# block 1

$ cat src/rtl/muldiv_pkg.sv
// Shared types and helpers for the iterative multiply/divide unit.
// Holds op codes, FSM states, counter sizing and sign-magnitude helper.
package muldiv_pkg;

    localparam int MD_WIDTH = 32;

    // Widest product the negation helper supports (WIDTH up to 64).
    localparam int MAX_W = 128;

    typedef enum logic [2:0] {
        OP_MULT  = 3'd0,
        OP_MULTU = 3'd1,
        OP_DIV   = 3'd2,
        OP_DIVU  = 3'd3,
        OP_MTHI  = 3'd4,
        OP_MTLO  = 3'd5,
        OP_NOP6  = 3'd6,
        OP_NOP7  = 3'd7
    } op_t;

    typedef enum logic [1:0] {
        IDLE = 2'd0,
        MUL  = 2'd1,
        DIV  = 2'd2,
        FIX  = 2'd3
    } state_t;

    function automatic int cnt_w(input int w);
        return $clog2(w + 1);
    endfunction

    localparam int CNT_W = cnt_w(MD_WIDTH);

    // Conditional two's-complement negation. Callers zero-extend into
    // MAX_W bits and truncate the result back to their own width; the
    // low bits are identical to a native-width negation.
    function automatic logic [MAX_W-1:0] neg_if(
        input logic [MAX_W-1:0] v,
        input logic             s
    );
        return s ? (~v + MAX_W'(1)) : v;
    endfunction

endpackage

$ cat src/rtl/muldiv_unit.sv
// Multi-cycle multiply/divide unit owning HI/LO; one bit per clock.
// Ports: clk, reset, start/op/op1/op2 in; busy, done, div_by_zero, hi, lo out.
module muldiv_unit
    import muldiv_pkg::*;
#(
    parameter int WIDTH = MD_WIDTH
) (
    input  logic             clk,
    input  logic             reset,
    input  logic             start,
    input  logic [2:0]       op,
    input  logic [WIDTH-1:0] op1,
    input  logic [WIDTH-1:0] op2,
    output logic             busy,
    output logic             done,
    output logic             div_by_zero,
    output logic [WIDTH-1:0] hi,
    output logic [WIDTH-1:0] lo
);

    localparam int CW = cnt_w(WIDTH);

    state_t             state_q, state_d;
    logic [CW-1:0]      cnt_q, cnt_d;
    logic [WIDTH-1:0]   dsr_q, dsr_d;
    logic [2*WIDTH-1:0] acc_q, acc_d;
    logic               sgn_q, sgn_d;
    logic               rsgn_q, rsgn_d;
    logic               isdiv_q, isdiv_d;
    logic [WIDTH-1:0]   hi_q, hi_d;
    logic [WIDTH-1:0]   lo_q, lo_d;
    logic               done_q, done_d;
    logic               dbz_q, dbz_d;

    op_t                op_e;
    logic               signed_op;
    logic               op1_neg, op2_neg;
    logic [WIDTH-1:0]   op1_mag, op2_mag;
    logic [WIDTH:0]     mul_sum;
    logic [WIDTH:0]     rem_sh, rem_diff;
    logic [2*WIDTH-1:0] prod_fix;
    logic [WIDTH-1:0]   quo_fix, rem_fix;

    assign op_e      = op_t'(op);
    assign signed_op = (op_e == OP_MULT) || (op_e == OP_DIV);
    assign op1_neg   = signed_op & op1[WIDTH-1];
    assign op2_neg   = signed_op & op2[WIDTH-1];
    assign op1_mag   = WIDTH'(neg_if(MAX_W'(op1), op1_neg));
    assign op2_mag   = WIDTH'(neg_if(MAX_W'(op2), op2_neg));

    // Multiply: acc = {partial product, remaining multiplier bits}.
    // The carry out of the add lands in the top bit after the shift.
    assign mul_sum = {1'b0, acc_q[2*WIDTH-1:WIDTH]}
                   + (acc_q[0] ? {1'b0, dsr_q} : '0);

    // Divide: acc = {remainder, dividend/quotient}. Borrow means restore.
    assign rem_sh   = acc_q[2*WIDTH-1:WIDTH-1];
    assign rem_diff = rem_sh - {1'b0, dsr_q};

    assign prod_fix = (2*WIDTH)'(neg_if(MAX_W'(acc_q), sgn_q));
    assign quo_fix  = WIDTH'(neg_if(MAX_W'(acc_q[WIDTH-1:0]), sgn_q));
    assign rem_fix  = WIDTH'(neg_if(MAX_W'(acc_q[2*WIDTH-1:WIDTH]), rsgn_q));

    always_comb begin
        state_d = state_q;
        cnt_d   = cnt_q;
        dsr_d   = dsr_q;
        acc_d   = acc_q;
        sgn_d   = sgn_q;
        rsgn_d  = rsgn_q;
        isdiv_d = isdiv_q;
        hi_d    = hi_q;
        lo_d    = lo_q;
        done_d  = 1'b0;
        dbz_d   = 1'b0;

        unique case (state_q)
            IDLE: begin
                if (start) begin
                    case (op_e)
                        OP_MULT, OP_MULTU: begin
                            dsr_d   = op1_mag;
                            acc_d   = {{WIDTH{1'b0}}, op2_mag};
                            sgn_d   = op1_neg ^ op2_neg;
                            rsgn_d  = 1'b0;
                            isdiv_d = 1'b0;
                            cnt_d   = CW'(WIDTH);
                            state_d = MUL;
                        end
                        OP_DIV, OP_DIVU: begin
                            if (op2 == '0) begin
                                done_d = 1'b1;
                                dbz_d  = 1'b1;
                            end else begin
                                dsr_d   = op2_mag;
                                acc_d   = {{WIDTH{1'b0}}, op1_mag};
                                sgn_d   = op1_neg ^ op2_neg;
                                rsgn_d  = op1_neg;
                                isdiv_d = 1'b1;
                                cnt_d   = CW'(WIDTH);
                                state_d = DIV;
                            end
                        end
                        OP_MTHI: begin
                            hi_d   = op1;
                            done_d = 1'b1;
                        end
                        OP_MTLO: begin
                            lo_d   = op1;
                            done_d = 1'b1;
                        end
                        default: begin
                            done_d = 1'b1;
                        end
                    endcase
                end
            end
            MUL: begin
                acc_d = {mul_sum, acc_q[WIDTH-1:1]};
                cnt_d = cnt_q - CW'(1);
                if (cnt_q == CW'(1)) begin
                    state_d = FIX;
                end
            end
            DIV: begin
                if (rem_diff[WIDTH]) begin
                    acc_d = {rem_sh[WIDTH-1:0], acc_q[WIDTH-2:0], 1'b0};
                end else begin
                    acc_d = {rem_diff[WIDTH-1:0], acc_q[WIDTH-2:0], 1'b1};
                end
                cnt_d = cnt_q - CW'(1);
                if (cnt_q == CW'(1)) begin
                    state_d = FIX;
                end
            end
            FIX: begin
                if (isdiv_q) begin
                    hi_d = rem_fix;
                    lo_d = quo_fix;
                end else begin
                    hi_d = prod_fix[2*WIDTH-1:WIDTH];
                    lo_d = prod_fix[WIDTH-1:0];
                end
                done_d  = 1'b1;
                state_d = IDLE;
            end
            default: begin
                state_d = IDLE;
            end
        endcase
    end

    always_ff @(posedge clk or posedge reset) begin
        if (reset) begin
            state_q <= IDLE;
            cnt_q   <= '0;
            dsr_q   <= '0;
            acc_q   <= '0;
            sgn_q   <= 1'b0;
            rsgn_q  <= 1'b0;
            isdiv_q <= 1'b0;
            hi_q    <= '0;
            lo_q    <= '0;
            done_q  <= 1'b0;
            dbz_q   <= 1'b0;
        end else begin
            state_q <= state_d;
            cnt_q   <= cnt_d;
            dsr_q   <= dsr_d;
            acc_q   <= acc_d;
            sgn_q   <= sgn_d;
            rsgn_q  <= rsgn_d;
            isdiv_q <= isdiv_d;
            hi_q    <= hi_d;
            lo_q    <= lo_d;
            done_q  <= done_d;
            dbz_q   <= dbz_d;
        end
    end

    assign busy        = (state_q != IDLE);
    assign done        = done_q;
    assign div_by_zero = dbz_q;
    assign hi          = hi_q;
    assign lo          = lo_q;

endmodule

$ cat config.mk
export PLATFORM = sky130hd
export DESIGN_NAME = muldiv_unit
export DESIGN_NICKNAME = d
export VERILOG_FILES = /design/src/rtl/muldiv_pkg.sv /design/src/rtl/muldiv_unit.sv
export SDC_FILE = /design/constraint.sdc
export NUM_CORES = 1
export LEC_CHECK = 0
export CAP_MARGIN = 40
export CORE_AREA = 2 2 127 222
export CTS_BUF_LIST = sky130_fd_sc_hd__clkbuf_8
export DETAILED_ROUTE_END_ITERATION = 8
export DIE_AREA = 0 0 129 224
export GPL_TIMING_DRIVEN = 0
export PLACE_DENSITY = 0.76
export SLEW_MARGIN = 15
export SYNTH_ARGS = -nofsm -noshare
export SYNTH_HDL_FRONTEND = slang
export SYNTH_SLANG_ARGS = --single-unit
$ cat constraint.sdc
create_clock -name clk -period 6.3 [get_ports clk]
set_input_delay 0.63 -clock clk [delete_from_list [all_inputs] [get_ports clk]]
set_output_delay 0.63 -clock clk [all_outputs]
set_load 0.1 [all_outputs]
# block 2

$ cat src/rtl/bk_pipelined_addsub.sv
// Brent-Kung adder/subtractor with valid/ready flow control.
// Bitwise G/P is registered first, the 2*log2(WIDTH)-1 prefix levels are
// spread over the middle register ranks, and the last rank holds S/Cout/Ovf.
module bk_pipelined_addsub #(
  parameter int WIDTH   = 16,
  parameter int STAGES  = 2,
  parameter int VALENCY = 2
) (
  input  logic             clk,
  input  logic             rst,
  input  logic             in_valid,
  output logic             in_ready,
  input  logic             sub,
  input  logic [WIDTH-1:0] A,
  input  logic [WIDTH-1:0] B,
  input  logic             Cin,
  output logic             out_valid,
  input  logic             out_ready,
  output logic [WIDTH-1:0] S,
  output logic             Cout,
  output logic             Ovf
);

  localparam int LOG2W  = $clog2(WIDTH);
  localparam int LEVELS = 2 * LOG2W - 1;

  if (VALENCY != 2) begin : g_bad_valency
    $error("bk_pipelined_addsub: only VALENCY=2 is supported");
  end
  if ((WIDTH < 4) || (WIDTH > 64) || ((WIDTH & (WIDTH - 1)) != 0)) begin : g_bad_width
    $error("bk_pipelined_addsub: WIDTH must be a power of two in 4..64");
  end
  if ((STAGES < 1) || (STAGES > 2 * LOG2W)) begin : g_bad_stages
    $error("bk_pipelined_addsub: STAGES must be in 1..2*log2(WIDTH)");
  end

  // One Brent-Kung level: levels 0..LOG2W-1 are the up-sweep, the rest the
  // down-sweep that fills in the remaining prefixes.
  function automatic logic [2*WIDTH-1:0] prefix_level(
    input logic [WIDTH-1:0] g,
    input logic [WIDTH-1:0] p,
    input int               lvl
  );
    logic [WIDTH-1:0] go, po;
    logic [LOG2W-1:0] di, si;
    int d, src;
    bit hit;
    go = g;
    po = p;
    if (lvl < LOG2W) d = 1 << lvl;
    else             d = 1 << (2 * LOG2W - 2 - lvl);
    for (int i = 0; i < WIDTH; i++) begin
      src = i - d;
      di  = i[LOG2W-1:0];
      si  = src[LOG2W-1:0];
      if (lvl < LOG2W) hit = (((i + 1) % (2 * d)) == 0);
      else             hit = (i >= 3 * d - 1) && (((i + 1 - 3 * d) % (2 * d)) == 0);
      if (hit) begin
        go[di] = g[di] | (p[di] & g[si]);
        po[di] = p[di] & p[si];
      end
    end
    return {go, po};
  endfunction

  // Whether a register rank sits after node j (node 0 = bitwise G/P,
  // node k = after prefix level k). Earlier segments get the larger share.
  function automatic bit reg_after(input int j);
    int m, acc;
    bit r;
    r = 1'b0;
    if (STAGES >= 2) begin
      if (j == 0) r = 1'b1;
      m   = STAGES - 1;
      acc = 0;
      for (int s = 0; s < m - 1; s++) begin
        acc += LEVELS / m + ((s < LEVELS % m) ? 1 : 0);
        if (acc == j) r = 1'b1;
      end
    end
    return r;
  endfunction

  logic adv;
  assign adv      = out_ready | ~out_valid;
  assign in_ready = adv | rst;

  for (genvar j = 0; j <= LEVELS; j++) begin : g_lv
    logic [WIDTH-1:0] cg, cp, cx;
    logic             cc, cv;
    logic [WIDTH-1:0] og, op, ox;
    logic             oc, ov;

    if (j == 0) begin : g_bit
      logic [WIDTH-1:0] b_eff;
      assign b_eff = sub ? ~B : B;
      assign cg    = A & b_eff;
      assign cp    = A | b_eff;
      assign cx    = A ^ b_eff;
      assign cc    = sub | Cin;
      assign cv    = in_valid;
    end else begin : g_pfx
      logic [WIDTH-1:0]   gi;
      logic [2*WIDTH-1:0] r;
      if (j == 1) begin : g_fold
        // Fold the carry-in into bit 0 so every group G already includes it.
        assign gi = {g_lv[0].og[WIDTH-1:1], g_lv[0].og[0] | (g_lv[0].op[0] & g_lv[0].oc)};
      end else begin : g_nofold
        assign gi = g_lv[j-1].og;
      end
      assign r  = prefix_level(gi, g_lv[j-1].op, j - 1);
      assign cg = r[2*WIDTH-1:WIDTH];
      assign cp = r[WIDTH-1:0];
      assign cx = g_lv[j-1].ox;
      assign cc = g_lv[j-1].oc;
      assign cv = g_lv[j-1].ov;
    end

    if (reg_after(j)) begin : g_reg
      // Pipeline rank after this node; shifts with its valid bit on adv.
      always_ff @(posedge clk) begin
        if (rst) begin
          og <= '0;
          op <= '0;
          ox <= '0;
          oc <= 1'b0;
          ov <= 1'b0;
        end else if (adv) begin
          og <= cg;
          op <= cp;
          ox <= cx;
          oc <= cc;
          ov <= cv;
        end
      end
    end else begin : g_wire
      assign og = cg;
      assign op = cp;
      assign ox = cx;
      assign oc = cc;
      assign ov = cv;
    end
  end

  logic [WIDTH-1:0] carry, s_c;
  logic             cout_c, ovf_c;
  logic             unused_p;

  assign carry    = {g_lv[LEVELS].og[WIDTH-2:0], g_lv[LEVELS].oc};
  assign s_c      = g_lv[LEVELS].ox ^ carry;
  assign cout_c   = g_lv[LEVELS].og[WIDTH-1];
  assign ovf_c    = carry[WIDTH-1] ^ cout_c;
  assign unused_p = ^g_lv[LEVELS].op;

  // Output rank: result and its valid bit, held while downstream stalls.
  always_ff @(posedge clk) begin
    if (rst) begin
      out_valid <= 1'b0;
      S         <= '0;
      Cout      <= 1'b0;
      Ovf       <= 1'b0;
    end else if (adv) begin
      out_valid <= g_lv[LEVELS].ov;
      S         <= s_c;
      Cout      <= cout_c;
      Ovf       <= ovf_c;
    end
  end

endmodule
$ cat config.mk
export PLATFORM = sky130hd
export DESIGN_NAME = bk_pipelined_addsub
export DESIGN_NICKNAME = d
export VERILOG_FILES = /design/src/rtl/bk_pipelined_addsub.sv
export SDC_FILE = /design/constraint.sdc
export NUM_CORES = 1
export LEC_CHECK = 0
export ABC_AREA = 1
export CAP_MARGIN = 25
export CORE_MARGIN = 1.5
export CORE_UTILIZATION = 40
export DETAILED_ROUTE_END_ITERATION = 8
export GPL_TIMING_DRIVEN = 1
export PLACE_DENSITY = 0.6
export SLEW_MARGIN = 20
export SYNTH_ARGS = -nofsm -noshare
export SYNTH_HDL_FRONTEND = slang
export SYNTH_SLANG_ARGS = --single-unit
$ cat constraint.sdc
create_clock -name clk -period 3.85 [get_ports clk]
set_input_delay 0.385 -clock clk [delete_from_list [all_inputs] [get_ports clk]]
set_output_delay 0.385 -clock clk [all_outputs]
set_load 0.05 [all_outputs]
# block 3

==> config.mk <==
export PLATFORM = sky130hd
export DESIGN_NAME = writeback_arbiter_flat
export DESIGN_NICKNAME = d
export VERILOG_FILES = /design/src/rtl/wb_pkg.sv /design/src/rtl/writeback_arbiter_if.sv /design/src/rtl/wb_fifo.sv /design/src/rtl/writeback_arbiter.sv /design/src/flat_wrapper.sv
export SDC_FILE = /design/constraint.sdc
export NUM_CORES = 2
export LEC_CHECK = 0
export CAP_MARGIN = 30
export CORE_AREA = 2 2 464 466
export CTS_CLUSTER_DIAMETER = 30
export CTS_CLUSTER_SIZE = 25
export DETAILED_ROUTE_END_ITERATION = 16
export DIE_AREA = 0 0 466 468
export GPL_ROUTABILITY_DRIVEN = 1
export SLEW_MARGIN = 0
export SYNTH_ARGS = -nofsm -noshare
export SYNTH_HDL_FRONTEND = slang
export SYNTH_SLANG_ARGS = --single-unit
==> constraint.sdc <==
create_clock -name clk -period 27.7 [get_ports clk]
set_clock_uncertainty 0.2 [all_clocks]
set_input_delay 2.77 -clock clk [delete_from_list [all_inputs] [get_ports clk]]
set_output_delay 2.77 -clock clk [all_outputs]
set_load 0.03 [all_outputs]
==> src/rtl/wb_pkg.sv <==
// Shared types and constants for the writeback arbiter slice.
package wb_pkg;

  localparam int unsigned INST_ID_BITS = 6;
  localparam int unsigned PRN_BITS     = 6;
  localparam int unsigned MAX_OPERANDS = 3;
  localparam int unsigned FU_COUNT     = 4;
  localparam int unsigned BUF_DEPTH    = 2;
  localparam int unsigned DATA_BITS    = 64;
  localparam int unsigned FU_IDX_BITS  = (FU_COUNT > 1) ? $clog2(FU_COUNT) : 1;
  localparam int unsigned CNT_BITS     = $clog2(BUF_DEPTH + 1);
  localparam int unsigned PTR_BITS     = $clog2(BUF_DEPTH);

  typedef logic [FU_IDX_BITS-1:0] fu_idx_t;

  // One buffered FU result
  typedef struct packed {
    logic [INST_ID_BITS-1:0]                    inst_id;
    logic [MAX_OPERANDS-1:0][PRN_BITS-1:0]      prn;
    logic [MAX_OPERANDS-1:0][DATA_BITS-1:0]     data;
    logic [MAX_OPERANDS-1:0]                    data_valid;
  } wb_entry_t;

  // Round-robin successor of a grant index
  function automatic fu_idx_t rr_next(input fu_idx_t grant);
    if (grant == FU_IDX_BITS'(FU_COUNT - 1)) return '0;
    return grant + FU_IDX_BITS'(1);
  endfunction

endpackage

==> src/rtl/writeback_arbiter_if.sv <==
// FU result bus plus PRF/wakeup/ROB writeback bus of the writeback arbiter.
interface writeback_arbiter_if;
  import wb_pkg::*;

  logic [FU_COUNT-1:0]                                 fu_out_valid;
  logic [FU_COUNT-1:0]                                 fu_in_ready;
  logic [FU_COUNT-1:0][INST_ID_BITS-1:0]               fu_out_inst_id;
  logic [FU_COUNT-1:0][MAX_OPERANDS-1:0][PRN_BITS-1:0] fu_out_prn;
  logic [FU_COUNT-1:0][MAX_OPERANDS-1:0][DATA_BITS-1:0] fu_out_data;
  logic [FU_COUNT-1:0][MAX_OPERANDS-1:0]               fu_out_data_valid;

  logic [MAX_OPERANDS-1:0]                 prf_write_en;
  logic [MAX_OPERANDS-1:0][PRN_BITS-1:0]   prf_write_prn;
  logic [MAX_OPERANDS-1:0][DATA_BITS-1:0]  prf_write_data;
  logic [MAX_OPERANDS-1:0]                 set_prn_ready;
  logic [MAX_OPERANDS-1:0][PRN_BITS-1:0]   set_prn;
  logic                                    rob_complete_valid;
  logic [INST_ID_BITS-1:0]                 rob_complete_inst_id;
  logic [31:0]                             wb_stat_completions;
  logic [31:0]                             wb_stat_stall_cycles;

  // Functional-unit / environment side
  modport master (
    output fu_out_valid, fu_out_inst_id, fu_out_prn, fu_out_data, fu_out_data_valid,
    input  fu_in_ready, prf_write_en, prf_write_prn, prf_write_data, set_prn_ready,
    input  set_prn, rob_complete_valid, rob_complete_inst_id,
    input  wb_stat_completions, wb_stat_stall_cycles
  );

  // Writeback arbiter side
  modport slave (
    input  fu_out_valid, fu_out_inst_id, fu_out_prn, fu_out_data, fu_out_data_valid,
    output fu_in_ready, prf_write_en, prf_write_prn, prf_write_data, set_prn_ready,
    output set_prn, rob_complete_valid, rob_complete_inst_id,
    output wb_stat_completions, wb_stat_stall_cycles
  );
endinterface

==> src/rtl/wb_fifo.sv <==
// Per-FU result FIFO: BUF_DEPTH entries, synchronous clear, no pass-through.
module wb_fifo
  import wb_pkg::*;
(
  input  logic                clk,
  input  logic                rst,
  input  logic                clear_i,
  input  logic                push_i,
  input  wb_entry_t           din_i,
  input  logic                pop_i,
  output wb_entry_t           dout_o,
  output logic [CNT_BITS-1:0] count_o,
  output logic                full_o,
  output logic                empty_o
);

  wb_entry_t           mem_q [BUF_DEPTH];
  logic [PTR_BITS-1:0] wr_ptr_q, wr_ptr_d, rd_ptr_q, rd_ptr_d;
  logic [CNT_BITS-1:0] count_q, count_d;
  logic                do_push, do_pop;

  assign full_o  = (count_q == CNT_BITS'(BUF_DEPTH));
  assign empty_o = (count_q == '0);
  assign dout_o  = mem_q[rd_ptr_q];
  assign count_o = count_q;

  // Next pointer/count; a full FIFO refuses a push even while popping
  always_comb begin
    do_push  = push_i && !full_o;
    do_pop   = pop_i && !empty_o;
    wr_ptr_d = wr_ptr_q;
    rd_ptr_d = rd_ptr_q;
    count_d  = count_q;
    if (clear_i) begin
      wr_ptr_d = '0;
      rd_ptr_d = '0;
      count_d  = '0;
    end else begin
      if (do_push) wr_ptr_d = wr_ptr_q + PTR_BITS'(1);
      if (do_pop)  rd_ptr_d = rd_ptr_q + PTR_BITS'(1);
      count_d = count_q + CNT_BITS'(do_push) - CNT_BITS'(do_pop);
    end
  end

  // Pointer and occupancy registers
  always_ff @(posedge clk or negedge rst) begin
    if (!rst) begin
      wr_ptr_q <= '0;
      rd_ptr_q <= '0;
      count_q  <= '0;
    end else begin
      wr_ptr_q <= wr_ptr_d;
      rd_ptr_q <= rd_ptr_d;
      count_q  <= count_d;
    end
  end

  // Entry storage, data only, needs no reset
  always_ff @(posedge clk) begin
    if (do_push && !clear_i) mem_q[wr_ptr_q] <= din_i;
  end

endmodule

==> src/rtl/writeback_arbiter.sv <==
// Writeback arbiter: buffers FU results, round-robin picks one per cycle and
// drives PRF writes, wakeup broadcast and ROB completion.
// Optional WB_STATS_EN macro adds completion and stall counters.
module writeback_arbiter
  import wb_pkg::*;
(
  input  logic               clk,
  input  logic               rst,
  input  logic               flush,
  writeback_arbiter_if.slave bus
);

  wb_entry_t           fifo_din  [FU_COUNT];
  wb_entry_t           fifo_head [FU_COUNT];
  logic [CNT_BITS-1:0] fifo_count[FU_COUNT];
  logic [FU_COUNT-1:0] fifo_push, fifo_pop, fifo_full, fifo_empty;
  logic [FU_COUNT-1:0] ready_q, ready_d;
  fu_idx_t             rr_ptr_q, rr_ptr_d, grant_idx, cand;
  logic                grant_valid;
  wb_entry_t           head_sel;
  int                  nxt;

  logic                                   rob_valid_q, rob_valid_d;
  logic [INST_ID_BITS-1:0]                rob_id_q, rob_id_d;
  logic [MAX_OPERANDS-1:0]                wr_en_q, wr_en_d;
  logic [MAX_OPERANDS-1:0][PRN_BITS-1:0]  prn_q, prn_d;
  logic [MAX_OPERANDS-1:0][DATA_BITS-1:0] data_q, data_d;

  for (genvar g = 0; g < int'(FU_COUNT); g++) begin : g_fu
    assign fifo_din[g] = '{inst_id:    bus.fu_out_inst_id[g],
                           prn:        bus.fu_out_prn[g],
                           data:       bus.fu_out_data[g],
                           data_valid: bus.fu_out_data_valid[g]};
    assign fifo_push[g] = bus.fu_out_valid[g] && ready_q[g] && !fifo_full[g];
    assign fifo_pop[g]  = grant_valid && !flush && (grant_idx == fu_idx_t'(g));

    wb_fifo u_fifo (
      .clk     (clk),
      .rst     (rst),
      .clear_i (flush),
      .push_i  (fifo_push[g]),
      .din_i   (fifo_din[g]),
      .pop_i   (fifo_pop[g]),
      .dout_o  (fifo_head[g]),
      .count_o (fifo_count[g]),
      .full_o  (fifo_full[g]),
      .empty_o (fifo_empty[g])
    );
  end

  // Ready for next cycle from next occupancy, so it is a pure register output
  always_comb begin
    nxt     = 0;
    ready_d = '0;
    for (int i = 0; i < int'(FU_COUNT); i++) begin
      nxt = int'(fifo_count[i]) + int'(fifo_push[i]) - int'(fifo_pop[i]);
      ready_d[i] = flush || (nxt < int'(BUF_DEPTH));
    end
  end

  // Round-robin search from rr_ptr over non-empty FIFOs
  always_comb begin
    grant_valid = 1'b0;
    grant_idx   = rr_ptr_q;
    cand        = '0;
    for (int k = 0; k < int'(FU_COUNT); k++) begin
      cand = fu_idx_t'((int'(rr_ptr_q) + k) % int'(FU_COUNT));
      if (!grant_valid && !fifo_empty[cand]) begin
        grant_valid = 1'b1;
        grant_idx   = cand;
      end
    end
    rr_ptr_d = (grant_valid && !flush) ? rr_next(grant_idx) : rr_ptr_q;
  end

  assign head_sel = fifo_head[grant_idx];

  // Writeback next-state: strobes only on a grant, payload holds otherwise
  always_comb begin
    rob_valid_d = 1'b0;
    rob_id_d    = rob_id_q;
    wr_en_d     = '0;
    prn_d       = prn_q;
    data_d      = data_q;
    if (grant_valid && !flush) begin
      rob_valid_d = 1'b1;
      rob_id_d    = head_sel.inst_id;
      wr_en_d     = head_sel.data_valid;
      prn_d       = head_sel.prn;
      data_d      = head_sel.data;
    end
  end

  // Arbiter pointer, ready and writeback output registers
  always_ff @(posedge clk or negedge rst) begin
    if (!rst) begin
      rr_ptr_q    <= '0;
      ready_q     <= '0;
      rob_valid_q <= 1'b0;
      rob_id_q    <= '0;
      wr_en_q     <= '0;
      prn_q       <= '0;
      data_q      <= '0;
    end else begin
      rr_ptr_q    <= rr_ptr_d;
      ready_q     <= ready_d;
      rob_valid_q <= rob_valid_d;
      rob_id_q    <= rob_id_d;
      wr_en_q     <= wr_en_d;
      prn_q       <= prn_d;
      data_q      <= data_d;
    end
  end

  assign bus.fu_in_ready          = ready_q;
  assign bus.rob_complete_valid   = rob_valid_q;
  assign bus.rob_complete_inst_id = rob_id_q;
  assign bus.prf_write_en         = wr_en_q;
  assign bus.set_prn_ready        = wr_en_q;
  assign bus.prf_write_prn        = prn_q;
  assign bus.set_prn              = prn_q;
  assign bus.prf_write_data       = data_q;

`ifdef WB_STATS_EN
  logic [31:0] stat_comp_q, stat_comp_d, stat_stall_q, stat_stall_d;

  // Completion and backpressure counters, wrap naturally, survive flush
  always_comb begin
    stat_comp_d  = stat_comp_q + 32'(rob_valid_q);
    stat_stall_d = stat_stall_q + 32'(|(bus.fu_out_valid & ~ready_q));
  end

  // Statistics registers
  always_ff @(posedge clk or negedge rst) begin
    if (!rst) begin
      stat_comp_q  <= '0;
      stat_stall_q <= '0;
    end else begin
      stat_comp_q  <= stat_comp_d;
      stat_stall_q <= stat_stall_d;
    end
  end

  assign bus.wb_stat_completions  = stat_comp_q;
  assign bus.wb_stat_stall_cycles = stat_stall_q;
`else
  assign bus.wb_stat_completions  = '0;
  assign bus.wb_stat_stall_cycles = '0;
`endif

endmodule

==> src/flat_wrapper.sv <==
// flat-port wrapper written by rule: the top's interface ports become plain ports
module writeback_arbiter_flat import wb_pkg::*;
  (clk, rst, flush, bus_fu_out_valid, bus_fu_out_inst_id, bus_fu_out_prn, bus_fu_out_data, bus_fu_out_data_valid, bus_fu_in_ready, bus_prf_write_en, bus_prf_write_prn, bus_prf_write_data, bus_set_prn_ready, bus_set_prn, bus_rob_complete_valid, bus_rob_complete_inst_id, bus_wb_stat_completions, bus_wb_stat_stall_cycles);
  writeback_arbiter_if bus_i ();
  input  logic clk;
  input  logic rst;
  input  logic flush;
  input wire logic [$bits(bus_i.fu_out_valid)-1:0] bus_fu_out_valid;
  input wire logic [$bits(bus_i.fu_out_inst_id)-1:0] bus_fu_out_inst_id;
  input wire logic [$bits(bus_i.fu_out_prn)-1:0] bus_fu_out_prn;
  input wire logic [$bits(bus_i.fu_out_data)-1:0] bus_fu_out_data;
  input wire logic [$bits(bus_i.fu_out_data_valid)-1:0] bus_fu_out_data_valid;
  output wire logic [$bits(bus_i.fu_in_ready)-1:0] bus_fu_in_ready;
  output wire logic [$bits(bus_i.prf_write_en)-1:0] bus_prf_write_en;
  output wire logic [$bits(bus_i.prf_write_prn)-1:0] bus_prf_write_prn;
  output wire logic [$bits(bus_i.prf_write_data)-1:0] bus_prf_write_data;
  output wire logic [$bits(bus_i.set_prn_ready)-1:0] bus_set_prn_ready;
  output wire logic [$bits(bus_i.set_prn)-1:0] bus_set_prn;
  output wire logic [$bits(bus_i.rob_complete_valid)-1:0] bus_rob_complete_valid;
  output wire logic [$bits(bus_i.rob_complete_inst_id)-1:0] bus_rob_complete_inst_id;
  output wire logic [$bits(bus_i.wb_stat_completions)-1:0] bus_wb_stat_completions;
  output wire logic [$bits(bus_i.wb_stat_stall_cycles)-1:0] bus_wb_stat_stall_cycles;
  assign bus_i.fu_out_valid = bus_fu_out_valid;
  assign bus_i.fu_out_inst_id = bus_fu_out_inst_id;
  assign bus_i.fu_out_prn = bus_fu_out_prn;
  assign bus_i.fu_out_data = bus_fu_out_data;
  assign bus_i.fu_out_data_valid = bus_fu_out_data_valid;
  assign bus_fu_in_ready = bus_i.fu_in_ready;
  assign bus_prf_write_en = bus_i.prf_write_en;
  assign bus_prf_write_prn = bus_i.prf_write_prn;
  assign bus_prf_write_data = bus_i.prf_write_data;
  assign bus_set_prn_ready = bus_i.set_prn_ready;
  assign bus_set_prn = bus_i.set_prn;
  assign bus_rob_complete_valid = bus_i.rob_complete_valid;
  assign bus_rob_complete_inst_id = bus_i.rob_complete_inst_id;
  assign bus_wb_stat_completions = bus_i.wb_stat_completions;
  assign bus_wb_stat_stall_cycles = bus_i.wb_stat_stall_cycles;
  writeback_arbiter u_core (.clk(clk), .rst(rst), .flush(flush), .bus(bus_i));
endmodule
# block 4

--- config.mk ---
export PLATFORM = sky130hd
export DESIGN_NAME = jk_button_ctrl
export DESIGN_NICKNAME = d
export VERILOG_FILES = /design/src/rtl/jk_button_ctrl.sv
export SDC_FILE = /design/constraint.sdc
export NUM_CORES = 1
export LEC_CHECK = 0
export CORE_ASPECT_RATIO = 1.2
export CORE_MARGIN = 3
export CORE_UTILIZATION = 28
export CTS_CLUSTER_SIZE = 8
export DETAILED_ROUTE_END_ITERATION = 16
export PLACE_DENSITY = 0.44
export SYNTH_ARGS = -nofsm -noshare
export SYNTH_HDL_FRONTEND = slang
export SYNTH_SLANG_ARGS = --single-unit
--- constraint.sdc ---
create_clock -name clk -period 2.6 [get_ports clk]
set_input_delay 0.52 -clock clk [delete_from_list [all_inputs] [get_ports clk]]
set_output_delay 0.52 -clock clk [all_outputs]
set_load 0.01 [all_outputs]
--- src/rtl/jk_button_ctrl.sv ---
// Push-button front end for a JK flip-flop: synchronises two raw buttons, debounces
// them as one 2-bit vector and turns each accepted press into a single-cycle J/K command.
module jk_button_ctrl #(
  parameter int DEBOUNCE_CYCLES = 4,
  parameter int CNT_W           = 8
) (
  input  logic             clk,
  input  logic             rst_n,
  input  logic             btn_j,
  input  logic             btn_k,
  output logic             j,
  output logic             k,
  output logic             busy,
  output logic [CNT_W-1:0] press_count
);

  localparam int              DB_W    = $clog2(DEBOUNCE_CYCLES + 1);
  localparam logic [DB_W-1:0] DB_LAST = DB_W'(DEBOUNCE_CYCLES - 1);
  localparam logic [DB_W-1:0] DB_ONE  = DB_W'(1);

  typedef enum logic [1:0] {
    IDLE,
    DEBOUNCE,
    FIRE,
    HELD
  } state_e;

  logic [1:0]       s1_q, s1_d;
  logic [1:0]       s2_q, s2_d;
  state_e           state_q, state_d;
  logic [1:0]       cand_q, cand_d;
  logic [DB_W-1:0]  cnt_q, cnt_d;
  logic             j_q, j_d;
  logic             k_q, k_d;
  logic             busy_q, busy_d;
  logic [CNT_W-1:0] count_q, count_d;

  always_comb begin
    // NOTE: every signal written here gets a default first, so no path leaves one
    // unassigned and no latch is inferred.
    s1_d    = {btn_j, btn_k};
    s2_d    = s1_q;
    state_d = state_q;
    cand_d  = cand_q;
    cnt_d   = cnt_q;
    j_d     = 1'b0;
    k_d     = 1'b0;
    count_d = count_q;

    unique case (state_q)
      IDLE: begin
        if (s2_q != 2'b00) begin
          cand_d  = s2_q;
          cnt_d   = DB_ONE;
          state_d = DEBOUNCE;
        end
      end
      DEBOUNCE: begin
        if (s2_q == 2'b00) begin
          cnt_d   = '0;
          state_d = IDLE;
        end else if (s2_q != cand_q) begin
          // A code change (e.g. 10 -> 11) restarts the stability window.
          cand_d = s2_q;
          cnt_d  = DB_ONE;
        end else if (cnt_q == DB_LAST) begin
          j_d     = cand_q[1];
          k_d     = cand_q[0];
          count_d = count_q + CNT_W'(1);
          state_d = FIRE;
        end else begin
          cnt_d = cnt_q + DB_ONE;
        end
      end
      FIRE: begin
        cnt_d   = '0;
        state_d = HELD;
      end
      HELD: begin
        // Only an unbroken run of released samples re-arms the block.
        if (s2_q == 2'b00) begin
          if (cnt_q == DB_LAST) begin
            cnt_d   = '0;
            state_d = IDLE;
          end else begin
            cnt_d = cnt_q + DB_ONE;
          end
        end else begin
          cnt_d = '0;
        end
      end
      default: state_d = IDLE;
    endcase

    busy_d = (state_d != IDLE);
  end

  // NOTE: state registers use non-blocking assignments so every flop samples the
  // pre-edge values regardless of statement order.
  always_ff @(posedge clk or negedge rst_n) begin
    if (!rst_n) begin
      s1_q    <= 2'b00;
      s2_q    <= 2'b00;
      state_q <= IDLE;
      cand_q  <= 2'b00;
      cnt_q   <= '0;
      j_q     <= 1'b0;
      k_q     <= 1'b0;
      busy_q  <= 1'b0;
      count_q <= '0;
    end else begin
      s1_q    <= s1_d;
      s2_q    <= s2_d;
      state_q <= state_d;
      cand_q  <= cand_d;
      cnt_q   <= cnt_d;
      j_q     <= j_d;
      k_q     <= k_d;
      busy_q  <= busy_d;
      count_q <= count_d;
    end
  end

  assign j           = j_q;
  assign k           = k_q;
  assign busy        = busy_q;
  assign press_count = count_q;

endmodule

==> notes/layouts.md <==
Pictures saved along the way, in no particular order.

Nets reached from selected ports.
panel A
Drawn at 1 px/um.
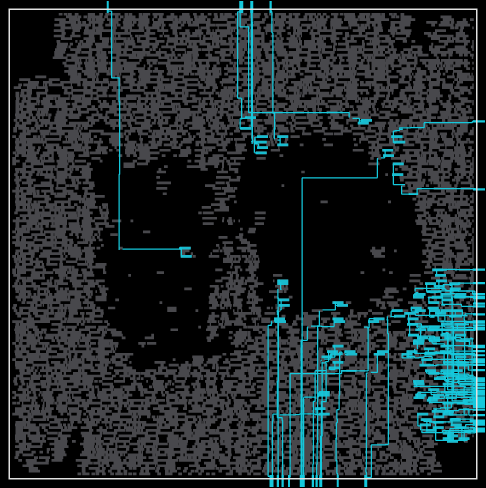
panel B
Drawn at 4 px/um.
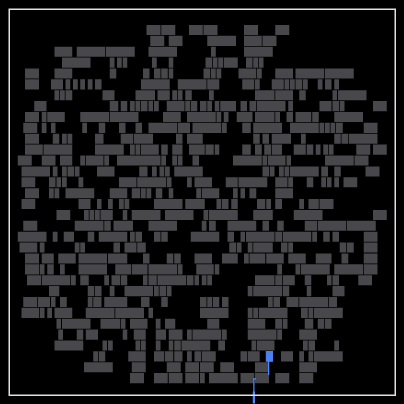
panel C
Drawn at 2 px/um.
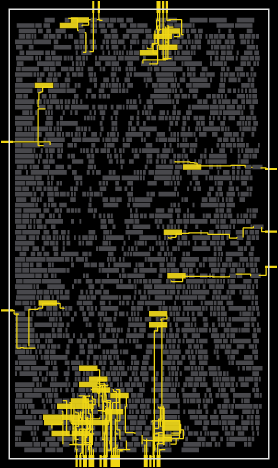
panel D
Drawn at 4 px/um.
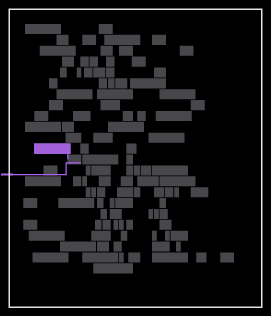
- smallest die: panel D
- largest die: panel A
Panel C is block 1.
Panel D is block 4.
Panel A is block 3.
Panel B is block 2.

Key to panel D:
Purple is j, bits 1, direction output, edge west, end cells 1, buffers 1, wire 22.3 um.

**Block 3: metal 2**

Drawn at 1 px/um. Cells faint in the background.
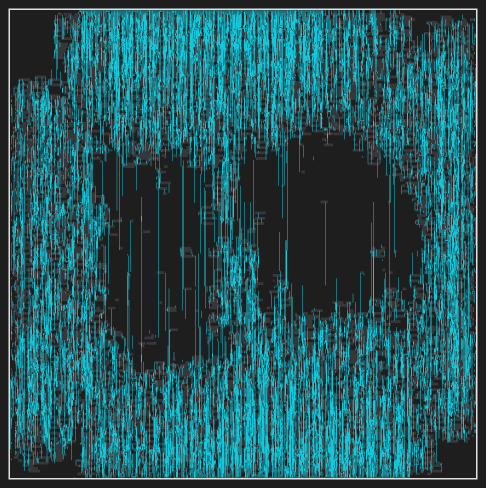
The layer carries 135 mm of wire. The layer holds 48% of the routed length.
GR met2 Demand/Resource: 39.9%
aggregate routed wire length: 282000 um
routed via count: 51500

==> run notes, block 3 <==
Implementation status.

- The run finished, with violations left.
- The final reports fail on slew limit.
- In the final report, the number of pins over their slew limit comes to 18.
- The sequential cell area is 0.0587 mm2.
- In the per-layer breakdown of the detailed-route log, met1 shows 109000 um.
- The routed design uses 25600 um of met3 wire.
- The worst register-to-register path ends at u_core.bus.prf_write_data[78].
- Setup repair after global routing left no endpoint under its margin.
- TritonCTS built the clock tree.
- The path length in cells of the critical path is 9.
- Counting every instance in the synthesized netlist gives 4799.
- The synthesized area is 0.0799 mm2.
- For hold timing, the worst endpoint is u_core.bus.prf_write_prn[11].
- The total setup buffers inserted after CTS is 0.
- The number of endpoints with negative hold slack in the final report is 0.
- The later-pin clock latency in the skew report is 980 ps.
- The height of the chip is 468 um.
- The worst relative slew slack is -1.14%.
- The total overflow reported by the global router is 0.
- The pre-CTS worst setup slack is 20620 ps.
- The repair_antennas step left the layout with diodes totalling around 90.
- According to the tapcell log, the count of inserted taps is ~2800.
- The die width is 466 um.
- Multi-input logic gates represent a cell area share of 17.3%.
- The chip area line in the Yosys stat output reads about 0.08 mm2.
- The layer carrying the most global-route usage is met2.
- The power in sequential cells is around 4000 uW.
- The routability congestion estimate from global placement is 0.832.
- The share of power burned in registers is 28.4%.
- The number of standard cells reported by yosys is ~4800.
- The number of ordinary and repair buffers in the finished layout is about 1200.
- Global routing used 7.65% of the available met3 tracks.
- The number of vias per cell after detailed routing is 5.51.
- The arrival time of data at the critical path endpoint is 6780 ps.
- The final timing summary puts the cycle share of the worst path at 22.1%.
- The overall die area is 0.218 mm2.
==> block 3: logic make-up (layout without fill, tap and decap cells) <==
group / count (synthesis) / in the layout / share of synthesized area (%)
flip-flops: 1994 / 1994 / 73.5
adder cells (fa/ha/maj): 33 / 33 / 0.555
AND-OR/OR-AND: 903 / 903 / 9.96
other: 1 / 154 / 0.00470
multiplexers: 444 / 444 / 5.91
XOR/XNOR: 16 / 16 / 0.175
AND/OR/NAND/NOR: 924 / 924 / 6.51
buffers and inverters: 484 / 2042 / 3.43
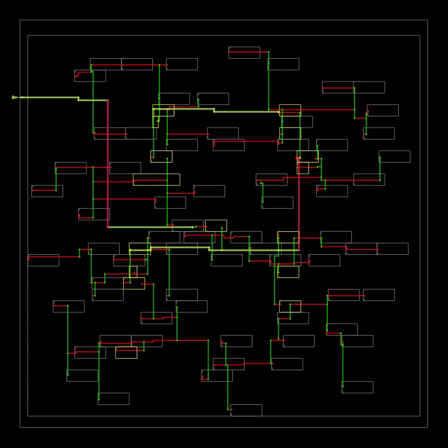
**Above:** block 2 (the clock network).
insertion delay of the later-clocked pin in the worst-skew pair: 340 ps
sequential cell count of the final layout: 69

**Block 2: placement by cell class**

Drawn at 4 px/um. Fill, decap, tap and diode cells in gray.
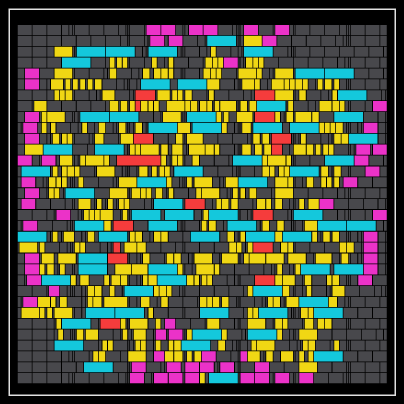
Yellow is remaining logic cells, cells 354. Magenta is remaining buffers and delay cells, cells 61. Red is clock drivers and dummy loads, cells 16. Cyan is registers, cells 69.
post-route standard cell area excluding fillers: 0.00434 mm2
row count: 33
sequential fraction of total cell area: 31.8%
core region area: 0.00830 mm2

==> run notes, block 2 <==
Implementation status.

- The startpoint of the most critical register-to-register path is out_valid.
- The top cell types in the final layout, fill and taps aside, are sky130_fd_sc_hd__nand2_1, sky130_fd_sc_hd__dfxtp_1, sky130_fd_sc_hd__inv_1, sky130_fd_sc_hd__clkdlybuf4s50_1, sky130_fd_sc_hd__nand3_1.
- The power report lists cell-internal power as 1310 uW.
- On the worst setup and hold paths after CTS, the clock-pin slew comes to 70 ps.
- Counting only logic cells after layout, the most numerous master is sky130_fd_sc_hd__nand2_1.
- The clock tree from TritonCTS is yes.
- On the critical path the largest part of the delay comes from buffers and inverters.
- The synthesis report names the predominant flop master as sky130_fd_sc_hd__dfxtp_1.
- The routed length per instance is 12.8 um.
- The worst setup path is launched from a primary input.
- Setup repair after global routing left no endpoint under its margin.
- The hold-critical path depth is 2.
- The number of multi-input combinational cells in the layout is 279.
- The run finished with clean final reports.
- Global route summary, busiest routing layer listed as met2.
- The DRC violation total left in the routed layout is recorded as 0.
- The worst pin sits at a relative slew slack of 62.2%.
- The chip occupies 0.00924 mm2.
- The via count of the first global-routing pass was 2746.
- Setup total negative slack on the finished layout was measured at 0 ps.
- The netlist uses 31 different library cells.
- 58 I/O pins were placed.
- In the hold report, the worst path ends at g_lv[0].ox[4].
- The area taken by sequential standard cells is reported as 0.00138 mm2.
- After clock tree synthesis, the setup repair step added 0 buffers.
- The worst-case reg-to-reg setup slack stands at 2070 ps.
- The fraction of area in clock buffers and inverters is 4.87%.
- In this run, post-CTS repair resized a total of 0 instances.
## block 2: worst max path at each step
stage,from,endpoint,slack [ps],cells after the start
after floorplan,out_valid,in_ready,1930,5
after global placement,sub,g_lv[0].ox[11],1410,5
after detailed placement,rst,in_ready,1520,4
after CTS,rst,in_ready,1500,4
after global routing,rst,in_ready,1470,4
final,rst,in_ready,1530,4
## block 2: logic make-up (layout without fill, tap and decap cells)
logic type | after synthesis | count (layout)
compound gates | 71 | 71
fa+ha+maj | 32 | 32
xor+xnor | 26 | 26
simple gates | 150 | 150
buf+inv | 93 | 152
flops | 69 | 69
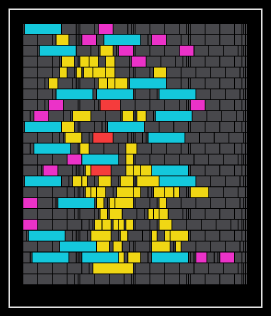
**Above:** block 4 (placement by cell class).
Drawn at 4 px/um. Fill, decap, tap and diode cells in gray.
Cyan is registers, cells 22. Magenta is remaining buffers and delay cells, cells 15. Yellow is remaining logic cells, cells 69. Red is clock-net drivers, cells 3.
row count: 24
post-route standard cell area excluding fillers: 0.00130 mm2
share of the core filled with cells: 35.5%

==> run notes, block 4 <==
Implementation status.

- Across all hold checks on the routed design, the worst slack comes to about 350 ps.
- The area of placed instances is 0.00126 mm2.
- The count of vias placed by the detailed router is 711.
- The multi-input combinational cell area is 473 um2.
- In the hold report, the worst path ends at s2_q[1].
- The script reports the combined buffer and inverter count of the critical path as 0.
- By area the synthesized netlist is led by sky130_fd_sc_hd__dfrtp_1, sky130_fd_sc_hd__xnor2_1, sky130_fd_sc_hd__ha_1, sky130_fd_sc_hd__o32ai_4, sky130_fd_sc_hd__nand2_1.
- The capture point of the worst path is cnt_q[0].
- No sink is reached through more buffers than the 2 on the longest clock path.
- The final number of setup-violating endpoints is 0.
- Buffers inserted during clock tree synthesis total 3.
- The total overflow reported by the global router is 0.
- The total setup buffers inserted after CTS is 0.
- The number of slew-limit violations in the final report is 0.
- The inverter count is 6.
- The combinational fraction of the cell area is 36.4%.
- The number of max-capacitance violations reported is 0.
- Global routing used 14.9% of the available met2 tracks.
- The fraction of area in clock buffers and inverters is 3.18%.
- As logged by OpenROAD, the buffers inserted on ports number 14.
- Looking at area per cell type in the netlist, the leader is sky130_fd_sc_hd__dfrtp_1.
- Sorting the synthesized cells by how often they occur yields sky130_fd_sc_hd__dfrtp_1, sky130_fd_sc_hd__nand2_1, sky130_fd_sc_hd__inv_1, sky130_fd_sc_hd__xnor2_1, sky130_fd_sc_hd__nand3_1.
- The first global-routing pass estimated 3390 um of wire.
- At the pin with the least slew margin, the transition time is 330 ps.
- The detail route stage leaves a number of antenna-violating nets equal to 0.
- The flow ran to the end, and the final reports show no timing, DRC or antenna violations.
- The clock-pin slew of the registers on the worst-case setup and hold paths is 80 ps.
- 15 I/O pins were placed.
- The OpenROAD report gives the critical path a required time of 2740 ps.
- The global routing report lists combined usage of all routing layers as 9.34%.
- The number of nets at floorplan is 104.
- The synthesis log from Yosys contains 0 warnings.
- The number of sequential storage elements is 22.
- According to the timing report, the arrival time at the worst endpoint equals ~2300 ps.
-- block 4: cells by family after synthesis --
group / share of synthesized area (%)
AND/OR/NAND/NOR: 17.7
flip-flops: 50.9
AND-OR/OR-AND: 12.5
buffers and inverters: 5.43
XOR/XNOR: 6.47
adder cells (fa/ha/maj): 4.62
multiplexers: 2.43
-- block 4: report_power, final --
part	leakage (uW)	switching [uW]	internal (uW)
combinational	0.000256	142	162
sequential	0.000278	92.3	402
clock	0.0000216	102	103
total	0.000556	336	668
**Block 1: routed clock nets over the placement**

Drawn at 3 px/um.
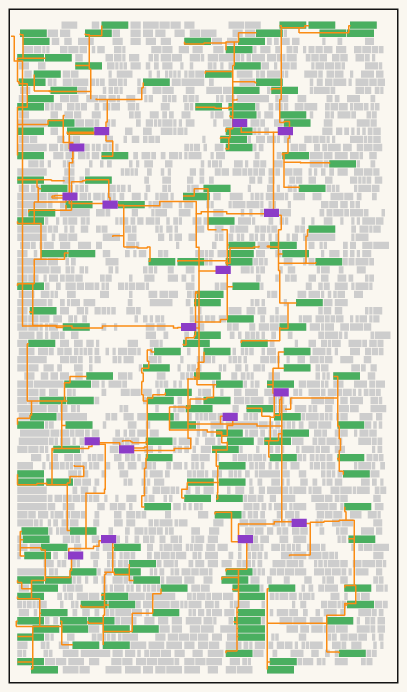
Orange is clock wires, length 2510 um. Green is flip-flops, count 173. Purple is clock-net drivers, count 17.
There are 18 routed clock nets. Position of the flops: widely spread.
clock network fraction of total power: 7.6%
clk_skew: 21.1 ps
power attributed to the clock group: 887 uW

**Block 1: placement by cell class**

Drawn at 2 px/um. Fill, decap, tap and diode cells in gray.
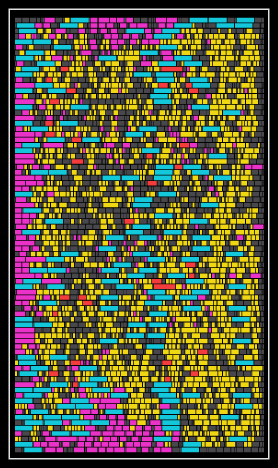
Yellow is remaining logic cells, cells 1577. Magenta is remaining buffers and delay cells, cells 319. Red is clock drivers and dummy loads, cells 32. Cyan is registers, cells 173.
share of the core filled with cells: 67.5%
post-route standard cell area excluding fillers: 0.0183 mm2
row count: 80

==> run notes, block 1 <==
Implementation status.

- The run finished with clean final reports.
- Per Yosys stat, the portion of area used by sequential elements is a little under 30%.
- The largest fanout on the critical path is 10.
- The synthesis report lists the Yosys warning total as 0.
- The combinational fraction of design power is 74.2%.
- The largest register by flop count is acc_q.
- The clock tree from TritonCTS is yes.
- Looking at the max-slew report, the worst-margin pin has a slew of 1000 ps.
- The worst-case reg-to-reg setup slack stands at 1240 ps.
- The routed length per instance is 25.9 um.
- The root buffer cell is sky130_fd_sc_hd__clkbuf_8.
- The layer carrying the most global-route usage is met2.
- After detailed placement, the design holds a cell count of 2436.
- The end point of the worst hold path is hi[28].
- The layout-stage area growth over the synthesis result is 24.5%.
- Routing resource usage on met1 recorded by global route was 47.8%.
- The detailed router finished its first iteration with 1572 violations.
- According to the timing report, the data required time at the worst endpoint equals 6720 ps.
- According to the I/O placement log, the pin count is 137.
- The synthesis run shows the most used standard cells to be sky130_fd_sc_hd__nand2_1, sky130_fd_sc_hd__dfrtp_1, sky130_fd_sc_hd__a21oi_1, sky130_fd_sc_hd__o21ai_0, sky130_fd_sc_hd__nor2_1.
- The number of H-tree branching levels is 4.
- In the hold timing report, the worst path depth is 1.
- The share of power burned in registers is between 10% and 20%.
- Signal routing reaches up to met5.
- The mean cell area of the mapped netlist is 7.91 um2.
- The number of flip-flops under the largest register name is 64.
- The post-route report lists met1 wire length as 22000 um.
- The final number of setup-violating endpoints is 0.
- The synthesized design contains 0 enable-type register cells.
- The clock passes through at most 2 buffers.
- The global-route met2 utilization is 75.3%.
- Per the post-route antenna check, the number of violating nets is 0.
==> block 1: kinds of logic after synthesis <==
logic type	synth area share, %
AND-OR/OR-AND	27.6
XOR/XNOR	10.2
AND/OR/NAND/NOR	18.7
buffers and inverters	4.77
multiplexers	2.75
adder cells (fa/ha/maj)	6.65
flip-flops	29.4
==> block 1: final cells by class <==
type / instances / area (um2)
multi-input cells: 1508 / 9700
fillers: 2274 / 8800
flip-flops and latches: 173 / 4330
repair buffers: 209 / 2700
well taps: 369 / 462
plain buffers: 110 / 443
inverters: 69 / 267
clock buffers: 17 / 234
clock inverters: 15 / 191

# block 5

**Block 5: nets reached from selected ports**

Drawn at 10 px/um.
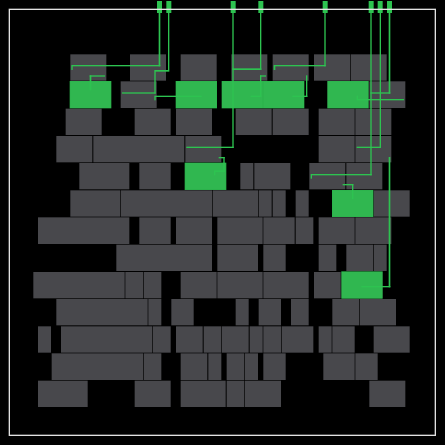

`src/rtl/mux_2_1_arbiter_if.sv`:
```
// rtl/mux_2_1_arbiter_if.sv - requester, downstream and select signals of the 2:1 mux arbiter
// MUX_ARB_STATS_EN adds the per-requester beat counters a_beats/b_beats.
interface mux_2_1_arbiter_if #(
  parameter int DATA_W = 8
);
  logic              a_valid;
  logic [DATA_W-1:0] a_data;
  logic              a_ready;
  logic              b_valid;
  logic [DATA_W-1:0] b_data;
  logic              b_ready;
  logic              out_valid;
  logic [DATA_W-1:0] out_data;
  logic              out_ready;
  logic              sel;
  logic              busy;
`ifdef MUX_ARB_STATS_EN
  logic [15:0]       a_beats;
  logic [15:0]       b_beats;

  modport slave (
    input  a_valid, a_data, b_valid, b_data, out_ready,
    output a_ready, b_ready, out_valid, out_data, sel, busy, a_beats, b_beats
  );
  modport master (
    output a_valid, a_data, b_valid, b_data, out_ready,
    input  a_ready, b_ready, out_valid, out_data, sel, busy, a_beats, b_beats
  );
`else
  modport slave (
    input  a_valid, a_data, b_valid, b_data, out_ready,
    output a_ready, b_ready, out_valid, out_data, sel, busy
  );
  modport master (
    output a_valid, a_data, b_valid, b_data, out_ready,
    input  a_ready, b_ready, out_valid, out_data, sel, busy
  );
`endif
endinterface

```
`src/rtl/mux_2_1_arbiter.sv`:
```
// rtl/mux_2_1_arbiter.sv - round-robin burst arbiter owning the select of a 2:1 data mux
// MUX_ARB_STATS_EN adds saturating per-requester transfer counters.
module mux_2_1_arbiter #(
  parameter int DATA_W   = 8,
  parameter int HOLD_MAX = 4
) (
  input logic                     clk,
  input logic                     rst_n,
  mux_2_1_arbiter_if.slave        arb_if
);

  typedef enum logic [1:0] {IDLE, GRANT_A, GRANT_B} state_t;

  localparam logic [3:0] LAST_BEAT = 4'(HOLD_MAX - 1);
  localparam logic       OWNER_A   = 1'b0;
  localparam logic       OWNER_B   = 1'b1;

  state_t      state_q, state_d;
  logic        sel_q, sel_d;
  logic        last_q, last_d;
  logic [3:0]  cnt_q, cnt_d;

  logic              a_ready;
  logic              b_ready;
  logic              out_valid;
  logic [DATA_W-1:0] mux_data;

  always_ff @(posedge clk or negedge rst_n) begin
    if (!rst_n) begin
      state_q <= IDLE;
      sel_q   <= 1'b0;
      last_q  <= OWNER_B;
      cnt_q   <= 4'd0;
    end else begin
      state_q <= state_d;
      sel_q   <= sel_d;
      last_q  <= last_d;
      cnt_q   <= cnt_d;
    end
  end

  always_comb begin
    state_d   = state_q;
    sel_d     = sel_q;
    last_d    = last_q;
    cnt_d     = cnt_q;
    a_ready   = 1'b0;
    b_ready   = 1'b0;
    out_valid = 1'b0;
    case (state_q)
      IDLE: begin
        // A wins a tie only when B owned the previous grant
        if (arb_if.a_valid && (!arb_if.b_valid || last_q == OWNER_B)) begin
          state_d = GRANT_A;
          sel_d   = 1'b0;
          cnt_d   = 4'd0;
        end else if (arb_if.b_valid) begin
          state_d = GRANT_B;
          sel_d   = 1'b1;
          cnt_d   = 4'd0;
        end
      end
      GRANT_A: begin
        out_valid = arb_if.a_valid;
        a_ready   = arb_if.out_ready;
        if (arb_if.a_valid && arb_if.out_ready) begin
          if (cnt_q == LAST_BEAT) begin
            state_d = IDLE;
            last_d  = OWNER_A;
            cnt_d   = 4'd0;
          end else begin
            cnt_d = cnt_q + 4'd1;
          end
        end else if (!arb_if.a_valid) begin
          state_d = IDLE;
          last_d  = OWNER_A;
          cnt_d   = 4'd0;
        end
      end
      GRANT_B: begin
        out_valid = arb_if.b_valid;
        b_ready   = arb_if.out_ready;
        if (arb_if.b_valid && arb_if.out_ready) begin
          if (cnt_q == LAST_BEAT) begin
            state_d = IDLE;
            last_d  = OWNER_B;
            cnt_d   = 4'd0;
          end else begin
            cnt_d = cnt_q + 4'd1;
          end
        end else if (!arb_if.b_valid) begin
          state_d = IDLE;
          last_d  = OWNER_B;
          cnt_d   = 4'd0;
        end
      end
      default: state_d = IDLE;
    endcase
  end

  assign mux_data         = sel_q ? arb_if.b_data : arb_if.a_data;
  assign arb_if.out_data  = mux_data;
  assign arb_if.out_valid = out_valid;
  assign arb_if.a_ready   = a_ready;
  assign arb_if.b_ready   = b_ready;
  assign arb_if.sel       = sel_q;
  assign arb_if.busy      = (state_q != IDLE);

`ifdef MUX_ARB_STATS_EN
  logic [15:0] a_beats_q, b_beats_q;

  always_ff @(posedge clk or negedge rst_n) begin
    if (!rst_n) begin
      a_beats_q <= 16'd0;
      b_beats_q <= 16'd0;
    end else begin
      if (arb_if.a_valid && a_ready && a_beats_q != 16'hFFFF) a_beats_q <= a_beats_q + 16'd1;
      if (arb_if.b_valid && b_ready && b_beats_q != 16'hFFFF) b_beats_q <= b_beats_q + 16'd1;
    end
  end

  assign arb_if.a_beats = a_beats_q;
  assign arb_if.b_beats = b_beats_q;
`endif

endmodule

```
`src/flat_wrapper.sv`:
```
// flat-port wrapper written by rule: the top's interface ports become plain ports
module mux_2_1_arbiter_flat 
#(
  parameter int DATA_W   = 8,
  parameter int HOLD_MAX = 4
)
  (clk, rst_n, arb_if_a_valid, arb_if_a_data, arb_if_b_valid, arb_if_b_data, arb_if_out_ready, arb_if_a_ready, arb_if_b_ready, arb_if_out_valid, arb_if_out_data, arb_if_sel, arb_if_busy);
  mux_2_1_arbiter_if #(.DATA_W(DATA_W)) arb_if_i ();
  input logic clk;
  input logic rst_n;
  input wire logic [$bits(arb_if_i.a_valid)-1:0] arb_if_a_valid;
  input wire logic [$bits(arb_if_i.a_data)-1:0] arb_if_a_data;
  input wire logic [$bits(arb_if_i.b_valid)-1:0] arb_if_b_valid;
  input wire logic [$bits(arb_if_i.b_data)-1:0] arb_if_b_data;
  input wire logic [$bits(arb_if_i.out_ready)-1:0] arb_if_out_ready;
  output wire logic [$bits(arb_if_i.a_ready)-1:0] arb_if_a_ready;
  output wire logic [$bits(arb_if_i.b_ready)-1:0] arb_if_b_ready;
  output wire logic [$bits(arb_if_i.out_valid)-1:0] arb_if_out_valid;
  output wire logic [$bits(arb_if_i.out_data)-1:0] arb_if_out_data;
  output wire logic [$bits(arb_if_i.sel)-1:0] arb_if_sel;
  output wire logic [$bits(arb_if_i.busy)-1:0] arb_if_busy;
  assign arb_if_i.a_valid = arb_if_a_valid;
  assign arb_if_i.a_data = arb_if_a_data;
  assign arb_if_i.b_valid = arb_if_b_valid;
  assign arb_if_i.b_data = arb_if_b_data;
  assign arb_if_i.out_ready = arb_if_out_ready;
  assign arb_if_a_ready = arb_if_i.a_ready;
  assign arb_if_b_ready = arb_if_i.b_ready;
  assign arb_if_out_valid = arb_if_i.out_valid;
  assign arb_if_out_data = arb_if_i.out_data;
  assign arb_if_sel = arb_if_i.sel;
  assign arb_if_busy = arb_if_i.busy;
  mux_2_1_arbiter #(.DATA_W(DATA_W), .HOLD_MAX(HOLD_MAX)) u_core (.clk(clk), .rst_n(rst_n), .arb_if(arb_if_i));
endmodule
```
`config.mk`:
```
export PLATFORM = sky130hd
export DESIGN_NAME = mux_2_1_arbiter_flat
export DESIGN_NICKNAME = d
export VERILOG_FILES = /design/src/rtl/mux_2_1_arbiter_if.sv /design/src/rtl/mux_2_1_arbiter.sv /design/src/flat_wrapper.sv
export SDC_FILE = /design/constraint.sdc
export NUM_CORES = 1
export LEC_CHECK = 0
export CORE_MARGIN = 2
export CORE_UTILIZATION = 40
export CTS_BUF_LIST = sky130_fd_sc_hd__clkbuf_8
export CTS_CLUSTER_SIZE = 8
export DETAILED_ROUTE_END_ITERATION = 12
export GPL_TIMING_DRIVEN = 1
export PLACE_DENSITY = 0.86
export SETUP_SLACK_MARGIN = 0.5
export SLEW_MARGIN = 20
export SYNTH_ARGS = -nofsm -noshare
export SYNTH_HDL_FRONTEND = slang
export SYNTH_SLANG_ARGS = --single-unit
```
`constraint.sdc`:
```
create_clock -name clk -period 4.4 [get_ports clk]
set_clock_uncertainty 0.1 [all_clocks]
set_input_delay 0.88 -clock clk [delete_from_list [all_inputs] [get_ports clk]]
set_output_delay 0.88 -clock clk [all_outputs]
set_load 0.03 [all_outputs]
```
# block 6

`config.mk`:
```
export PLATFORM = sky130hd
export DESIGN_NAME = branch_predictor_ras
export DESIGN_NICKNAME = d
export VERILOG_FILES = /design/src/rtl/riscv_pkg.sv /design/src/rtl/return_addr_stack.sv /design/src/rtl/branch_predictor_ras.sv
export SDC_FILE = /design/constraint.sdc
export NUM_CORES = 1
export LEC_CHECK = 0
export CORE_MARGIN = 1.5
export CORE_UTILIZATION = 40
export DETAILED_ROUTE_END_ITERATION = 16
export PLACE_DENSITY = 0.59
export SLEW_MARGIN = 5
export SYNTH_ARGS = -nofsm -noshare
export SYNTH_HDL_FRONTEND = slang
export SYNTH_HIERARCHICAL = 1
export SYNTH_SLANG_ARGS = --single-unit
export TNS_END_PERCENT = 10
```
`constraint.sdc`:
```
create_clock -name clk_i -period 5.9 [get_ports clk_i]
set_input_delay 1.18 -clock clk_i [delete_from_list [all_inputs] [get_ports clk_i]]
set_output_delay 1.18 -clock clk_i [all_outputs]
set_load 0.1 [all_outputs]
```
`src/rtl/riscv_pkg.sv`:
```
`default_nettype none
// ============================================================================
// Module   : riscv_pkg
// Brief    : Core-wide constants and control-transfer kind encoding.
// Revision : 1.0 - initial release
// ============================================================================
package riscv_pkg;

    localparam int XLEN = 32;

    typedef enum logic [2:0] {
        CF_NONE   = 3'd0,
        CF_BRANCH = 3'd1,
        CF_JUMP   = 3'd2,
        CF_CALL   = 3'd3,
        CF_RET    = 3'd4
    } cf_kind_e;

endpackage
`default_nettype wire

```
`src/rtl/return_addr_stack.sv`:
```
`default_nettype none
// ============================================================================
// Module   : return_addr_stack
// Brief    : Circular return-address stack; a push onto a full stack
//            overwrites the oldest entry, and a pop of an empty stack is ignored.
// Revision : 1.0 - initial release
// ============================================================================
module return_addr_stack #(
    parameter int RAS_DEPTH = 4,
    parameter int XLEN      = 32
) (
    input  logic            clk_i,
    input  logic            rstn_i,
    input  logic            push,
    input  logic            pop,
    input  logic [XLEN-1:0] push_data,
    input  logic            clear,
    output logic [XLEN-1:0] top,
    output logic            empty
);

    localparam int c_PTR_W = (RAS_DEPTH > 1) ? $clog2(RAS_DEPTH) : 1;
    localparam int c_CNT_W = $clog2(RAS_DEPTH + 1);

    logic [XLEN-1:0]    r_mem [RAS_DEPTH];
    logic [c_PTR_W-1:0] r_ptr;
    logic [c_CNT_W-1:0] r_cnt;
    logic [c_PTR_W-1:0] w_ptrInc;
    logic [c_PTR_W-1:0] w_ptrDec;

    // r_ptr is the next free slot; explicit wrap keeps non-trivial depths safe
    assign w_ptrInc = (r_ptr == c_PTR_W'(RAS_DEPTH - 1)) ? '0 : r_ptr + 1'b1;
    assign w_ptrDec = (r_ptr == '0) ? c_PTR_W'(RAS_DEPTH - 1) : r_ptr - 1'b1;

    assign top   = r_mem[w_ptrDec];
    assign empty = (r_cnt == '0);

    always_ff @(posedge clk_i) begin
        if (push && !clear) begin
            r_mem[r_ptr] <= push_data;
        end
    end

    always_ff @(posedge clk_i or negedge rstn_i) begin
        if (!rstn_i) begin
            r_ptr <= '0;
            r_cnt <= '0;
        end else if (clear) begin
            r_ptr <= '0;
            r_cnt <= '0;
        end else if (push) begin
            r_ptr <= w_ptrInc;
            if (r_cnt != c_CNT_W'(RAS_DEPTH)) begin
                r_cnt <= r_cnt + 1'b1;
            end
        end else if (pop && !empty) begin
            r_ptr <= w_ptrDec;
            r_cnt <= r_cnt - 1'b1;
        end
    end

endmodule
`default_nettype wire

```
`src/rtl/branch_predictor_ras.sv`:
```
`default_nettype none
// ============================================================================
// Module   : branch_predictor_ras
// Brief    : Tagged direct-mapped BTB with 2-bit direction counters and a
//            non-speculative return-address stack.
// Revision : 1.0 - initial release
// ============================================================================
module branch_predictor_ras
    import riscv_pkg::*;
#(
    parameter int         BTB_ENTRIES = 16,
    parameter int         TAG_BITS    = 8,
    parameter int         RAS_DEPTH   = 4,
    parameter logic [1:0] CTR_INIT    = 2'b10
) (
    input  logic            clk_i,
    input  logic            rstn_i,
    input  logic            clear_i,
    input  logic [XLEN-1:0] fetch_pc_i,
    output logic            fetch_hit_o,
    output logic [XLEN-1:0] fetch_target_o,
    input  logic            ex_valid_i,
    input  logic [XLEN-1:0] ex_pc_i,
    input  cf_kind_e        ex_kind_i,
    input  logic            ex_taken_i,
    input  logic [XLEN-1:0] ex_target_i,
    input  logic            ex_compressed_i,
    input  logic            ex_mispredict_i,
    output logic [31:0]     mispredict_cnt_o
);

    localparam int c_IDX = $clog2(BTB_ENTRIES);

    logic                r_valid  [BTB_ENTRIES];
    logic [TAG_BITS-1:0] r_tag    [BTB_ENTRIES];
    logic [XLEN-1:0]     r_target [BTB_ENTRIES];
    cf_kind_e            r_kind   [BTB_ENTRIES];
    logic [1:0]          r_ctr    [BTB_ENTRIES];
    logic [31:0]         r_mispredictCnt;

    logic [c_IDX-1:0]    w_fIdx;
    logic [TAG_BITS-1:0] w_fTag;
    logic                w_fMatch;
    logic [c_IDX-1:0]    w_eIdx;
    logic [TAG_BITS-1:0] w_eTag;
    logic                w_eMatch;
    logic                w_update;
    logic                w_isBranch;
    logic                w_rasPush;
    logic                w_rasPop;
    logic [XLEN-1:0]     w_rasPushData;
    logic [XLEN-1:0]     w_rasTop;
    logic                w_rasEmpty;
    logic                w_unused;

    // Halfword-granular indexing so compressed instructions get their own slot
    assign w_fIdx = fetch_pc_i[c_IDX:1];
    assign w_fTag = fetch_pc_i[c_IDX+TAG_BITS:c_IDX+1];
    assign w_eIdx = ex_pc_i[c_IDX:1];
    assign w_eTag = ex_pc_i[c_IDX+TAG_BITS:c_IDX+1];

    assign w_fMatch   = r_valid[w_fIdx] && (r_tag[w_fIdx] == w_fTag);
    assign w_eMatch   = r_valid[w_eIdx] && (r_tag[w_eIdx] == w_eTag);
    assign w_update   = ex_valid_i && (ex_kind_i != CF_NONE);
    assign w_isBranch = (ex_kind_i == CF_BRANCH);

    always_comb begin
        fetch_hit_o    = w_fMatch && ((r_kind[w_fIdx] != CF_BRANCH) || r_ctr[w_fIdx][1]);
        fetch_target_o = '0;
        if (fetch_hit_o) begin
            if ((r_kind[w_fIdx] == CF_RET) && !w_rasEmpty) begin
                fetch_target_o = w_rasTop;
            end else begin
                fetch_target_o = r_target[w_fIdx];
            end
        end
    end

    always_ff @(posedge clk_i or negedge rstn_i) begin
        if (!rstn_i) begin
            for (int i = 0; i < BTB_ENTRIES; i++) begin
                r_valid[i] <= 1'b0;
                r_ctr[i]   <= 2'b01;
            end
        end else if (clear_i) begin
            for (int i = 0; i < BTB_ENTRIES; i++) begin
                r_valid[i] <= 1'b0;
            end
        end else if (w_update) begin
            if (w_eMatch) begin
                if (w_isBranch) begin
                    if (ex_taken_i && (r_ctr[w_eIdx] != 2'b11)) begin
                        r_ctr[w_eIdx] <= r_ctr[w_eIdx] + 2'd1;
                    end else if (!ex_taken_i && (r_ctr[w_eIdx] != 2'b00)) begin
                        r_ctr[w_eIdx] <= r_ctr[w_eIdx] - 2'd1;
                    end
                end else begin
                    r_ctr[w_eIdx] <= 2'b11;
                end
            end else if (ex_taken_i) begin
                r_valid[w_eIdx] <= 1'b1;
                r_ctr[w_eIdx]   <= w_isBranch ? CTR_INIT : 2'b11;
            end
        end
    end

    // Payload fields need no reset: they are only observed behind a valid bit
    always_ff @(posedge clk_i) begin
        if (!clear_i && w_update) begin
            if (w_eMatch) begin
                if (!w_isBranch) begin
                    r_target[w_eIdx] <= ex_target_i;
                    r_kind[w_eIdx]   <= ex_kind_i;
                end else if (ex_taken_i) begin
                    r_target[w_eIdx] <= ex_target_i;
                end
            end else if (ex_taken_i) begin
                r_tag[w_eIdx]    <= w_eTag;
                r_target[w_eIdx] <= ex_target_i;
                r_kind[w_eIdx]   <= ex_kind_i;
            end
        end
    end

    always_ff @(posedge clk_i or negedge rstn_i) begin
        if (!rstn_i) begin
            r_mispredictCnt <= '0;
        end else if (ex_valid_i && ex_mispredict_i) begin
            r_mispredictCnt <= r_mispredictCnt + 32'd1;
        end
    end

    assign mispredict_cnt_o = r_mispredictCnt;

    assign w_rasPush     = ex_valid_i && (ex_kind_i == CF_CALL) && ex_taken_i;
    assign w_rasPop      = ex_valid_i && (ex_kind_i == CF_RET) && ex_taken_i;
    assign w_rasPushData = ex_pc_i + (ex_compressed_i ? XLEN'(2) : XLEN'(4));

    return_addr_stack #(
        .RAS_DEPTH (RAS_DEPTH),
        .XLEN      (XLEN)
    ) u_ras (
        .clk_i     (clk_i),
        .rstn_i    (rstn_i),
        .push      (w_rasPush),
        .pop       (w_rasPop),
        .push_data (w_rasPushData),
        .clear     (clear_i),
        .top       (w_rasTop),
        .empty     (w_rasEmpty)
    );

    assign w_unused = ^{fetch_pc_i[0], fetch_pc_i[XLEN-1:c_IDX+TAG_BITS+1],
                        ex_pc_i[0], ex_pc_i[XLEN-1:c_IDX+TAG_BITS+1]};

endmodule
`default_nettype wire
```
# block 7

## src/rtl/panel_load_sequencer_pkg.sv

```systemverilog
// Shared types and default timing for the PDP-8 front-panel load sequencer.
// The cycle constants are the Front_Panel debounce-friendly defaults.
package panel_load_sequencer_pkg;

    typedef logic [11:0] pdp8_word_t;

    localparam int         DEF_SETUP_CYCLES  = 10;
    localparam int         DEF_PULSE_CYCLES  = 10;
    localparam int         DEF_SETTLE_CYCLES = 30;
    localparam pdp8_word_t DEF_START_PC      = 12'o0200;
    localparam int         WORDS_MAX         = 4096;

    typedef enum logic [3:0] {
        ST_IDLE,
        ST_WAIT_WORD,
        ST_ADDR_SETUP,
        ST_LOAD_PULSE,
        ST_LOAD_GAP,
        ST_DATA_SETUP,
        ST_DEP_PULSE,
        ST_DEP_GAP,
        ST_RUN_SETUP,
        ST_RUNNING,
        ST_DONE
    } panel_seq_state_t;

    function automatic int max3(input int a, input int b, input int c);
        int m;
        m = (a > b) ? a : b;
        return (m > c) ? m : c;
    endfunction

endpackage

```

## src/rtl/panel_load_sequencer_phase_timer.sv

```systemverilog
// Shared phase down-counter: reloaded on start, expires when it reaches zero
// and then holds there until the next reload.
module panel_load_sequencer_phase_timer #(
    parameter int W = 6
) (
    input  logic         clock,
    input  logic         reset,
    input  logic         start_i,
    input  logic [W-1:0] load_value_i,
    output logic         expired_o
);

    logic [W-1:0] cnt_q;

    always_ff @(posedge clock) begin
        if (reset) begin
            cnt_q <= '0;
        end else if (start_i) begin
            cnt_q <= load_value_i;
        end else if (cnt_q != '0) begin
            cnt_q <= cnt_q - 1'b1;
        end
    end

    assign expired_o = (cnt_q == '0);

endmodule

```

## src/rtl/panel_load_sequencer.sv

```systemverilog
// Drives Front_Panel sw/btnl/btnd to deposit an (addr, data) image, loads the
// start PC, sets run and reports when the CPU halts again.
module panel_load_sequencer
    import panel_load_sequencer_pkg::*;
#(
    parameter int         SETUP_CYCLES  = DEF_SETUP_CYCLES,
    parameter int         PULSE_CYCLES  = DEF_PULSE_CYCLES,
    parameter int         SETTLE_CYCLES = DEF_SETTLE_CYCLES,
    parameter pdp8_word_t START_PC      = DEF_START_PC
) (
    input  logic             clock,
    input  logic             reset,
    input  logic             start,
    input  logic             in_valid,
    input  logic [11:0]      in_addr,
    input  logic [11:0]      in_data,
    input  logic             in_last,
    output logic             in_ready,
    input  logic             run_led,
    output logic [12:0]      sw,
    output logic             load_pc_btn,
    output logic             deposit_btn,
    output logic             busy,
    output logic             done,
    output logic [12:0]      words_loaded,
    output panel_seq_state_t dbg_state_o,
    output logic [11:0]      dbg_next_pc_o
);

    localparam int CNT_W = $clog2(max3(SETUP_CYCLES, PULSE_CYCLES, SETTLE_CYCLES)) + 1;

    // Word handshake: a word moves on a rising edge where in_valid and
    // in_ready are both high; in_ready is only ever high in WAIT_WORD.
    panel_seq_state_t state_q, state_d;
    pdp8_word_t       sw_val_q, sw_val_d;
    logic             run_sw_q, run_sw_d;
    logic             load_btn_q, load_btn_d;
    logic             dep_btn_q, dep_btn_d;
    logic             in_ready_q, in_ready_d;
    logic             busy_q, busy_d;
    logic             done_q, done_d;
    logic [12:0]      words_q, words_d;
    pdp8_word_t       addr_q, addr_d;
    pdp8_word_t       data_q, data_d;
    logic             last_q, last_d;
    pdp8_word_t       next_pc_q, next_pc_d;
    logic             first_q, first_d;
    logic             final_q, final_d;

    logic             xfer;
    logic             timer_start;
    logic [CNT_W-1:0] timer_load;
    logic             expired;

    panel_load_sequencer_phase_timer #(.W(CNT_W)) u_timer (
        .clock        (clock),
        .reset        (reset),
        .start_i      (timer_start),
        .load_value_i (timer_load),
        .expired_o    (expired)
    );

    always_ff @(posedge clock) begin
        if (reset) begin
            state_q    <= ST_IDLE;
            sw_val_q   <= '0;
            run_sw_q   <= 1'b0;
            load_btn_q <= 1'b0;
            dep_btn_q  <= 1'b0;
            in_ready_q <= 1'b0;
            busy_q     <= 1'b0;
            done_q     <= 1'b0;
            words_q    <= '0;
            addr_q     <= '0;
            data_q     <= '0;
            last_q     <= 1'b0;
            next_pc_q  <= '0;
            first_q    <= 1'b1;
            final_q    <= 1'b0;
        end else begin
            state_q    <= state_d;
            sw_val_q   <= sw_val_d;
            run_sw_q   <= run_sw_d;
            load_btn_q <= load_btn_d;
            dep_btn_q  <= dep_btn_d;
            in_ready_q <= in_ready_d;
            busy_q     <= busy_d;
            done_q     <= done_d;
            words_q    <= words_d;
            addr_q     <= addr_d;
            data_q     <= data_d;
            last_q     <= last_d;
            next_pc_q  <= next_pc_d;
            first_q    <= first_d;
            final_q    <= final_d;
        end
    end

    always_comb begin
        state_d    = state_q;
        sw_val_d   = sw_val_q;
        run_sw_d   = run_sw_q;
        load_btn_d = 1'b0;
        dep_btn_d  = 1'b0;
        in_ready_d = 1'b0;
        done_d     = done_q;
        words_d    = words_q;
        addr_d     = addr_q;
        data_d     = data_q;
        last_d     = last_q;
        next_pc_d  = next_pc_q;
        first_d    = first_q;
        final_d    = final_q;
        xfer       = in_valid && in_ready_q;

        case (state_q)
            ST_IDLE, ST_DONE: begin
                if (start) begin
                    state_d = ST_WAIT_WORD;
                    words_d = '0;
                    done_d  = 1'b0;
                    first_d = 1'b1;
                    final_d = 1'b0;
                end
            end
            ST_WAIT_WORD: begin
                in_ready_d = 1'b1;
                if (xfer) begin
                    in_ready_d = 1'b0;
                    addr_d     = in_addr;
                    data_d     = in_data;
                    last_d     = in_last;
                    // Deposit auto-increments the panel PC, so a contiguous
                    // word can skip the load-PC step.
                    if (!first_q && in_addr == next_pc_q) begin
                        state_d  = ST_DATA_SETUP;
                        sw_val_d = in_data;
                    end else begin
                        state_d  = ST_ADDR_SETUP;
                        sw_val_d = in_addr;
                    end
                end
            end
            ST_ADDR_SETUP: begin
                if (expired) begin
                    state_d    = ST_LOAD_PULSE;
                    load_btn_d = 1'b1;
                end
            end
            ST_LOAD_PULSE: begin
                load_btn_d = !expired;
                if (expired) begin
                    state_d = ST_LOAD_GAP;
                end
            end
            ST_LOAD_GAP: begin
                if (expired) begin
                    if (final_q) begin
                        state_d  = ST_RUN_SETUP;
                        run_sw_d = 1'b1;
                    end else begin
                        state_d  = ST_DATA_SETUP;
                        sw_val_d = data_q;
                    end
                end
            end
            ST_DATA_SETUP: begin
                if (expired) begin
                    state_d   = ST_DEP_PULSE;
                    dep_btn_d = 1'b1;
                end
            end
            ST_DEP_PULSE: begin
                dep_btn_d = !expired;
                if (expired) begin
                    state_d = ST_DEP_GAP;
                end
            end
            ST_DEP_GAP: begin
                if (expired) begin
                    if (words_q != 13'(WORDS_MAX)) begin
                        words_d = words_q + 13'd1;
                    end
                    next_pc_d = addr_q + 12'd1;
                    first_d   = 1'b0;
                    if (last_q) begin
                        final_d  = 1'b1;
                        addr_d   = START_PC;
                        sw_val_d = START_PC;
                        state_d  = ST_ADDR_SETUP;
                    end else begin
                        state_d = ST_WAIT_WORD;
                    end
                end
            end
            ST_RUN_SETUP: begin
                if (run_led) begin
                    state_d = ST_RUNNING;
                end
            end
            ST_RUNNING: begin
                if (!run_led) begin
                    state_d  = ST_DONE;
                    run_sw_d = 1'b0;
                    done_d   = 1'b1;
                end
            end
            default: begin
                state_d = ST_IDLE;
            end
        endcase

        busy_d      = (state_d != ST_IDLE) && (state_d != ST_DONE);
        timer_start = (state_d != state_q);

        case (state_d)
            ST_ADDR_SETUP, ST_DATA_SETUP, ST_DEP_GAP: timer_load = CNT_W'(SETUP_CYCLES - 1);
            ST_LOAD_PULSE, ST_DEP_PULSE:              timer_load = CNT_W'(PULSE_CYCLES - 1);
            ST_LOAD_GAP:                              timer_load = CNT_W'(SETTLE_CYCLES - 1);
            default:                                  timer_load = '0;
        endcase
    end

    assign sw            = {run_sw_q, sw_val_q};
    assign load_pc_btn   = load_btn_q;
    assign deposit_btn   = dep_btn_q;
    assign in_ready      = in_ready_q;
    assign busy          = busy_q;
    assign done          = done_q;
    assign words_loaded  = words_q;
    assign dbg_state_o   = state_q;
    assign dbg_next_pc_o = next_pc_q;

endmodule

```

## config.mk

```make
export PLATFORM = sky130hd
export DESIGN_NAME = panel_load_sequencer
export DESIGN_NICKNAME = d
export VERILOG_FILES = /design/src/rtl/panel_load_sequencer_pkg.sv /design/src/rtl/panel_load_sequencer_phase_timer.sv /design/src/rtl/panel_load_sequencer.sv
export SDC_FILE = /design/constraint.sdc
export NUM_CORES = 1
export LEC_CHECK = 0
export ABC_CLOCK_PERIOD_IN_PS = 3100
export CAP_MARGIN = 20
export CORE_ASPECT_RATIO = 2
export CORE_MARGIN = 5
export CORE_UTILIZATION = 53
export CTS_CLUSTER_DIAMETER = 80
export DETAILED_ROUTE_END_ITERATION = 16
export PLACE_DENSITY_LB_ADDON = 0.05
export RECOVER_POWER = 100
export REMOVE_ABC_BUFFERS = 1
export SYNTH_ARGS = -nofsm -noshare
export SYNTH_HDL_FRONTEND = slang
export SYNTH_HIERARCHICAL = 1
export SYNTH_SLANG_ARGS = --single-unit
export TNS_END_PERCENT = 50
```

## constraint.sdc

```tcl
create_clock -name clock -period 3.1 [get_ports clock]
set_input_delay 0.465 -clock clock [delete_from_list [all_inputs] [get_ports clock]]
set_output_delay 0.465 -clock clock [all_outputs]
set_load 0.1 [all_outputs]
```

**Block 5: placement by cell class**

Drawn at 10 px/um. Fill, decap, tap and diode cells in gray.
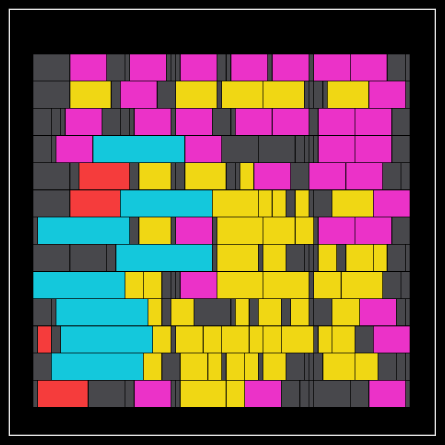
Cyan is registers, cells 8. Red is clock drivers and dummy loads, cells 4. Magenta is remaining buffers and delay cells, cells 33. Yellow is remaining logic cells, cells 53.
sequential fraction of total cell area: 20.5%
post-route standard cell area excluding fillers: 982 um2
share of the core filled with cells: 73.6%

Notes on 'nets reached from selected ports' of block 5 above:
Green is arb_if_a_data, bits 8, direction input, edge north, end cells 8, buffers 8, wire 153 um.
io pins: 34
number of buffers inserted by port buffering: 33

==> run notes, block 5 <==
Implementation status.

- The flow ran to the end, and the final reports show no timing, DRC or antenna violations.
- The share of power burned in registers is between 20% and 30%.
- The global-route usage over all layers is 21.3%.
- Routing resource usage on met1 recorded by global route was 27.0%.
- In the floorplan report the effective utilization is 44.4%.
- The largest register by flop count is u_core.cnt_q.
- The combinational fraction of design power is 63.2%.
- The sequential cell area is slightly above 200 um2.
- Yosys reported that registers with async set or reset make up 100%.
- The start point of the critical path is arb_if_b_valid.
- For this design, the slowest cell found on the critical path is sky130_fd_sc_hd__clkdlybuf4s50_1.
- The pre-CTS worst setup slack is 970 ps.
- The routed wirelength on the met1 layer is recorded as roughly 720 um.
- The uppermost layer routed is met4.
- For reference, the final report shows the hold violation count at 0.
- The post-synthesis cell type count is 26.
- The critical path launch point type is a primary input.
- The class of the tightest hold or removal check is reg2reg.
- The total placed cells including tap cells is 109.
- After Yosys synthesis, XOR and XNOR cells account for 0% of the synthesized area.
- Summing over the stages, the warning tally comes to 29.
- The area inside the core boundary is between 0.001 and 0.0015 mm2.
- The path length in cells of the critical path is 4.
- In the final layout, the registers with the most flip-flops are u_core.cnt_q (4), u_core.state_q (2).
- In the synthesized netlist, the number of instances is approximately 62.
-- block 5: layout make-up --
type                            count  share of cell area, %
Clock buffer                        3                   4.20
Clock inverter                      1                  0.382
Inverter                            5                   1.91
Multi-Input combinational cell     48                   37.5
Sequential cell                     8                   20.5
Tap cell                           15                   1.91
Timing Repair Buffer               33                   33.6
-- block 5: through the flow --
step	util (%)	instance area [um2]	power, uW
2_1_floorplan	-	592	348
3_3_place_gp	70.3	937	476
3_5_place_dp	70.3	937	483
4_1_cts	73.6	982	572
5_1_grt	73.6	982	604
6_report	73.6	982	567
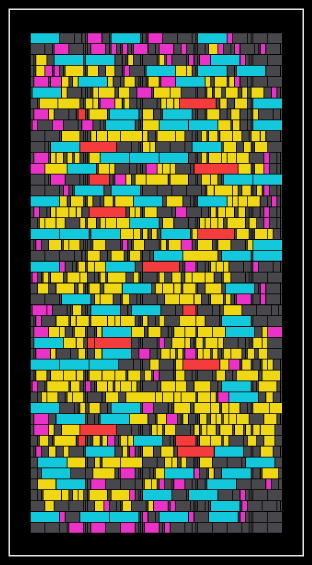
**Above:** block 7 (placement by cell class).
Drawn at 4 px/um. Fill, decap, tap and diode cells in gray.
Magenta is remaining buffers and delay cells, cells 97. Red is clock drivers and dummy loads, cells 16. Cyan is registers, cells 80. Yellow is remaining logic cells, cells 355.
row count: 46
post-route standard cell area excluding fillers: 0.00504 mm2
core region area: 0.00789 mm2

**Block 7: the clock network**

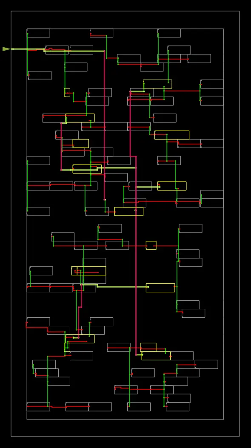
power attributed to the clock group: 1080 uW
sequential cell count of the final layout: 80

==> run notes, block 7 <==
Implementation status.

- The flow ran to the end, and the final reports show no timing, DRC or antenna violations.
- The power attributed to combinational cells is 927 uW.
- The count of vias placed by the detailed router is 3682.
- Summing the areas of all compound-gate instances in the mapped netlist gives 19.8% of the synthesized area.
- The main area contributors are sky130_fd_sc_hd__dfxtp_1, sky130_fd_sc_hd__xor2_1, sky130_fd_sc_hd__nor2_1, sky130_fd_sc_hd__nand2_1, sky130_fd_sc_hd__mux2_4.
- Setup slack on the critical path of the routed design comes to 161 ps.
- TritonCTS created 9 clock buffers.
- The actual slew at the worst max-slew pin is approximately 1200 ps.
- The highest-delay cell along the critical path is sky130_fd_sc_hd__dfxtp_1.
- For this run, the script counts the antenna cells in the layout as 0.
- The clock tree from TritonCTS is yes.
- The script logs the mean routed wire length per placed instance as approximately 17 um.
- For reference, the critical path is captured by u_timer/cnt_q[5].
- Once detailed placement completed, the half-perimeter wirelength came to roughly 8100 um.
- Per the synth log, the flip-flop and latch total comes to 80.
- The hold-critical path depth is 2.
- Buffers placed on the I/O ports in this run total 76.
- Global routing finished with a remaining overflow of 0.
- According to the finish report, the design has a final net count of 578.
- The routed design has between 10000 and 15000 um of wire.
- Per the synth stats, the flop cell with the highest instance count is sky130_fd_sc_hd__dfxtp_1.
- Per the synthesis report, the simple-gate share of the synthesized area is 23.3%.
- Setup repair after global routing left no endpoint under its margin.
- In the synthesized netlist the async set-or-reset flop fraction comes to 0%.
- The maximum clock insertion buffer count is 2.
- The share of total power in the clock network is 34.1%.
- Per the synthesis report, the XOR/XNOR share of the synthesized area is under 10%.
- The pin count of the biggest net entering global routing is 41.
- The final number of setup-violating endpoints is 0.
- The largest combinational cell category by area is simple AND/OR/NAND/NOR gates.
- The count of pins on the block boundary is 77.
block 7: state kept, by name, summed over array words and instances, names as in the netlist:
register,count
addr_q,12
first_q,1
dbg_next_pc_o,12
dbg_state_o,4
deposit_btn,1
sw_val_q,12
run_sw_q,1
done,1
words_loaded,13
busy,1
final_q,1
data_q,12
in_ready,1
u_timer/cnt_q,6
load_pc_btn,1
last_q,1
block 7: area by class of cell:
type,count,area [um2],share of cell area [%]
multi-input combinational,345,2370,47.1
timing repair buffer,97,602,11.9
tap,96,120,2.38
clock inverter,5,53.8,1.07
inverter,10,37.5,0.744
clock buffer,11,253,5.01
sequential,80,1600,31.8
**Block 6: the clock network**

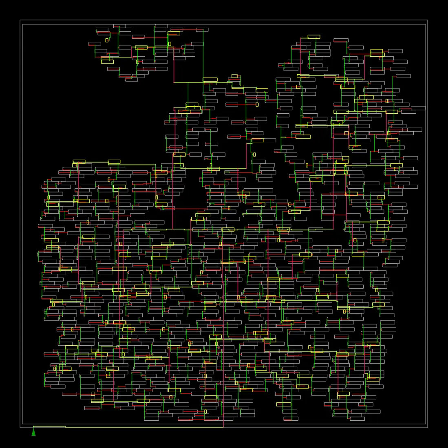
number of clock buffers inserted by TritonCTS: 94
# clock sinks: 901

==> run notes, block 6 <==
Implementation status.

- The run finished with clean final reports.
- Yosys instantiated no cell more often than sky130_fd_sc_hd__edfxtp_1.
- The highest clock rate is 0.177 GHz.
- Setup repair after global routing left no endpoint under its margin.
- For reference, the final report shows the hold violation count at 0.
- The number of logged tool warnings is a little over 50.
- For the final database, setup skew stands at 56.3 ps.
- For this design the static power due to leakage is 0.0147 uW.
- The sum of negative setup slack is 0 ps.
- For this run, design rule violations remaining after detail routing come to 0.
- Per the timing report, the most critical flop-to-flop path finishes at r_target[1][18].
- The number of flops mapped to enable cells by yosys is roughly 820.
- The count of pins on the block boundary is 171.
- In the per-layer breakdown of the detailed-route log, met1 shows 40200 um.
- The arrival time of data at the critical path endpoint is 4460 ps.
[block 6: cell type report]
type,count,area share [%]
Antenna cell,1,0.00554
Multi-Input combinational cell,890,23.8
Inverter,18,0.150
Clock inverter,67,1.73
Tap cell,1254,3.47
Clock buffer,109,5.38
Sequential cell,901,59.0
Timing Repair Buffer,258,6.46
[block 6: power by group]
group,internal (uW),switching [uW],leakage (uW)
registers,7070,63.4,0.00844
clock network,3550,2500,0.00157
logic,427,622,0.00469
total,11100,3190,0.0147

# block 8

**Block 8: nets reached from selected ports**

Drawn at 3 px/um.
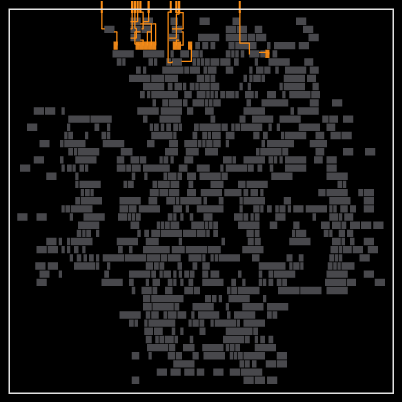

[config.mk]
export PLATFORM = sky130hd
export DESIGN_NAME = ram_fill_check
export DESIGN_NICKNAME = d
export VERILOG_FILES = /design/src/rtl/ram_fill_check_pkg.sv /design/src/rtl/ram_fill_check_cmp.sv /design/src/rtl/ram_fill_check.sv
export SDC_FILE = /design/constraint.sdc
export NUM_CORES = 1
export LEC_CHECK = 0
export CAP_MARGIN = 10
export CORE_MARGIN = 2
export CORE_UTILIZATION = 29
export CTS_BUF_LIST = sky130_fd_sc_hd__clkbuf_16
export CTS_CLUSTER_DIAMETER = 40
export DETAILED_ROUTE_END_ITERATION = 10
export PLACE_DENSITY = 0.59
export SYNTH_ARGS = -nofsm -noshare
export SYNTH_HDL_FRONTEND = slang
export SYNTH_SLANG_ARGS = --single-unit
[constraint.sdc]
create_clock -name clk_i -period 4.9 [get_ports clk_i]
set_clock_uncertainty 0.1 [all_clocks]
set_input_delay 0.735 -clock clk_i [delete_from_list [all_inputs] [get_ports clk_i]]
set_output_delay 0.735 -clock clk_i [all_outputs]
set_load 0.1 [all_outputs]
[src/rtl/ram_fill_check_pkg.sv]
// Shared defaults and FSM state encoding for the RAM fill/check engine.
package ram_fill_check_pkg;

  localparam int ADDR_W_DEF = 8;
  localparam int DATA_W_DEF = 10;

  typedef enum logic [2:0] {
    ST_IDLE,
    ST_WRITE,
    ST_READ,
    ST_DRAIN,
    ST_DONE
  } state_e;

endpackage

[src/rtl/ram_fill_check_cmp.sv]
// Read-back checker: delays the expected word/address by one cycle to line up
// with the synchronous RAM output, then tracks Pass, first failing address and count.
module ram_fill_check_cmp
  import ram_fill_check_pkg::*;
#(
  parameter int ADDR_W = ADDR_W_DEF,
  parameter int DATA_W = DATA_W_DEF
) (
  input  logic              clk_i,
  input  logic              rst_i,
  input  logic              clear_i,
  input  logic              issue_i,
  input  logic [DATA_W-1:0] exp_i,
  input  logic [ADDR_W-1:0] addr_i,
  input  logic [DATA_W-1:0] mem_dout_i,
  output logic              pass_o,
  output logic [ADDR_W-1:0] fail_addr_o,
  output logic [7:0]        fail_count_o
);

  logic              vld_q;
  logic [DATA_W-1:0] exp_q;
  logic [ADDR_W-1:0] addr_q;
  logic              pass_q;
  logic [ADDR_W-1:0] fail_addr_q;
  logic [7:0]        fail_count_q;
  logic [7:0]        fail_count_d;
  logic              miss;

  assign miss = vld_q && (mem_dout_i != exp_q);
  assign fail_count_d = (fail_count_q == 8'hFF) ? fail_count_q : fail_count_q + 8'd1;

  always_ff @(posedge clk_i) begin
    if (rst_i) begin
      vld_q        <= 1'b0;
      exp_q        <= '0;
      addr_q       <= '0;
      pass_q       <= 1'b0;
      fail_addr_q  <= '0;
      fail_count_q <= '0;
    end else begin
      vld_q  <= issue_i;
      exp_q  <= exp_i;
      addr_q <= addr_i;
      if (clear_i) begin
        pass_q       <= 1'b1;
        fail_addr_q  <= '0;
        fail_count_q <= '0;
      end else if (miss) begin
        // Pass is still high only until the first miscompare of the run
        pass_q       <= 1'b0;
        fail_count_q <= fail_count_d;
        if (pass_q) fail_addr_q <= addr_q;
      end
    end
  end

  assign pass_o       = pass_q;
  assign fail_addr_o  = fail_addr_q;
  assign fail_count_o = fail_count_q;

endmodule

[src/rtl/ram_fill_check.sv]
// RAM fill/check: IDLE wait Start | WRITE fill pattern | READ issue reads |
// DRAIN last compare | DONE one-cycle completion pulse.
module ram_fill_check
  import ram_fill_check_pkg::*;
#(
  parameter int ADDR_W = ADDR_W_DEF,
  parameter int DATA_W = DATA_W_DEF
) (
  input  logic              clk_i,
  input  logic              rst_i,
  input  logic              start_i,
  input  logic [ADDR_W-1:0] base_addr_i,
  input  logic [ADDR_W-1:0] len_i,
  input  logic [DATA_W-1:0] seed_i,
  output logic              busy_o,
  output logic              done_o,
  output logic              pass_o,
  output logic [ADDR_W-1:0] fail_addr_o,
  output logic [7:0]        fail_count_o,
  output logic [ADDR_W-1:0] mem_addr_o,
  output logic [DATA_W-1:0] mem_din_o,
  output logic              mem_en_o,
  output logic              mem_we_o,
  input  logic [DATA_W-1:0] mem_dout_i
);

  state_e            state_q, state_d;
  logic [ADDR_W-1:0] idx_q, idx_d;
  logic [ADDR_W-1:0] base_q, len_q;
  logic [DATA_W-1:0] seed_q;
  logic [ADDR_W-1:0] hold_addr_q;
  logic [DATA_W-1:0] hold_din_q;
  logic              accept;
  logic              last_idx;
  logic              mem_active;
  logic [ADDR_W-1:0] cur_addr;
  logic [DATA_W-1:0] cur_din;

  // Len=0 wraps to the full 2^ADDR_W span because last index is len-1 mod 2^ADDR_W
  assign last_idx   = (idx_q == len_q - ADDR_W'(1));
  assign cur_addr   = base_q + idx_q;
  assign cur_din    = seed_q + DATA_W'(idx_q);
  assign mem_active = (state_q == ST_WRITE) || (state_q == ST_READ);

  always_comb begin
    state_d = state_q;
    idx_d   = idx_q;
    accept  = 1'b0;
    case (state_q)
      ST_IDLE: begin
        if (start_i) begin
          accept  = 1'b1;
          idx_d   = '0;
          state_d = ST_WRITE;
        end
      end
      ST_WRITE: begin
        idx_d = idx_q + ADDR_W'(1);
        if (last_idx) begin
          idx_d   = '0;
          state_d = ST_READ;
        end
      end
      ST_READ: begin
        idx_d = idx_q + ADDR_W'(1);
        if (last_idx) state_d = ST_DRAIN;
      end
      ST_DRAIN: state_d = ST_DONE;
      ST_DONE:  state_d = ST_IDLE;
      default:  state_d = ST_IDLE;
    endcase
  end

  always_ff @(posedge clk_i) begin
    if (rst_i) begin
      state_q     <= ST_IDLE;
      idx_q       <= '0;
      base_q      <= '0;
      len_q       <= '0;
      seed_q      <= '0;
      hold_addr_q <= '0;
      hold_din_q  <= '0;
    end else begin
      state_q <= state_d;
      idx_q   <= idx_d;
      if (accept) begin
        base_q <= base_addr_i;
        len_q  <= len_i;
        seed_q <= seed_i;
      end
      if (mem_active) hold_addr_q <= cur_addr;
      if (state_q == ST_WRITE) hold_din_q <= cur_din;
    end
  end

  assign busy_o     = (state_q != ST_IDLE);
  assign done_o     = (state_q == ST_DONE);
  assign mem_en_o   = mem_active;
  assign mem_we_o   = (state_q == ST_WRITE);
  assign mem_addr_o = mem_active ? cur_addr : hold_addr_q;
  assign mem_din_o  = (state_q == ST_WRITE) ? cur_din : hold_din_q;

  ram_fill_check_cmp #(
    .ADDR_W(ADDR_W),
    .DATA_W(DATA_W)
  ) u_cmp (
    .clk_i       (clk_i),
    .rst_i       (rst_i),
    .clear_i     (accept),
    .issue_i     (state_q == ST_READ),
    .exp_i       (cur_din),
    .addr_i      (cur_addr),
    .mem_dout_i  (mem_dout_i),
    .pass_o      (pass_o),
    .fail_addr_o (fail_addr_o),
    .fail_count_o(fail_count_o)
  );

endmodule

# block 9

## config.mk

```make
export PLATFORM = sky130hd
export DESIGN_NAME = thresholding_axilite_loader
export DESIGN_NICKNAME = d
export VERILOG_FILES = /design/src/rtl/thresholding_axilite_loader.sv
export SDC_FILE = /design/constraint.sdc
export NUM_CORES = 1
export LEC_CHECK = 0
export ABC_AREA = 1
export ABC_CLOCK_PERIOD_IN_PS = 1950
export CAP_MARGIN = 20
export CORE_AREA = 2 2 52 54
export DETAILED_ROUTE_END_ITERATION = 7
export DIE_AREA = 0 0 54 56
export DONT_BUFFER_PORTS = 1
export PLACE_DENSITY = 0.79
export SYNTH_ARGS = -nofsm -noshare
export SYNTH_HDL_FRONTEND = slang
export SYNTH_SLANG_ARGS = --single-unit
```

## constraint.sdc

```tcl
create_clock -name ap_clk -period 1.95 [get_ports ap_clk]
set_clock_uncertainty 0.1 [all_clocks]
set_input_delay 0.2925 -clock ap_clk [delete_from_list [all_inputs] [get_ports ap_clk]]
set_output_delay 0.2925 -clock ap_clk [all_outputs]
set_load 0.02 [all_outputs]
```

## src/rtl/thresholding_axilite_loader.sv

```systemverilog
`default_nettype none
`timescale 1ns/1ps
// ============================================================================
// Module   : thresholding_axilite_loader
// Purpose  : AXI-Lite master sequencer that streams a full threshold table
//            into a thresholding_axi core (s_axilite slave). Each 32-bit
//            AXI-Stream word becomes one AXI-Lite write; only one AXI-Lite
//            transaction is ever outstanding.
// Ports    : ap_clk / ap_rst_n       clock, asynchronous active-low reset
//            start / busy / done / err   control and status
//            s_axis_*                threshold word stream (channel-major,
//                                    threshold index innermost)
//            m_axilite_AW* / W* / B* write channels to the core
//            m_axilite_AR* / R*      read-back channels (verify build only)
// Options  : `define THRESH_LOADER_VERIFY_EN adds a read-back of every word
//            after its write response; a data or RRESP mismatch sets err.
//            Without it the read channels are tied off.
// Revision : 1.0  initial release
// ============================================================================
module thresholding_axilite_loader #(
  parameter int N  = 2,   // output precision; 2**N-1 thresholds per channel
  parameter int K  = 8,   // significant threshold bits per word
  parameter int C  = 4,   // channels
  parameter int PE = 2,   // processing parallelism (C = CF*PE)
  localparam int ADDR_BITS = $clog2(C / PE) + $clog2(PE) + N + 2
) (
  input  logic                 ap_clk,
  input  logic                 ap_rst_n,
  input  logic                 start,
  output logic                 busy,
  output logic                 done,
  output logic                 err,
  input  logic                 s_axis_tvalid,
  output logic                 s_axis_tready,
  input  logic [31:0]          s_axis_tdata,
  output logic                 m_axilite_AWVALID,
  input  logic                 m_axilite_AWREADY,
  output logic [ADDR_BITS-1:0] m_axilite_AWADDR,
  output logic                 m_axilite_WVALID,
  input  logic                 m_axilite_WREADY,
  output logic [31:0]          m_axilite_WDATA,
  output logic [3:0]           m_axilite_WSTRB,
  input  logic                 m_axilite_BVALID,
  output logic                 m_axilite_BREADY,
  input  logic [1:0]           m_axilite_BRESP,
  output logic                 m_axilite_ARVALID,
  input  logic                 m_axilite_ARREADY,
  output logic [ADDR_BITS-1:0] m_axilite_ARADDR,
  input  logic                 m_axilite_RVALID,
  output logic                 m_axilite_RREADY,
  input  logic [31:0]          m_axilite_RDATA,
  input  logic [1:0]           m_axilite_RRESP
);

  localparam int CF  = C / PE;
  localparam int PB  = $clog2(PE);
  localparam int CFB = $clog2(CF);
  // Counter widths are kept at least 1 bit so degenerate fields stay legal.
  localparam int PEW = (PB  > 0) ? PB  : 1;
  localparam int CFW = (CFB > 0) ? CFB : 1;

  localparam logic [N-1:0]   C_T_LAST  = N'((2 ** N) - 2);
  localparam logic [PEW-1:0] C_PE_LAST = PEW'(PE - 1);
  localparam logic [CFW-1:0] C_CF_LAST = CFW'(CF - 1);

`ifdef THRESH_LOADER_VERIFY_EN
  typedef enum logic [2:0] {
    S_IDLE  = 3'd0,
    S_FETCH = 3'd1,
    S_ISSUE = 3'd2,
    S_RESP  = 3'd3,
    S_VADDR = 3'd4,
    S_VDATA = 3'd5,
    S_DONE  = 3'd6
  } state_t;
`else
  typedef enum logic [2:0] {
    S_IDLE  = 3'd0,
    S_FETCH = 3'd1,
    S_ISSUE = 3'd2,
    S_RESP  = 3'd3,
    S_DONE  = 3'd4
  } state_t;
`endif

  state_t                 state_q;
  logic [N-1:0]           t_q;
  logic [PEW-1:0]         pe_q;
  logic [CFW-1:0]         cf_q;
  logic [K-1:0]           word_q;
  logic [ADDR_BITS-1:0]   awaddr_q;
  logic                   busy_q;
  logic                   done_q;
  logic                   err_q;
  logic                   tready_q;
  logic                   awvalid_q;
  logic                   wvalid_q;
  logic                   bready_q;

  logic [N-1:0]           t_d;
  logic [PEW-1:0]         pe_d;
  logic [CFW-1:0]         cf_d;
  logic                   w_last;
  logic [ADDR_BITS-1:0]   w_addr;
  logic [ADDR_BITS-1:0]   w_pe_fld;
  logic [ADDR_BITS-1:0]   w_cf_fld;
  logic                   w_unused;

  // Counter advance: t innermost, then pe, then cf.
  always_comb begin
    t_d  = t_q;
    pe_d = pe_q;
    cf_d = cf_q;
    if (t_q == C_T_LAST) begin
      t_d = '0;
      if (pe_q == C_PE_LAST) begin
        pe_d = '0;
        cf_d = cf_q + CFW'(1);
      end else begin
        pe_d = pe_q + PEW'(1);
      end
    end else begin
      t_d = t_q + N'(1);
    end
  end

  assign w_last = (t_q == C_T_LAST) && (pe_q == C_PE_LAST) && (cf_q == C_CF_LAST);

  // Byte address {cf, pe, t, 2'b00}; a field vanishes when its range is 1.
  generate
    if (PB > 0) begin : g_pe_fld
      assign w_pe_fld = ADDR_BITS'(pe_q) << (N + 2);
    end else begin : g_no_pe_fld
      assign w_pe_fld = '0;
    end
    if (CFB > 0) begin : g_cf_fld
      assign w_cf_fld = ADDR_BITS'(cf_q) << (PB + N + 2);
    end else begin : g_no_cf_fld
      assign w_cf_fld = '0;
    end
  endgenerate

  assign w_addr = w_cf_fld | w_pe_fld | ADDR_BITS'({t_q, 2'b00});

`ifdef THRESH_LOADER_VERIFY_EN
  logic arvalid_q;
  logic rready_q;
  assign m_axilite_ARVALID = arvalid_q;
  assign m_axilite_RREADY  = rready_q;
  assign m_axilite_ARADDR  = awaddr_q;
  assign w_unused = ^{s_axis_tdata, m_axilite_RDATA};
`else
  assign m_axilite_ARVALID = 1'b0;
  assign m_axilite_RREADY  = 1'b0;
  assign m_axilite_ARADDR  = '0;
  assign w_unused = ^{s_axis_tdata, m_axilite_ARREADY, m_axilite_RVALID,
                      m_axilite_RDATA, m_axilite_RRESP};
`endif

  always_ff @(posedge ap_clk or negedge ap_rst_n) begin
    if (!ap_rst_n) begin
      state_q   <= S_IDLE;
      t_q       <= '0;
      pe_q      <= '0;
      cf_q      <= '0;
      word_q    <= '0;
      awaddr_q  <= '0;
      busy_q    <= 1'b0;
      done_q    <= 1'b0;
      err_q     <= 1'b0;
      tready_q  <= 1'b0;
      awvalid_q <= 1'b0;
      wvalid_q  <= 1'b0;
      bready_q  <= 1'b0;
`ifdef THRESH_LOADER_VERIFY_EN
      arvalid_q <= 1'b0;
      rready_q  <= 1'b0;
`endif
    end else begin
      done_q <= 1'b0;
      case (state_q)
        S_IDLE: begin
          if (start) begin
            t_q      <= '0;
            pe_q     <= '0;
            cf_q     <= '0;
            err_q    <= 1'b0;
            busy_q   <= 1'b1;
            tready_q <= 1'b1;
            state_q  <= S_FETCH;
          end
        end
        S_FETCH: begin
          if (s_axis_tvalid && tready_q) begin
            word_q    <= s_axis_tdata[K-1:0];
            awaddr_q  <= w_addr;
            tready_q  <= 1'b0;
            awvalid_q <= 1'b1;
            wvalid_q  <= 1'b1;
            state_q   <= S_ISSUE;
          end
        end
        S_ISSUE: begin
          // AW and W complete independently; leave once both have been taken.
          if (m_axilite_AWREADY) awvalid_q <= 1'b0;
          if (m_axilite_WREADY)  wvalid_q  <= 1'b0;
          if ((!awvalid_q || m_axilite_AWREADY) && (!wvalid_q || m_axilite_WREADY)) begin
            bready_q <= 1'b1;
            state_q  <= S_RESP;
          end
        end
        S_RESP: begin
          if (m_axilite_BVALID && bready_q) begin
            bready_q <= 1'b0;
            if (m_axilite_BRESP != 2'b00) err_q <= 1'b1;
`ifdef THRESH_LOADER_VERIFY_EN
            arvalid_q <= 1'b1;
            state_q   <= S_VADDR;
`else
            if (w_last) begin
              done_q  <= 1'b1;
              state_q <= S_DONE;
            end else begin
              t_q      <= t_d;
              pe_q     <= pe_d;
              cf_q     <= cf_d;
              tready_q <= 1'b1;
              state_q  <= S_FETCH;
            end
`endif
          end
        end
`ifdef THRESH_LOADER_VERIFY_EN
        S_VADDR: begin
          if (m_axilite_ARREADY) begin
            arvalid_q <= 1'b0;
            rready_q  <= 1'b1;
            state_q   <= S_VDATA;
          end
        end
        S_VDATA: begin
          if (m_axilite_RVALID && rready_q) begin
            rready_q <= 1'b0;
            if ((m_axilite_RRESP != 2'b00) || (m_axilite_RDATA[K-1:0] != word_q))
              err_q <= 1'b1;
            if (w_last) begin
              done_q  <= 1'b1;
              state_q <= S_DONE;
            end else begin
              t_q      <= t_d;
              pe_q     <= pe_d;
              cf_q     <= cf_d;
              tready_q <= 1'b1;
              state_q  <= S_FETCH;
            end
          end
        end
`endif
        S_DONE: begin
          busy_q  <= 1'b0;
          state_q <= S_IDLE;
        end
        default: begin
          state_q <= S_IDLE;
        end
      endcase
    end
  end

  assign busy              = busy_q;
  assign done              = done_q;
  assign err               = err_q;
  assign s_axis_tready     = tready_q;
  assign m_axilite_AWVALID = awvalid_q;
  assign m_axilite_AWADDR  = awaddr_q;
  assign m_axilite_WVALID  = wvalid_q;
  assign m_axilite_WDATA   = {{(32 - K){1'b0}}, word_q};
  assign m_axilite_WSTRB   = 4'hF;
  assign m_axilite_BREADY  = bready_q;

endmodule
`default_nettype wire
```

**Block 9: placement by cell class**

Drawn at 6 px/um. Fill, decap, tap and diode cells in gray.
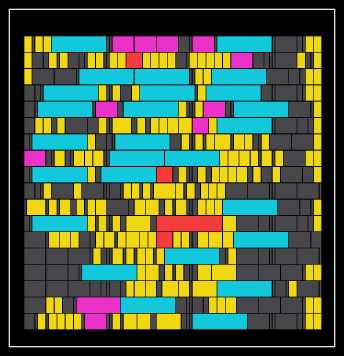
Red is clock drivers and dummy loads, cells 4. Cyan is registers, cells 26. Yellow is remaining logic cells, cells 165. Magenta is remaining buffers and delay cells, cells 11.
share of the core filled with cells: 65.1%
sequential fraction of total cell area: 41.1%
row count: 18
core region area: 0.00243 mm2
post-route standard cell area excluding fillers: 0.00158 mm2

==> run notes, block 9 <==
Implementation status.

- The maximum clock insertion buffer count is 2.
- Port buffering added 0 buffers.
- The overall die area is 0.00302 mm2.
- The largest contributor to cell area by class is multi-input combinational cells.
- The via count of the first global-routing pass was 1068.
- Following the worst setup path forward leads to its endpoint at pe_q.
- VDD sags by at most ~0.86 mV.
- Internal power comes to 1250 uW.
- The script logs the mean routed wire length per placed instance as 11.8 um.
- Gates resized during post-CTS repair numbered 0.
- The synthesis run shows the most used standard cells to be sky130_fd_sc_hd__nand2_1, sky130_fd_sc_hd__buf_4, sky130_fd_sc_hd__dfrtp_1, sky130_fd_sc_hd__inv_1, sky130_fd_sc_hd__o21ai_0.
- The end point of the worst hold path is done.
- Per STA, the worst path accumulates the most delay in the family simple AND/OR/NAND/NOR gates.
- The final number of setup-violating endpoints is 0.
- The total of hold buffers inserted after clock tree synthesis is 10.
- The static leakage is around 0.00087 uW.
- For this run, the register share of the synthesized area comes to between 40% and 50%.
- Setup repair after global routing left no endpoint under its margin.
- The final period demand of the worst path is 1550 ps.
- The clock sink count is 26.
- The uppermost layer routed is met4.
- Dividing the synthesized area by the synthesized cell count gives 7.92 um2.
- The run finished with clean final reports.
- The fraction of area in non-clock buffers is ~7.4%.
- The number of well-tap cells placed is 30.
## block 9: cells by family after synthesis
| kind of cell | synth area share, % |
|---|---|
| AND-OR/OR-AND | 6.08 |
| AND/OR/NAND/NOR | 27.1 |
| buffers and inverters | 24.2 |
| flip-flops | 42.1 |
| other | 0.486 |
## block 9: registers in the layout, summed over array words and instances (netlist names)
signal,flops
word_q,8
m_axilite_AWADDR,4
state_q,3
t_q,2
busy,1
cf_q,1
done,1
err,1
m_axilite_AWVALID,1
m_axilite_BREADY,1
m_axilite_WVALID,1
pe_q,1
s_axis_tready,1
**Block 8: routed clock nets over the placement**

Drawn at 4 px/um.
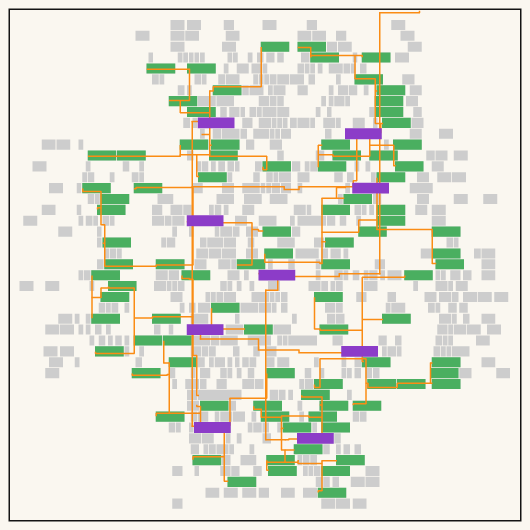
Green is flip-flops, count 91. Orange is clock wires, length 1190 um. Purple is clock-net drivers, count 9.
There are 10 routed clock nets.
clock network fraction of total power: 38.4%
insertion delay of the later-clocked pin in the worst-skew pair: 350 ps
power attributed to the clock group: 675 uW

Notes on 'nets reached from selected ports' of block 8 above:
Orange is seed_i, bits 10, direction input, edge north, end cells 10, buffers 10, wire 167 um.
io pins: 78
number of buffers inserted by port buffering: 77

==> run notes, block 8 <==
Implementation status.

- The class of the tightest hold or removal check is reg2reg.
- Counting instances in the post-synthesis netlist gives the leading cell types as sky130_fd_sc_hd__nand2_1, sky130_fd_sc_hd__dfxtp_1, sky130_fd_sc_hd__nor2_1, sky130_fd_sc_hd__a21oi_1, sky130_fd_sc_hd__xnor2_1.
- The final weighted congestion recorded by global placement is approximately 0.84.
- The number of endpoints with negative hold slack in the final report is 0.
- The final core utilization is ~37%.
- Summed over all failing endpoints, the final setup total negative slack is 0 ps.
- The category of the worst setup path capture point is an output port.
- The critical path data required time is 4070 ps.
- Looking at the reg2reg group, the worst path starts from len_q[0].
- The final number of setup-violating endpoints is 0.
- Per the cell usage report, the commonest logic cell in the layout is sky130_fd_sc_hd__nand2_1.
- The synthesis stats list as the most numerous cell sky130_fd_sc_hd__nand2_1.
- The placed wire-length estimate after detailed placement is 8010 um.
- The final critical-path share of the clock period is 83.1%.
- Of the cells placed in the final design, the portion with a size suffix greater than 1 is 5.35%.
- The transition time recorded at the tightest slew-check pin is 1040 ps.
- Among cell families on the critical path, the largest total delay comes from buffers and inverters.
- The run finished with clean final reports.
- Summed over all layers, the routed wires come to 10800 um.
- The largest combinational cell category by area is simple AND/OR/NAND/NOR gates.
- Averaged over all synthesized cells, the footprint is 8.09 um2.
- The timing report notes that buffer and inverter cells on the critical path total 1.
- The total met2 wirelength after detailed routing is about 5000 um.
- The via count of the first global-routing pass is 3797.
- The met3 routed wirelength is 439 um.
- TritonCTS built the clock tree.
- The arrival time of data at the critical path endpoint is 3240 ps.
- The analysis attributes to cell leakage a power of 0.00213 uW.
- The final layout contains 671 nets.
- The longest incremental delay of any stage on the critical path is reported as 1180 ps.
- The met1 routing resource usage after global routing is 17.1%.
- The global-route usage over all layers is 13.7%.
block 8: power groups by stage:
stage,clock [uW],sequential (uW),combinational (uW)
6_report,675,790,292
2_1_floorplan,0,803,208
5_1_grt,725,793,318
3_3_place_gp,0,805,291
3_5_place_dp,0,806,294
4_1_cts,690,790,295
block 8: layout make-up:
class                   count  area [um2]  area share (%)
inverters                  21        78.8            1.40
flip-flops and latches     91        1820            32.5
well taps                 188         235            4.19
repair buffers             80         768            13.7
clock inverters             7        61.3            1.09
multi-input cells         409        2420            43.2
clock buffers               9         225            4.01

# block 10

**Block 10: routed clock nets over the placement**

Drawn at 3 px/um.
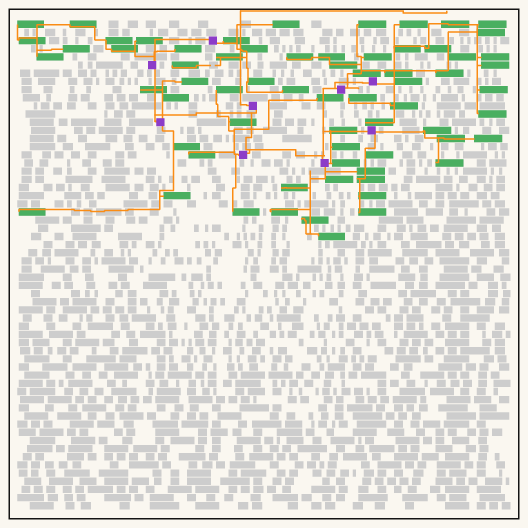
$ cat config.mk
export PLATFORM = sky130hd
export DESIGN_NAME = ippcrc_crc32_stream
export DESIGN_NICKNAME = d
export VERILOG_FILES = /design/src/rtl/ippcrc_crc32_stream.sv
export SDC_FILE = /design/constraint.sdc
export NUM_CORES = 1
export LEC_CHECK = 0
export CAP_MARGIN = 20
export CELL_PAD_IN_SITES_DETAIL_PLACEMENT = 1
export CELL_PAD_IN_SITES_GLOBAL_PLACEMENT = 1
export CORE_MARGIN = 2
export CORE_UTILIZATION = 53
export CTS_BUF_LIST = sky130_fd_sc_hd__clkbuf_4
export CTS_CLUSTER_DIAMETER = 40
export DETAILED_ROUTE_END_ITERATION = 6
export PLACE_DENSITY_LB_ADDON = 0.1
export SETUP_SLACK_MARGIN = 0.5
export SLEW_MARGIN = 20
export SYNTH_ARGS = -nofsm -noshare
export SYNTH_HDL_FRONTEND = slang
export SYNTH_SLANG_ARGS = --single-unit
$ cat constraint.sdc
create_clock -name clk -period 16.1 [get_ports clk]
set_clock_uncertainty 0.05 [all_clocks]
set_input_delay 4.83 -clock clk [delete_from_list [all_inputs] [get_ports clk]]
set_output_delay 4.83 -clock clk [all_outputs]
set_load 0.05 [all_outputs]
$ cat src/rtl/ippcrc_crc32_stream.sv
// Streaming MSB-first CRC-32 engine over a DW-bit bus with byte-granular packet end.
// Define IPPCRC_CHECK_EN to enable the residue check that drives crc_ok.
module ippcrc_crc32_stream #(
  parameter int          DW      = 64,
  parameter logic [31:0] POLY    = 32'h04C11DB7,
  parameter logic [31:0] INIT    = 32'hFFFFFFFF,
  parameter logic [31:0] XOROUT  = 32'hFFFFFFFF,
`ifdef IPPCRC_CHECK_EN
  parameter logic [31:0] RESIDUE = 32'hC704DD7B,
`endif
  parameter int          NBW     = (DW / 8 > 1) ? $clog2(DW / 8) : 1
) (
  input  logic           clk,
  input  logic           rst,
  input  logic           vld,
  input  logic           sop,
  input  logic           eop,
  input  logic [NBW-1:0] nbyte,
  input  logic [DW-1:0]  dat,
  output logic [31:0]    crc_o,
  output logic           crc_vld,
  output logic           crc_ok,
  output logic           err
);

  localparam int NL = DW / 8;

  typedef enum logic {IDLE, ACTIVE} state_t;

  state_t                 state, state_n;
  logic [31:0]            acc, acc_n;
  logic [31:0]            base_p0;
  logic [NL-1:0][31:0]    chain_p0;
  logic [31:0]            fin_p0;
  logic                   vld_p0;
  logic                   err_p0;

  function automatic logic [31:0] crc_byte(input logic [31:0] c, input logic [7:0] b);
    logic [31:0] r;
    r = c;
    for (int i = 7; i >= 0; i--)
      r = {r[30:0], 1'b0} ^ (POLY & {32{r[31] ^ b[i]}});
    return r;
  endfunction

  // Entry k holds the state after lanes 0..k, so any lane count is a simple pick.
  function automatic logic [NL-1:0][31:0] lane_chain(input logic [31:0] c,
                                                     input logic [DW-1:0] d);
    logic [NL-1:0][31:0] r;
    logic [31:0]         t;
    t = c;
    for (int k = 0; k < NL; k++) begin
      t    = crc_byte(t, d[8*k +: 8]);
      r[k] = t;
    end
    return r;
  endfunction

  // Stage p0: combinational lane update and packet control
  always_comb begin
    base_p0  = sop ? INIT : acc;
    chain_p0 = lane_chain(base_p0, dat);
    fin_p0   = chain_p0[NL-1];
    for (int k = 0; k < NL - 1; k++)
      if (nbyte == NBW'(k + 1)) fin_p0 = chain_p0[k];
  end

  always_comb begin
    state_n = state;
    acc_n   = acc;
    vld_p0  = 1'b0;
    err_p0  = 1'b0;
    if (vld) begin
      if (sop) begin
        err_p0 = (state == ACTIVE);
        if (eop) begin
          vld_p0  = 1'b1;
          acc_n   = INIT;
          state_n = IDLE;
        end else begin
          acc_n   = chain_p0[NL-1];
          state_n = ACTIVE;
        end
      end else if (state == IDLE) begin
        err_p0 = 1'b1;
      end else if (eop) begin
        vld_p0  = 1'b1;
        acc_n   = INIT;
        state_n = IDLE;
      end else begin
        acc_n = chain_p0[NL-1];
      end
    end
  end

  // Stage p1: registered state and outputs
  always_ff @(posedge clk or posedge rst) begin
    if (rst) begin
      state   <= IDLE;
      acc     <= INIT;
      crc_o   <= '0;
      crc_vld <= 1'b0;
      err     <= 1'b0;
    end else begin
      state   <= state_n;
      acc     <= acc_n;
      crc_vld <= vld_p0;
      err     <= err_p0;
      if (vld_p0) crc_o <= fin_p0 ^ XOROUT;
    end
  end

`ifdef IPPCRC_CHECK_EN
  always_ff @(posedge clk or posedge rst) begin
    if (rst)         crc_ok <= 1'b0;
    else if (vld_p0) crc_ok <= (fin_p0 == RESIDUE);
  end
`else
  assign crc_ok = 1'b0;
`endif

endmodule

==> run notes <==
Implementation status.

- The total setup buffers inserted after CTS is 0.
- The most used flip-flop cell after synthesis is sky130_fd_sc_hd__dfrtp_1.
- The initial antenna violation count came to 2.
- The timing report shows the most common cell along the critical path to be sky130_fd_sc_hd__xor2_1.
- The total of hold buffers inserted after clock tree synthesis is 0.
- The synthesis report gives the async set-or-reset register share as 100%.
- The arrival time of data at the critical path endpoint is 14760 ps.
- Per the detail_route report, routed wire per instance is between 30 and 40 um.
- TritonRoute reported its final design rule violation total as 0.
- The path length in cells of the critical path is 20.
- Per the gpl log, the routability congestion estimate is 1.02.
- The largest cell class by area is multi-input combinational cells.
- The met3 routed wirelength is 5140 um.
- Once placement finished, the instance area stood at 0.0158 mm2.
- The number of max-capacitance violations reported is 0.
- The first detailed-routing pass took 5 iterations.
- The number of multi-input combinational cells in the layout is 1281.
- TritonCTS built the clock tree.
- The most common cell after layout, fill and taps aside is sky130_fd_sc_hd__xnor2_1.
- The met1 routing resource usage after global routing is 56.4%.
- The maximum clock insertion buffer count is 2.
- Counting every instance in the synthesized netlist gives 1440.
- The total met2 wirelength after detailed routing is approximately 27000 um.
- The hold-critical path depth is 2.
- For this run, the script counts the antenna cells in the layout as 1.
- In the final timing run, aggregate negative setup slack is 0 ps.
- The final timing summary puts the cycle share of the worst path at 89.4%.
- At the pin with the least slew margin, the transition time is 1070 ps.
- In the synthesized netlist, mux cells make up 1.91% of the area.
- The category of cells accounting for the largest share of critical-path delay is XOR/XNOR gates.
- The flow ran to the end, and the final reports show no timing, DRC or antenna violations.
- Per the Yosys statistics, synthesis produced 1440 cells.
- The number of nets at floorplan is 1513.
- Among all stages on the critical path, the maximum delay recorded is 1000 ps.
- After Yosys synthesis, XOR and XNOR cells account for 65.1% of the synthesized area.
- For this design the top-level I/O count stands at 107.
- The final net count is 1573.
- By instance count, the leading cell after synthesis is sky130_fd_sc_hd__xnor2_1.
- The pre-CTS worst setup slack is 1460 ps.
Notes on 'routed clock nets over the placement' of block 10 above:
Green is flip-flops, count 67. Purple is clock-net drivers, count 9. Orange is clock wires, length 1130 um.
There are 10 routed clock nets.
insertion delay of the later-clocked pin in the worst-skew pair: 460 ps

## final timing paths
kind	from	to	slack, ps
max	dat[7]	crc_o[24]	1700
min	acc[16]	acc[16]	430
max reg2reg	acc[30]	crc_o[24]	6270
min reg2reg	acc[16]	acc[16]	430
max in group asynchronous	rst	crc_o[1]	10480
min in group asynchronous	rst	err	4910
## state kept, by name, summed over array words and instances (netlist names)
signal,flops
acc,32
crc_o,32
crc_vld,1
err,1
state,1


==> layout pictures side by side <==
Placement by cell class.
shot_01.png
Drawn at 3 px/um. Fill, decap, tap and diode cells in gray.
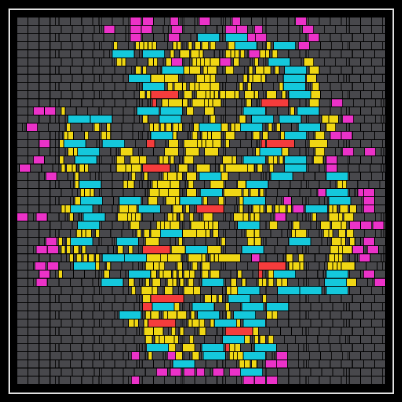
shot_02.png
Drawn at 1 px/um. Fill, decap, tap and diode cells in gray.
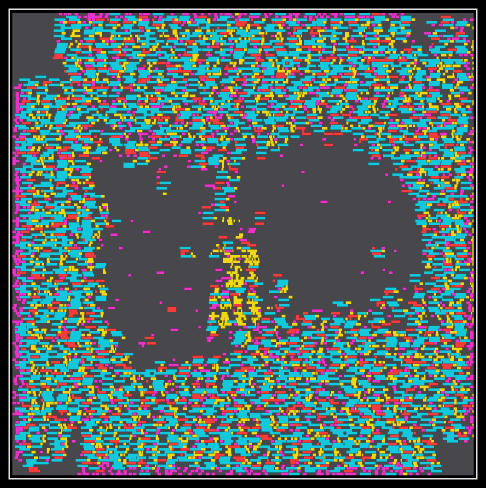
shot_03.png
Drawn at 1 px/um. Fill, decap, tap and diode cells in gray.
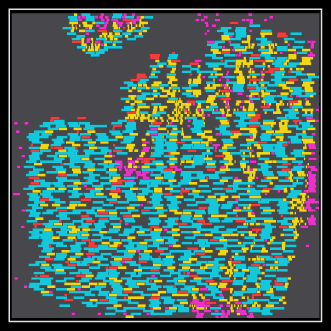
shot_04.png
Drawn at 2 px/um. Fill, decap, tap and diode cells in gray.
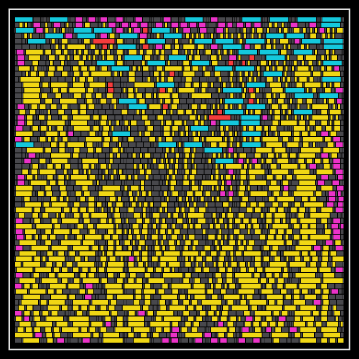
| from | picture |
|---|---|
| block 6 | shot_03.png |
| block 10 | shot_04.png |
| block 3 | shot_02.png |
| block 8 | shot_01.png |
Of these, fewest cells: shot_01.png

Key to shot_01.png:
Red is clock drivers and dummy loads, cells 16. Cyan is registers, cells 91. Magenta is remaining buffers and delay cells, cells 80. Yellow is remaining logic cells, cells 430.


## Gallery

Routed clock nets over the placement.
picture 1
Drawn at 1.5 px/um.
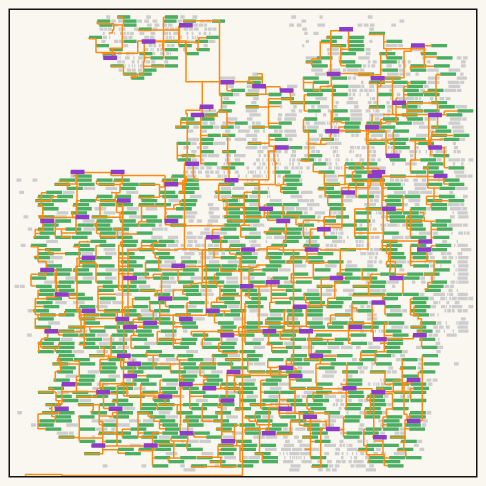
picture 2
Drawn at 6 px/um.
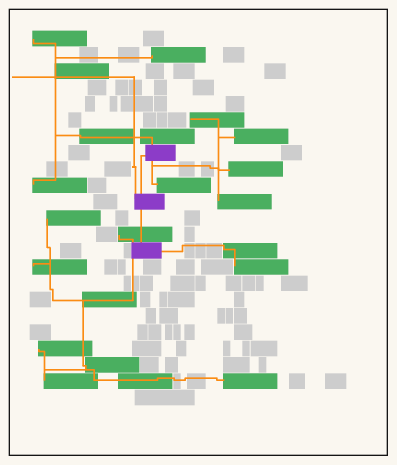
picture 3
Drawn at 4 px/um.
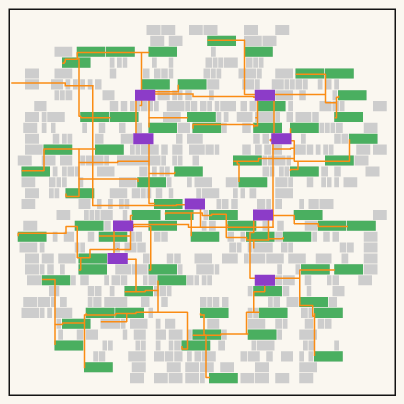
picture 4
Drawn at 8 px/um.
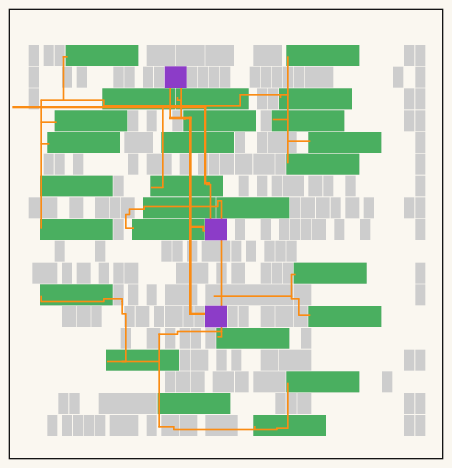
picture 5
Drawn at 12 px/um.
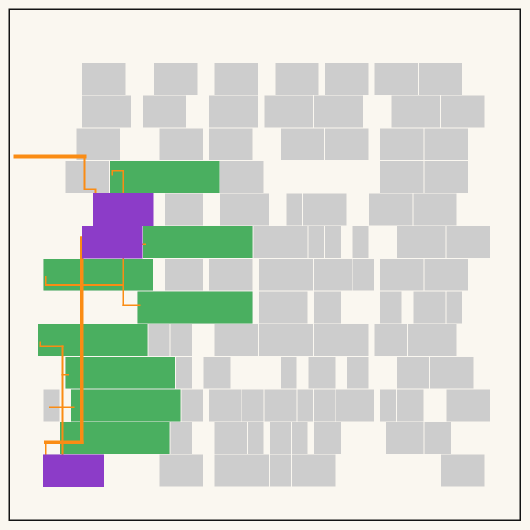
picture 6
Drawn at 4 px/um.
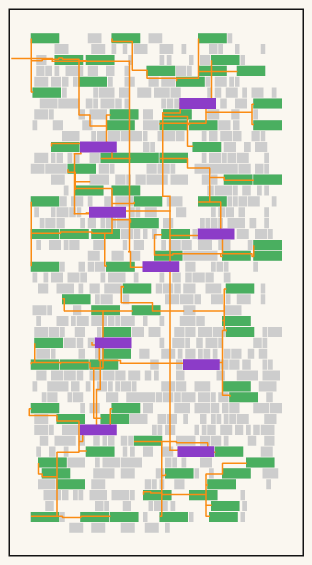
Of these, smallest die: picture 5
Of these, largest die: picture 1
picture 5: block 5
picture 3: block 2
picture 2: block 4
picture 4: block 9
picture 6: block 7
picture 1: block 6

Key to picture 6:
Purple is clock-net drivers, count 9. Orange is clock wires, length 979 um. Green is flip-flops, count 80.
There are 10 routed clock nets.

Power is estimated from default activity; no workload was simulated.
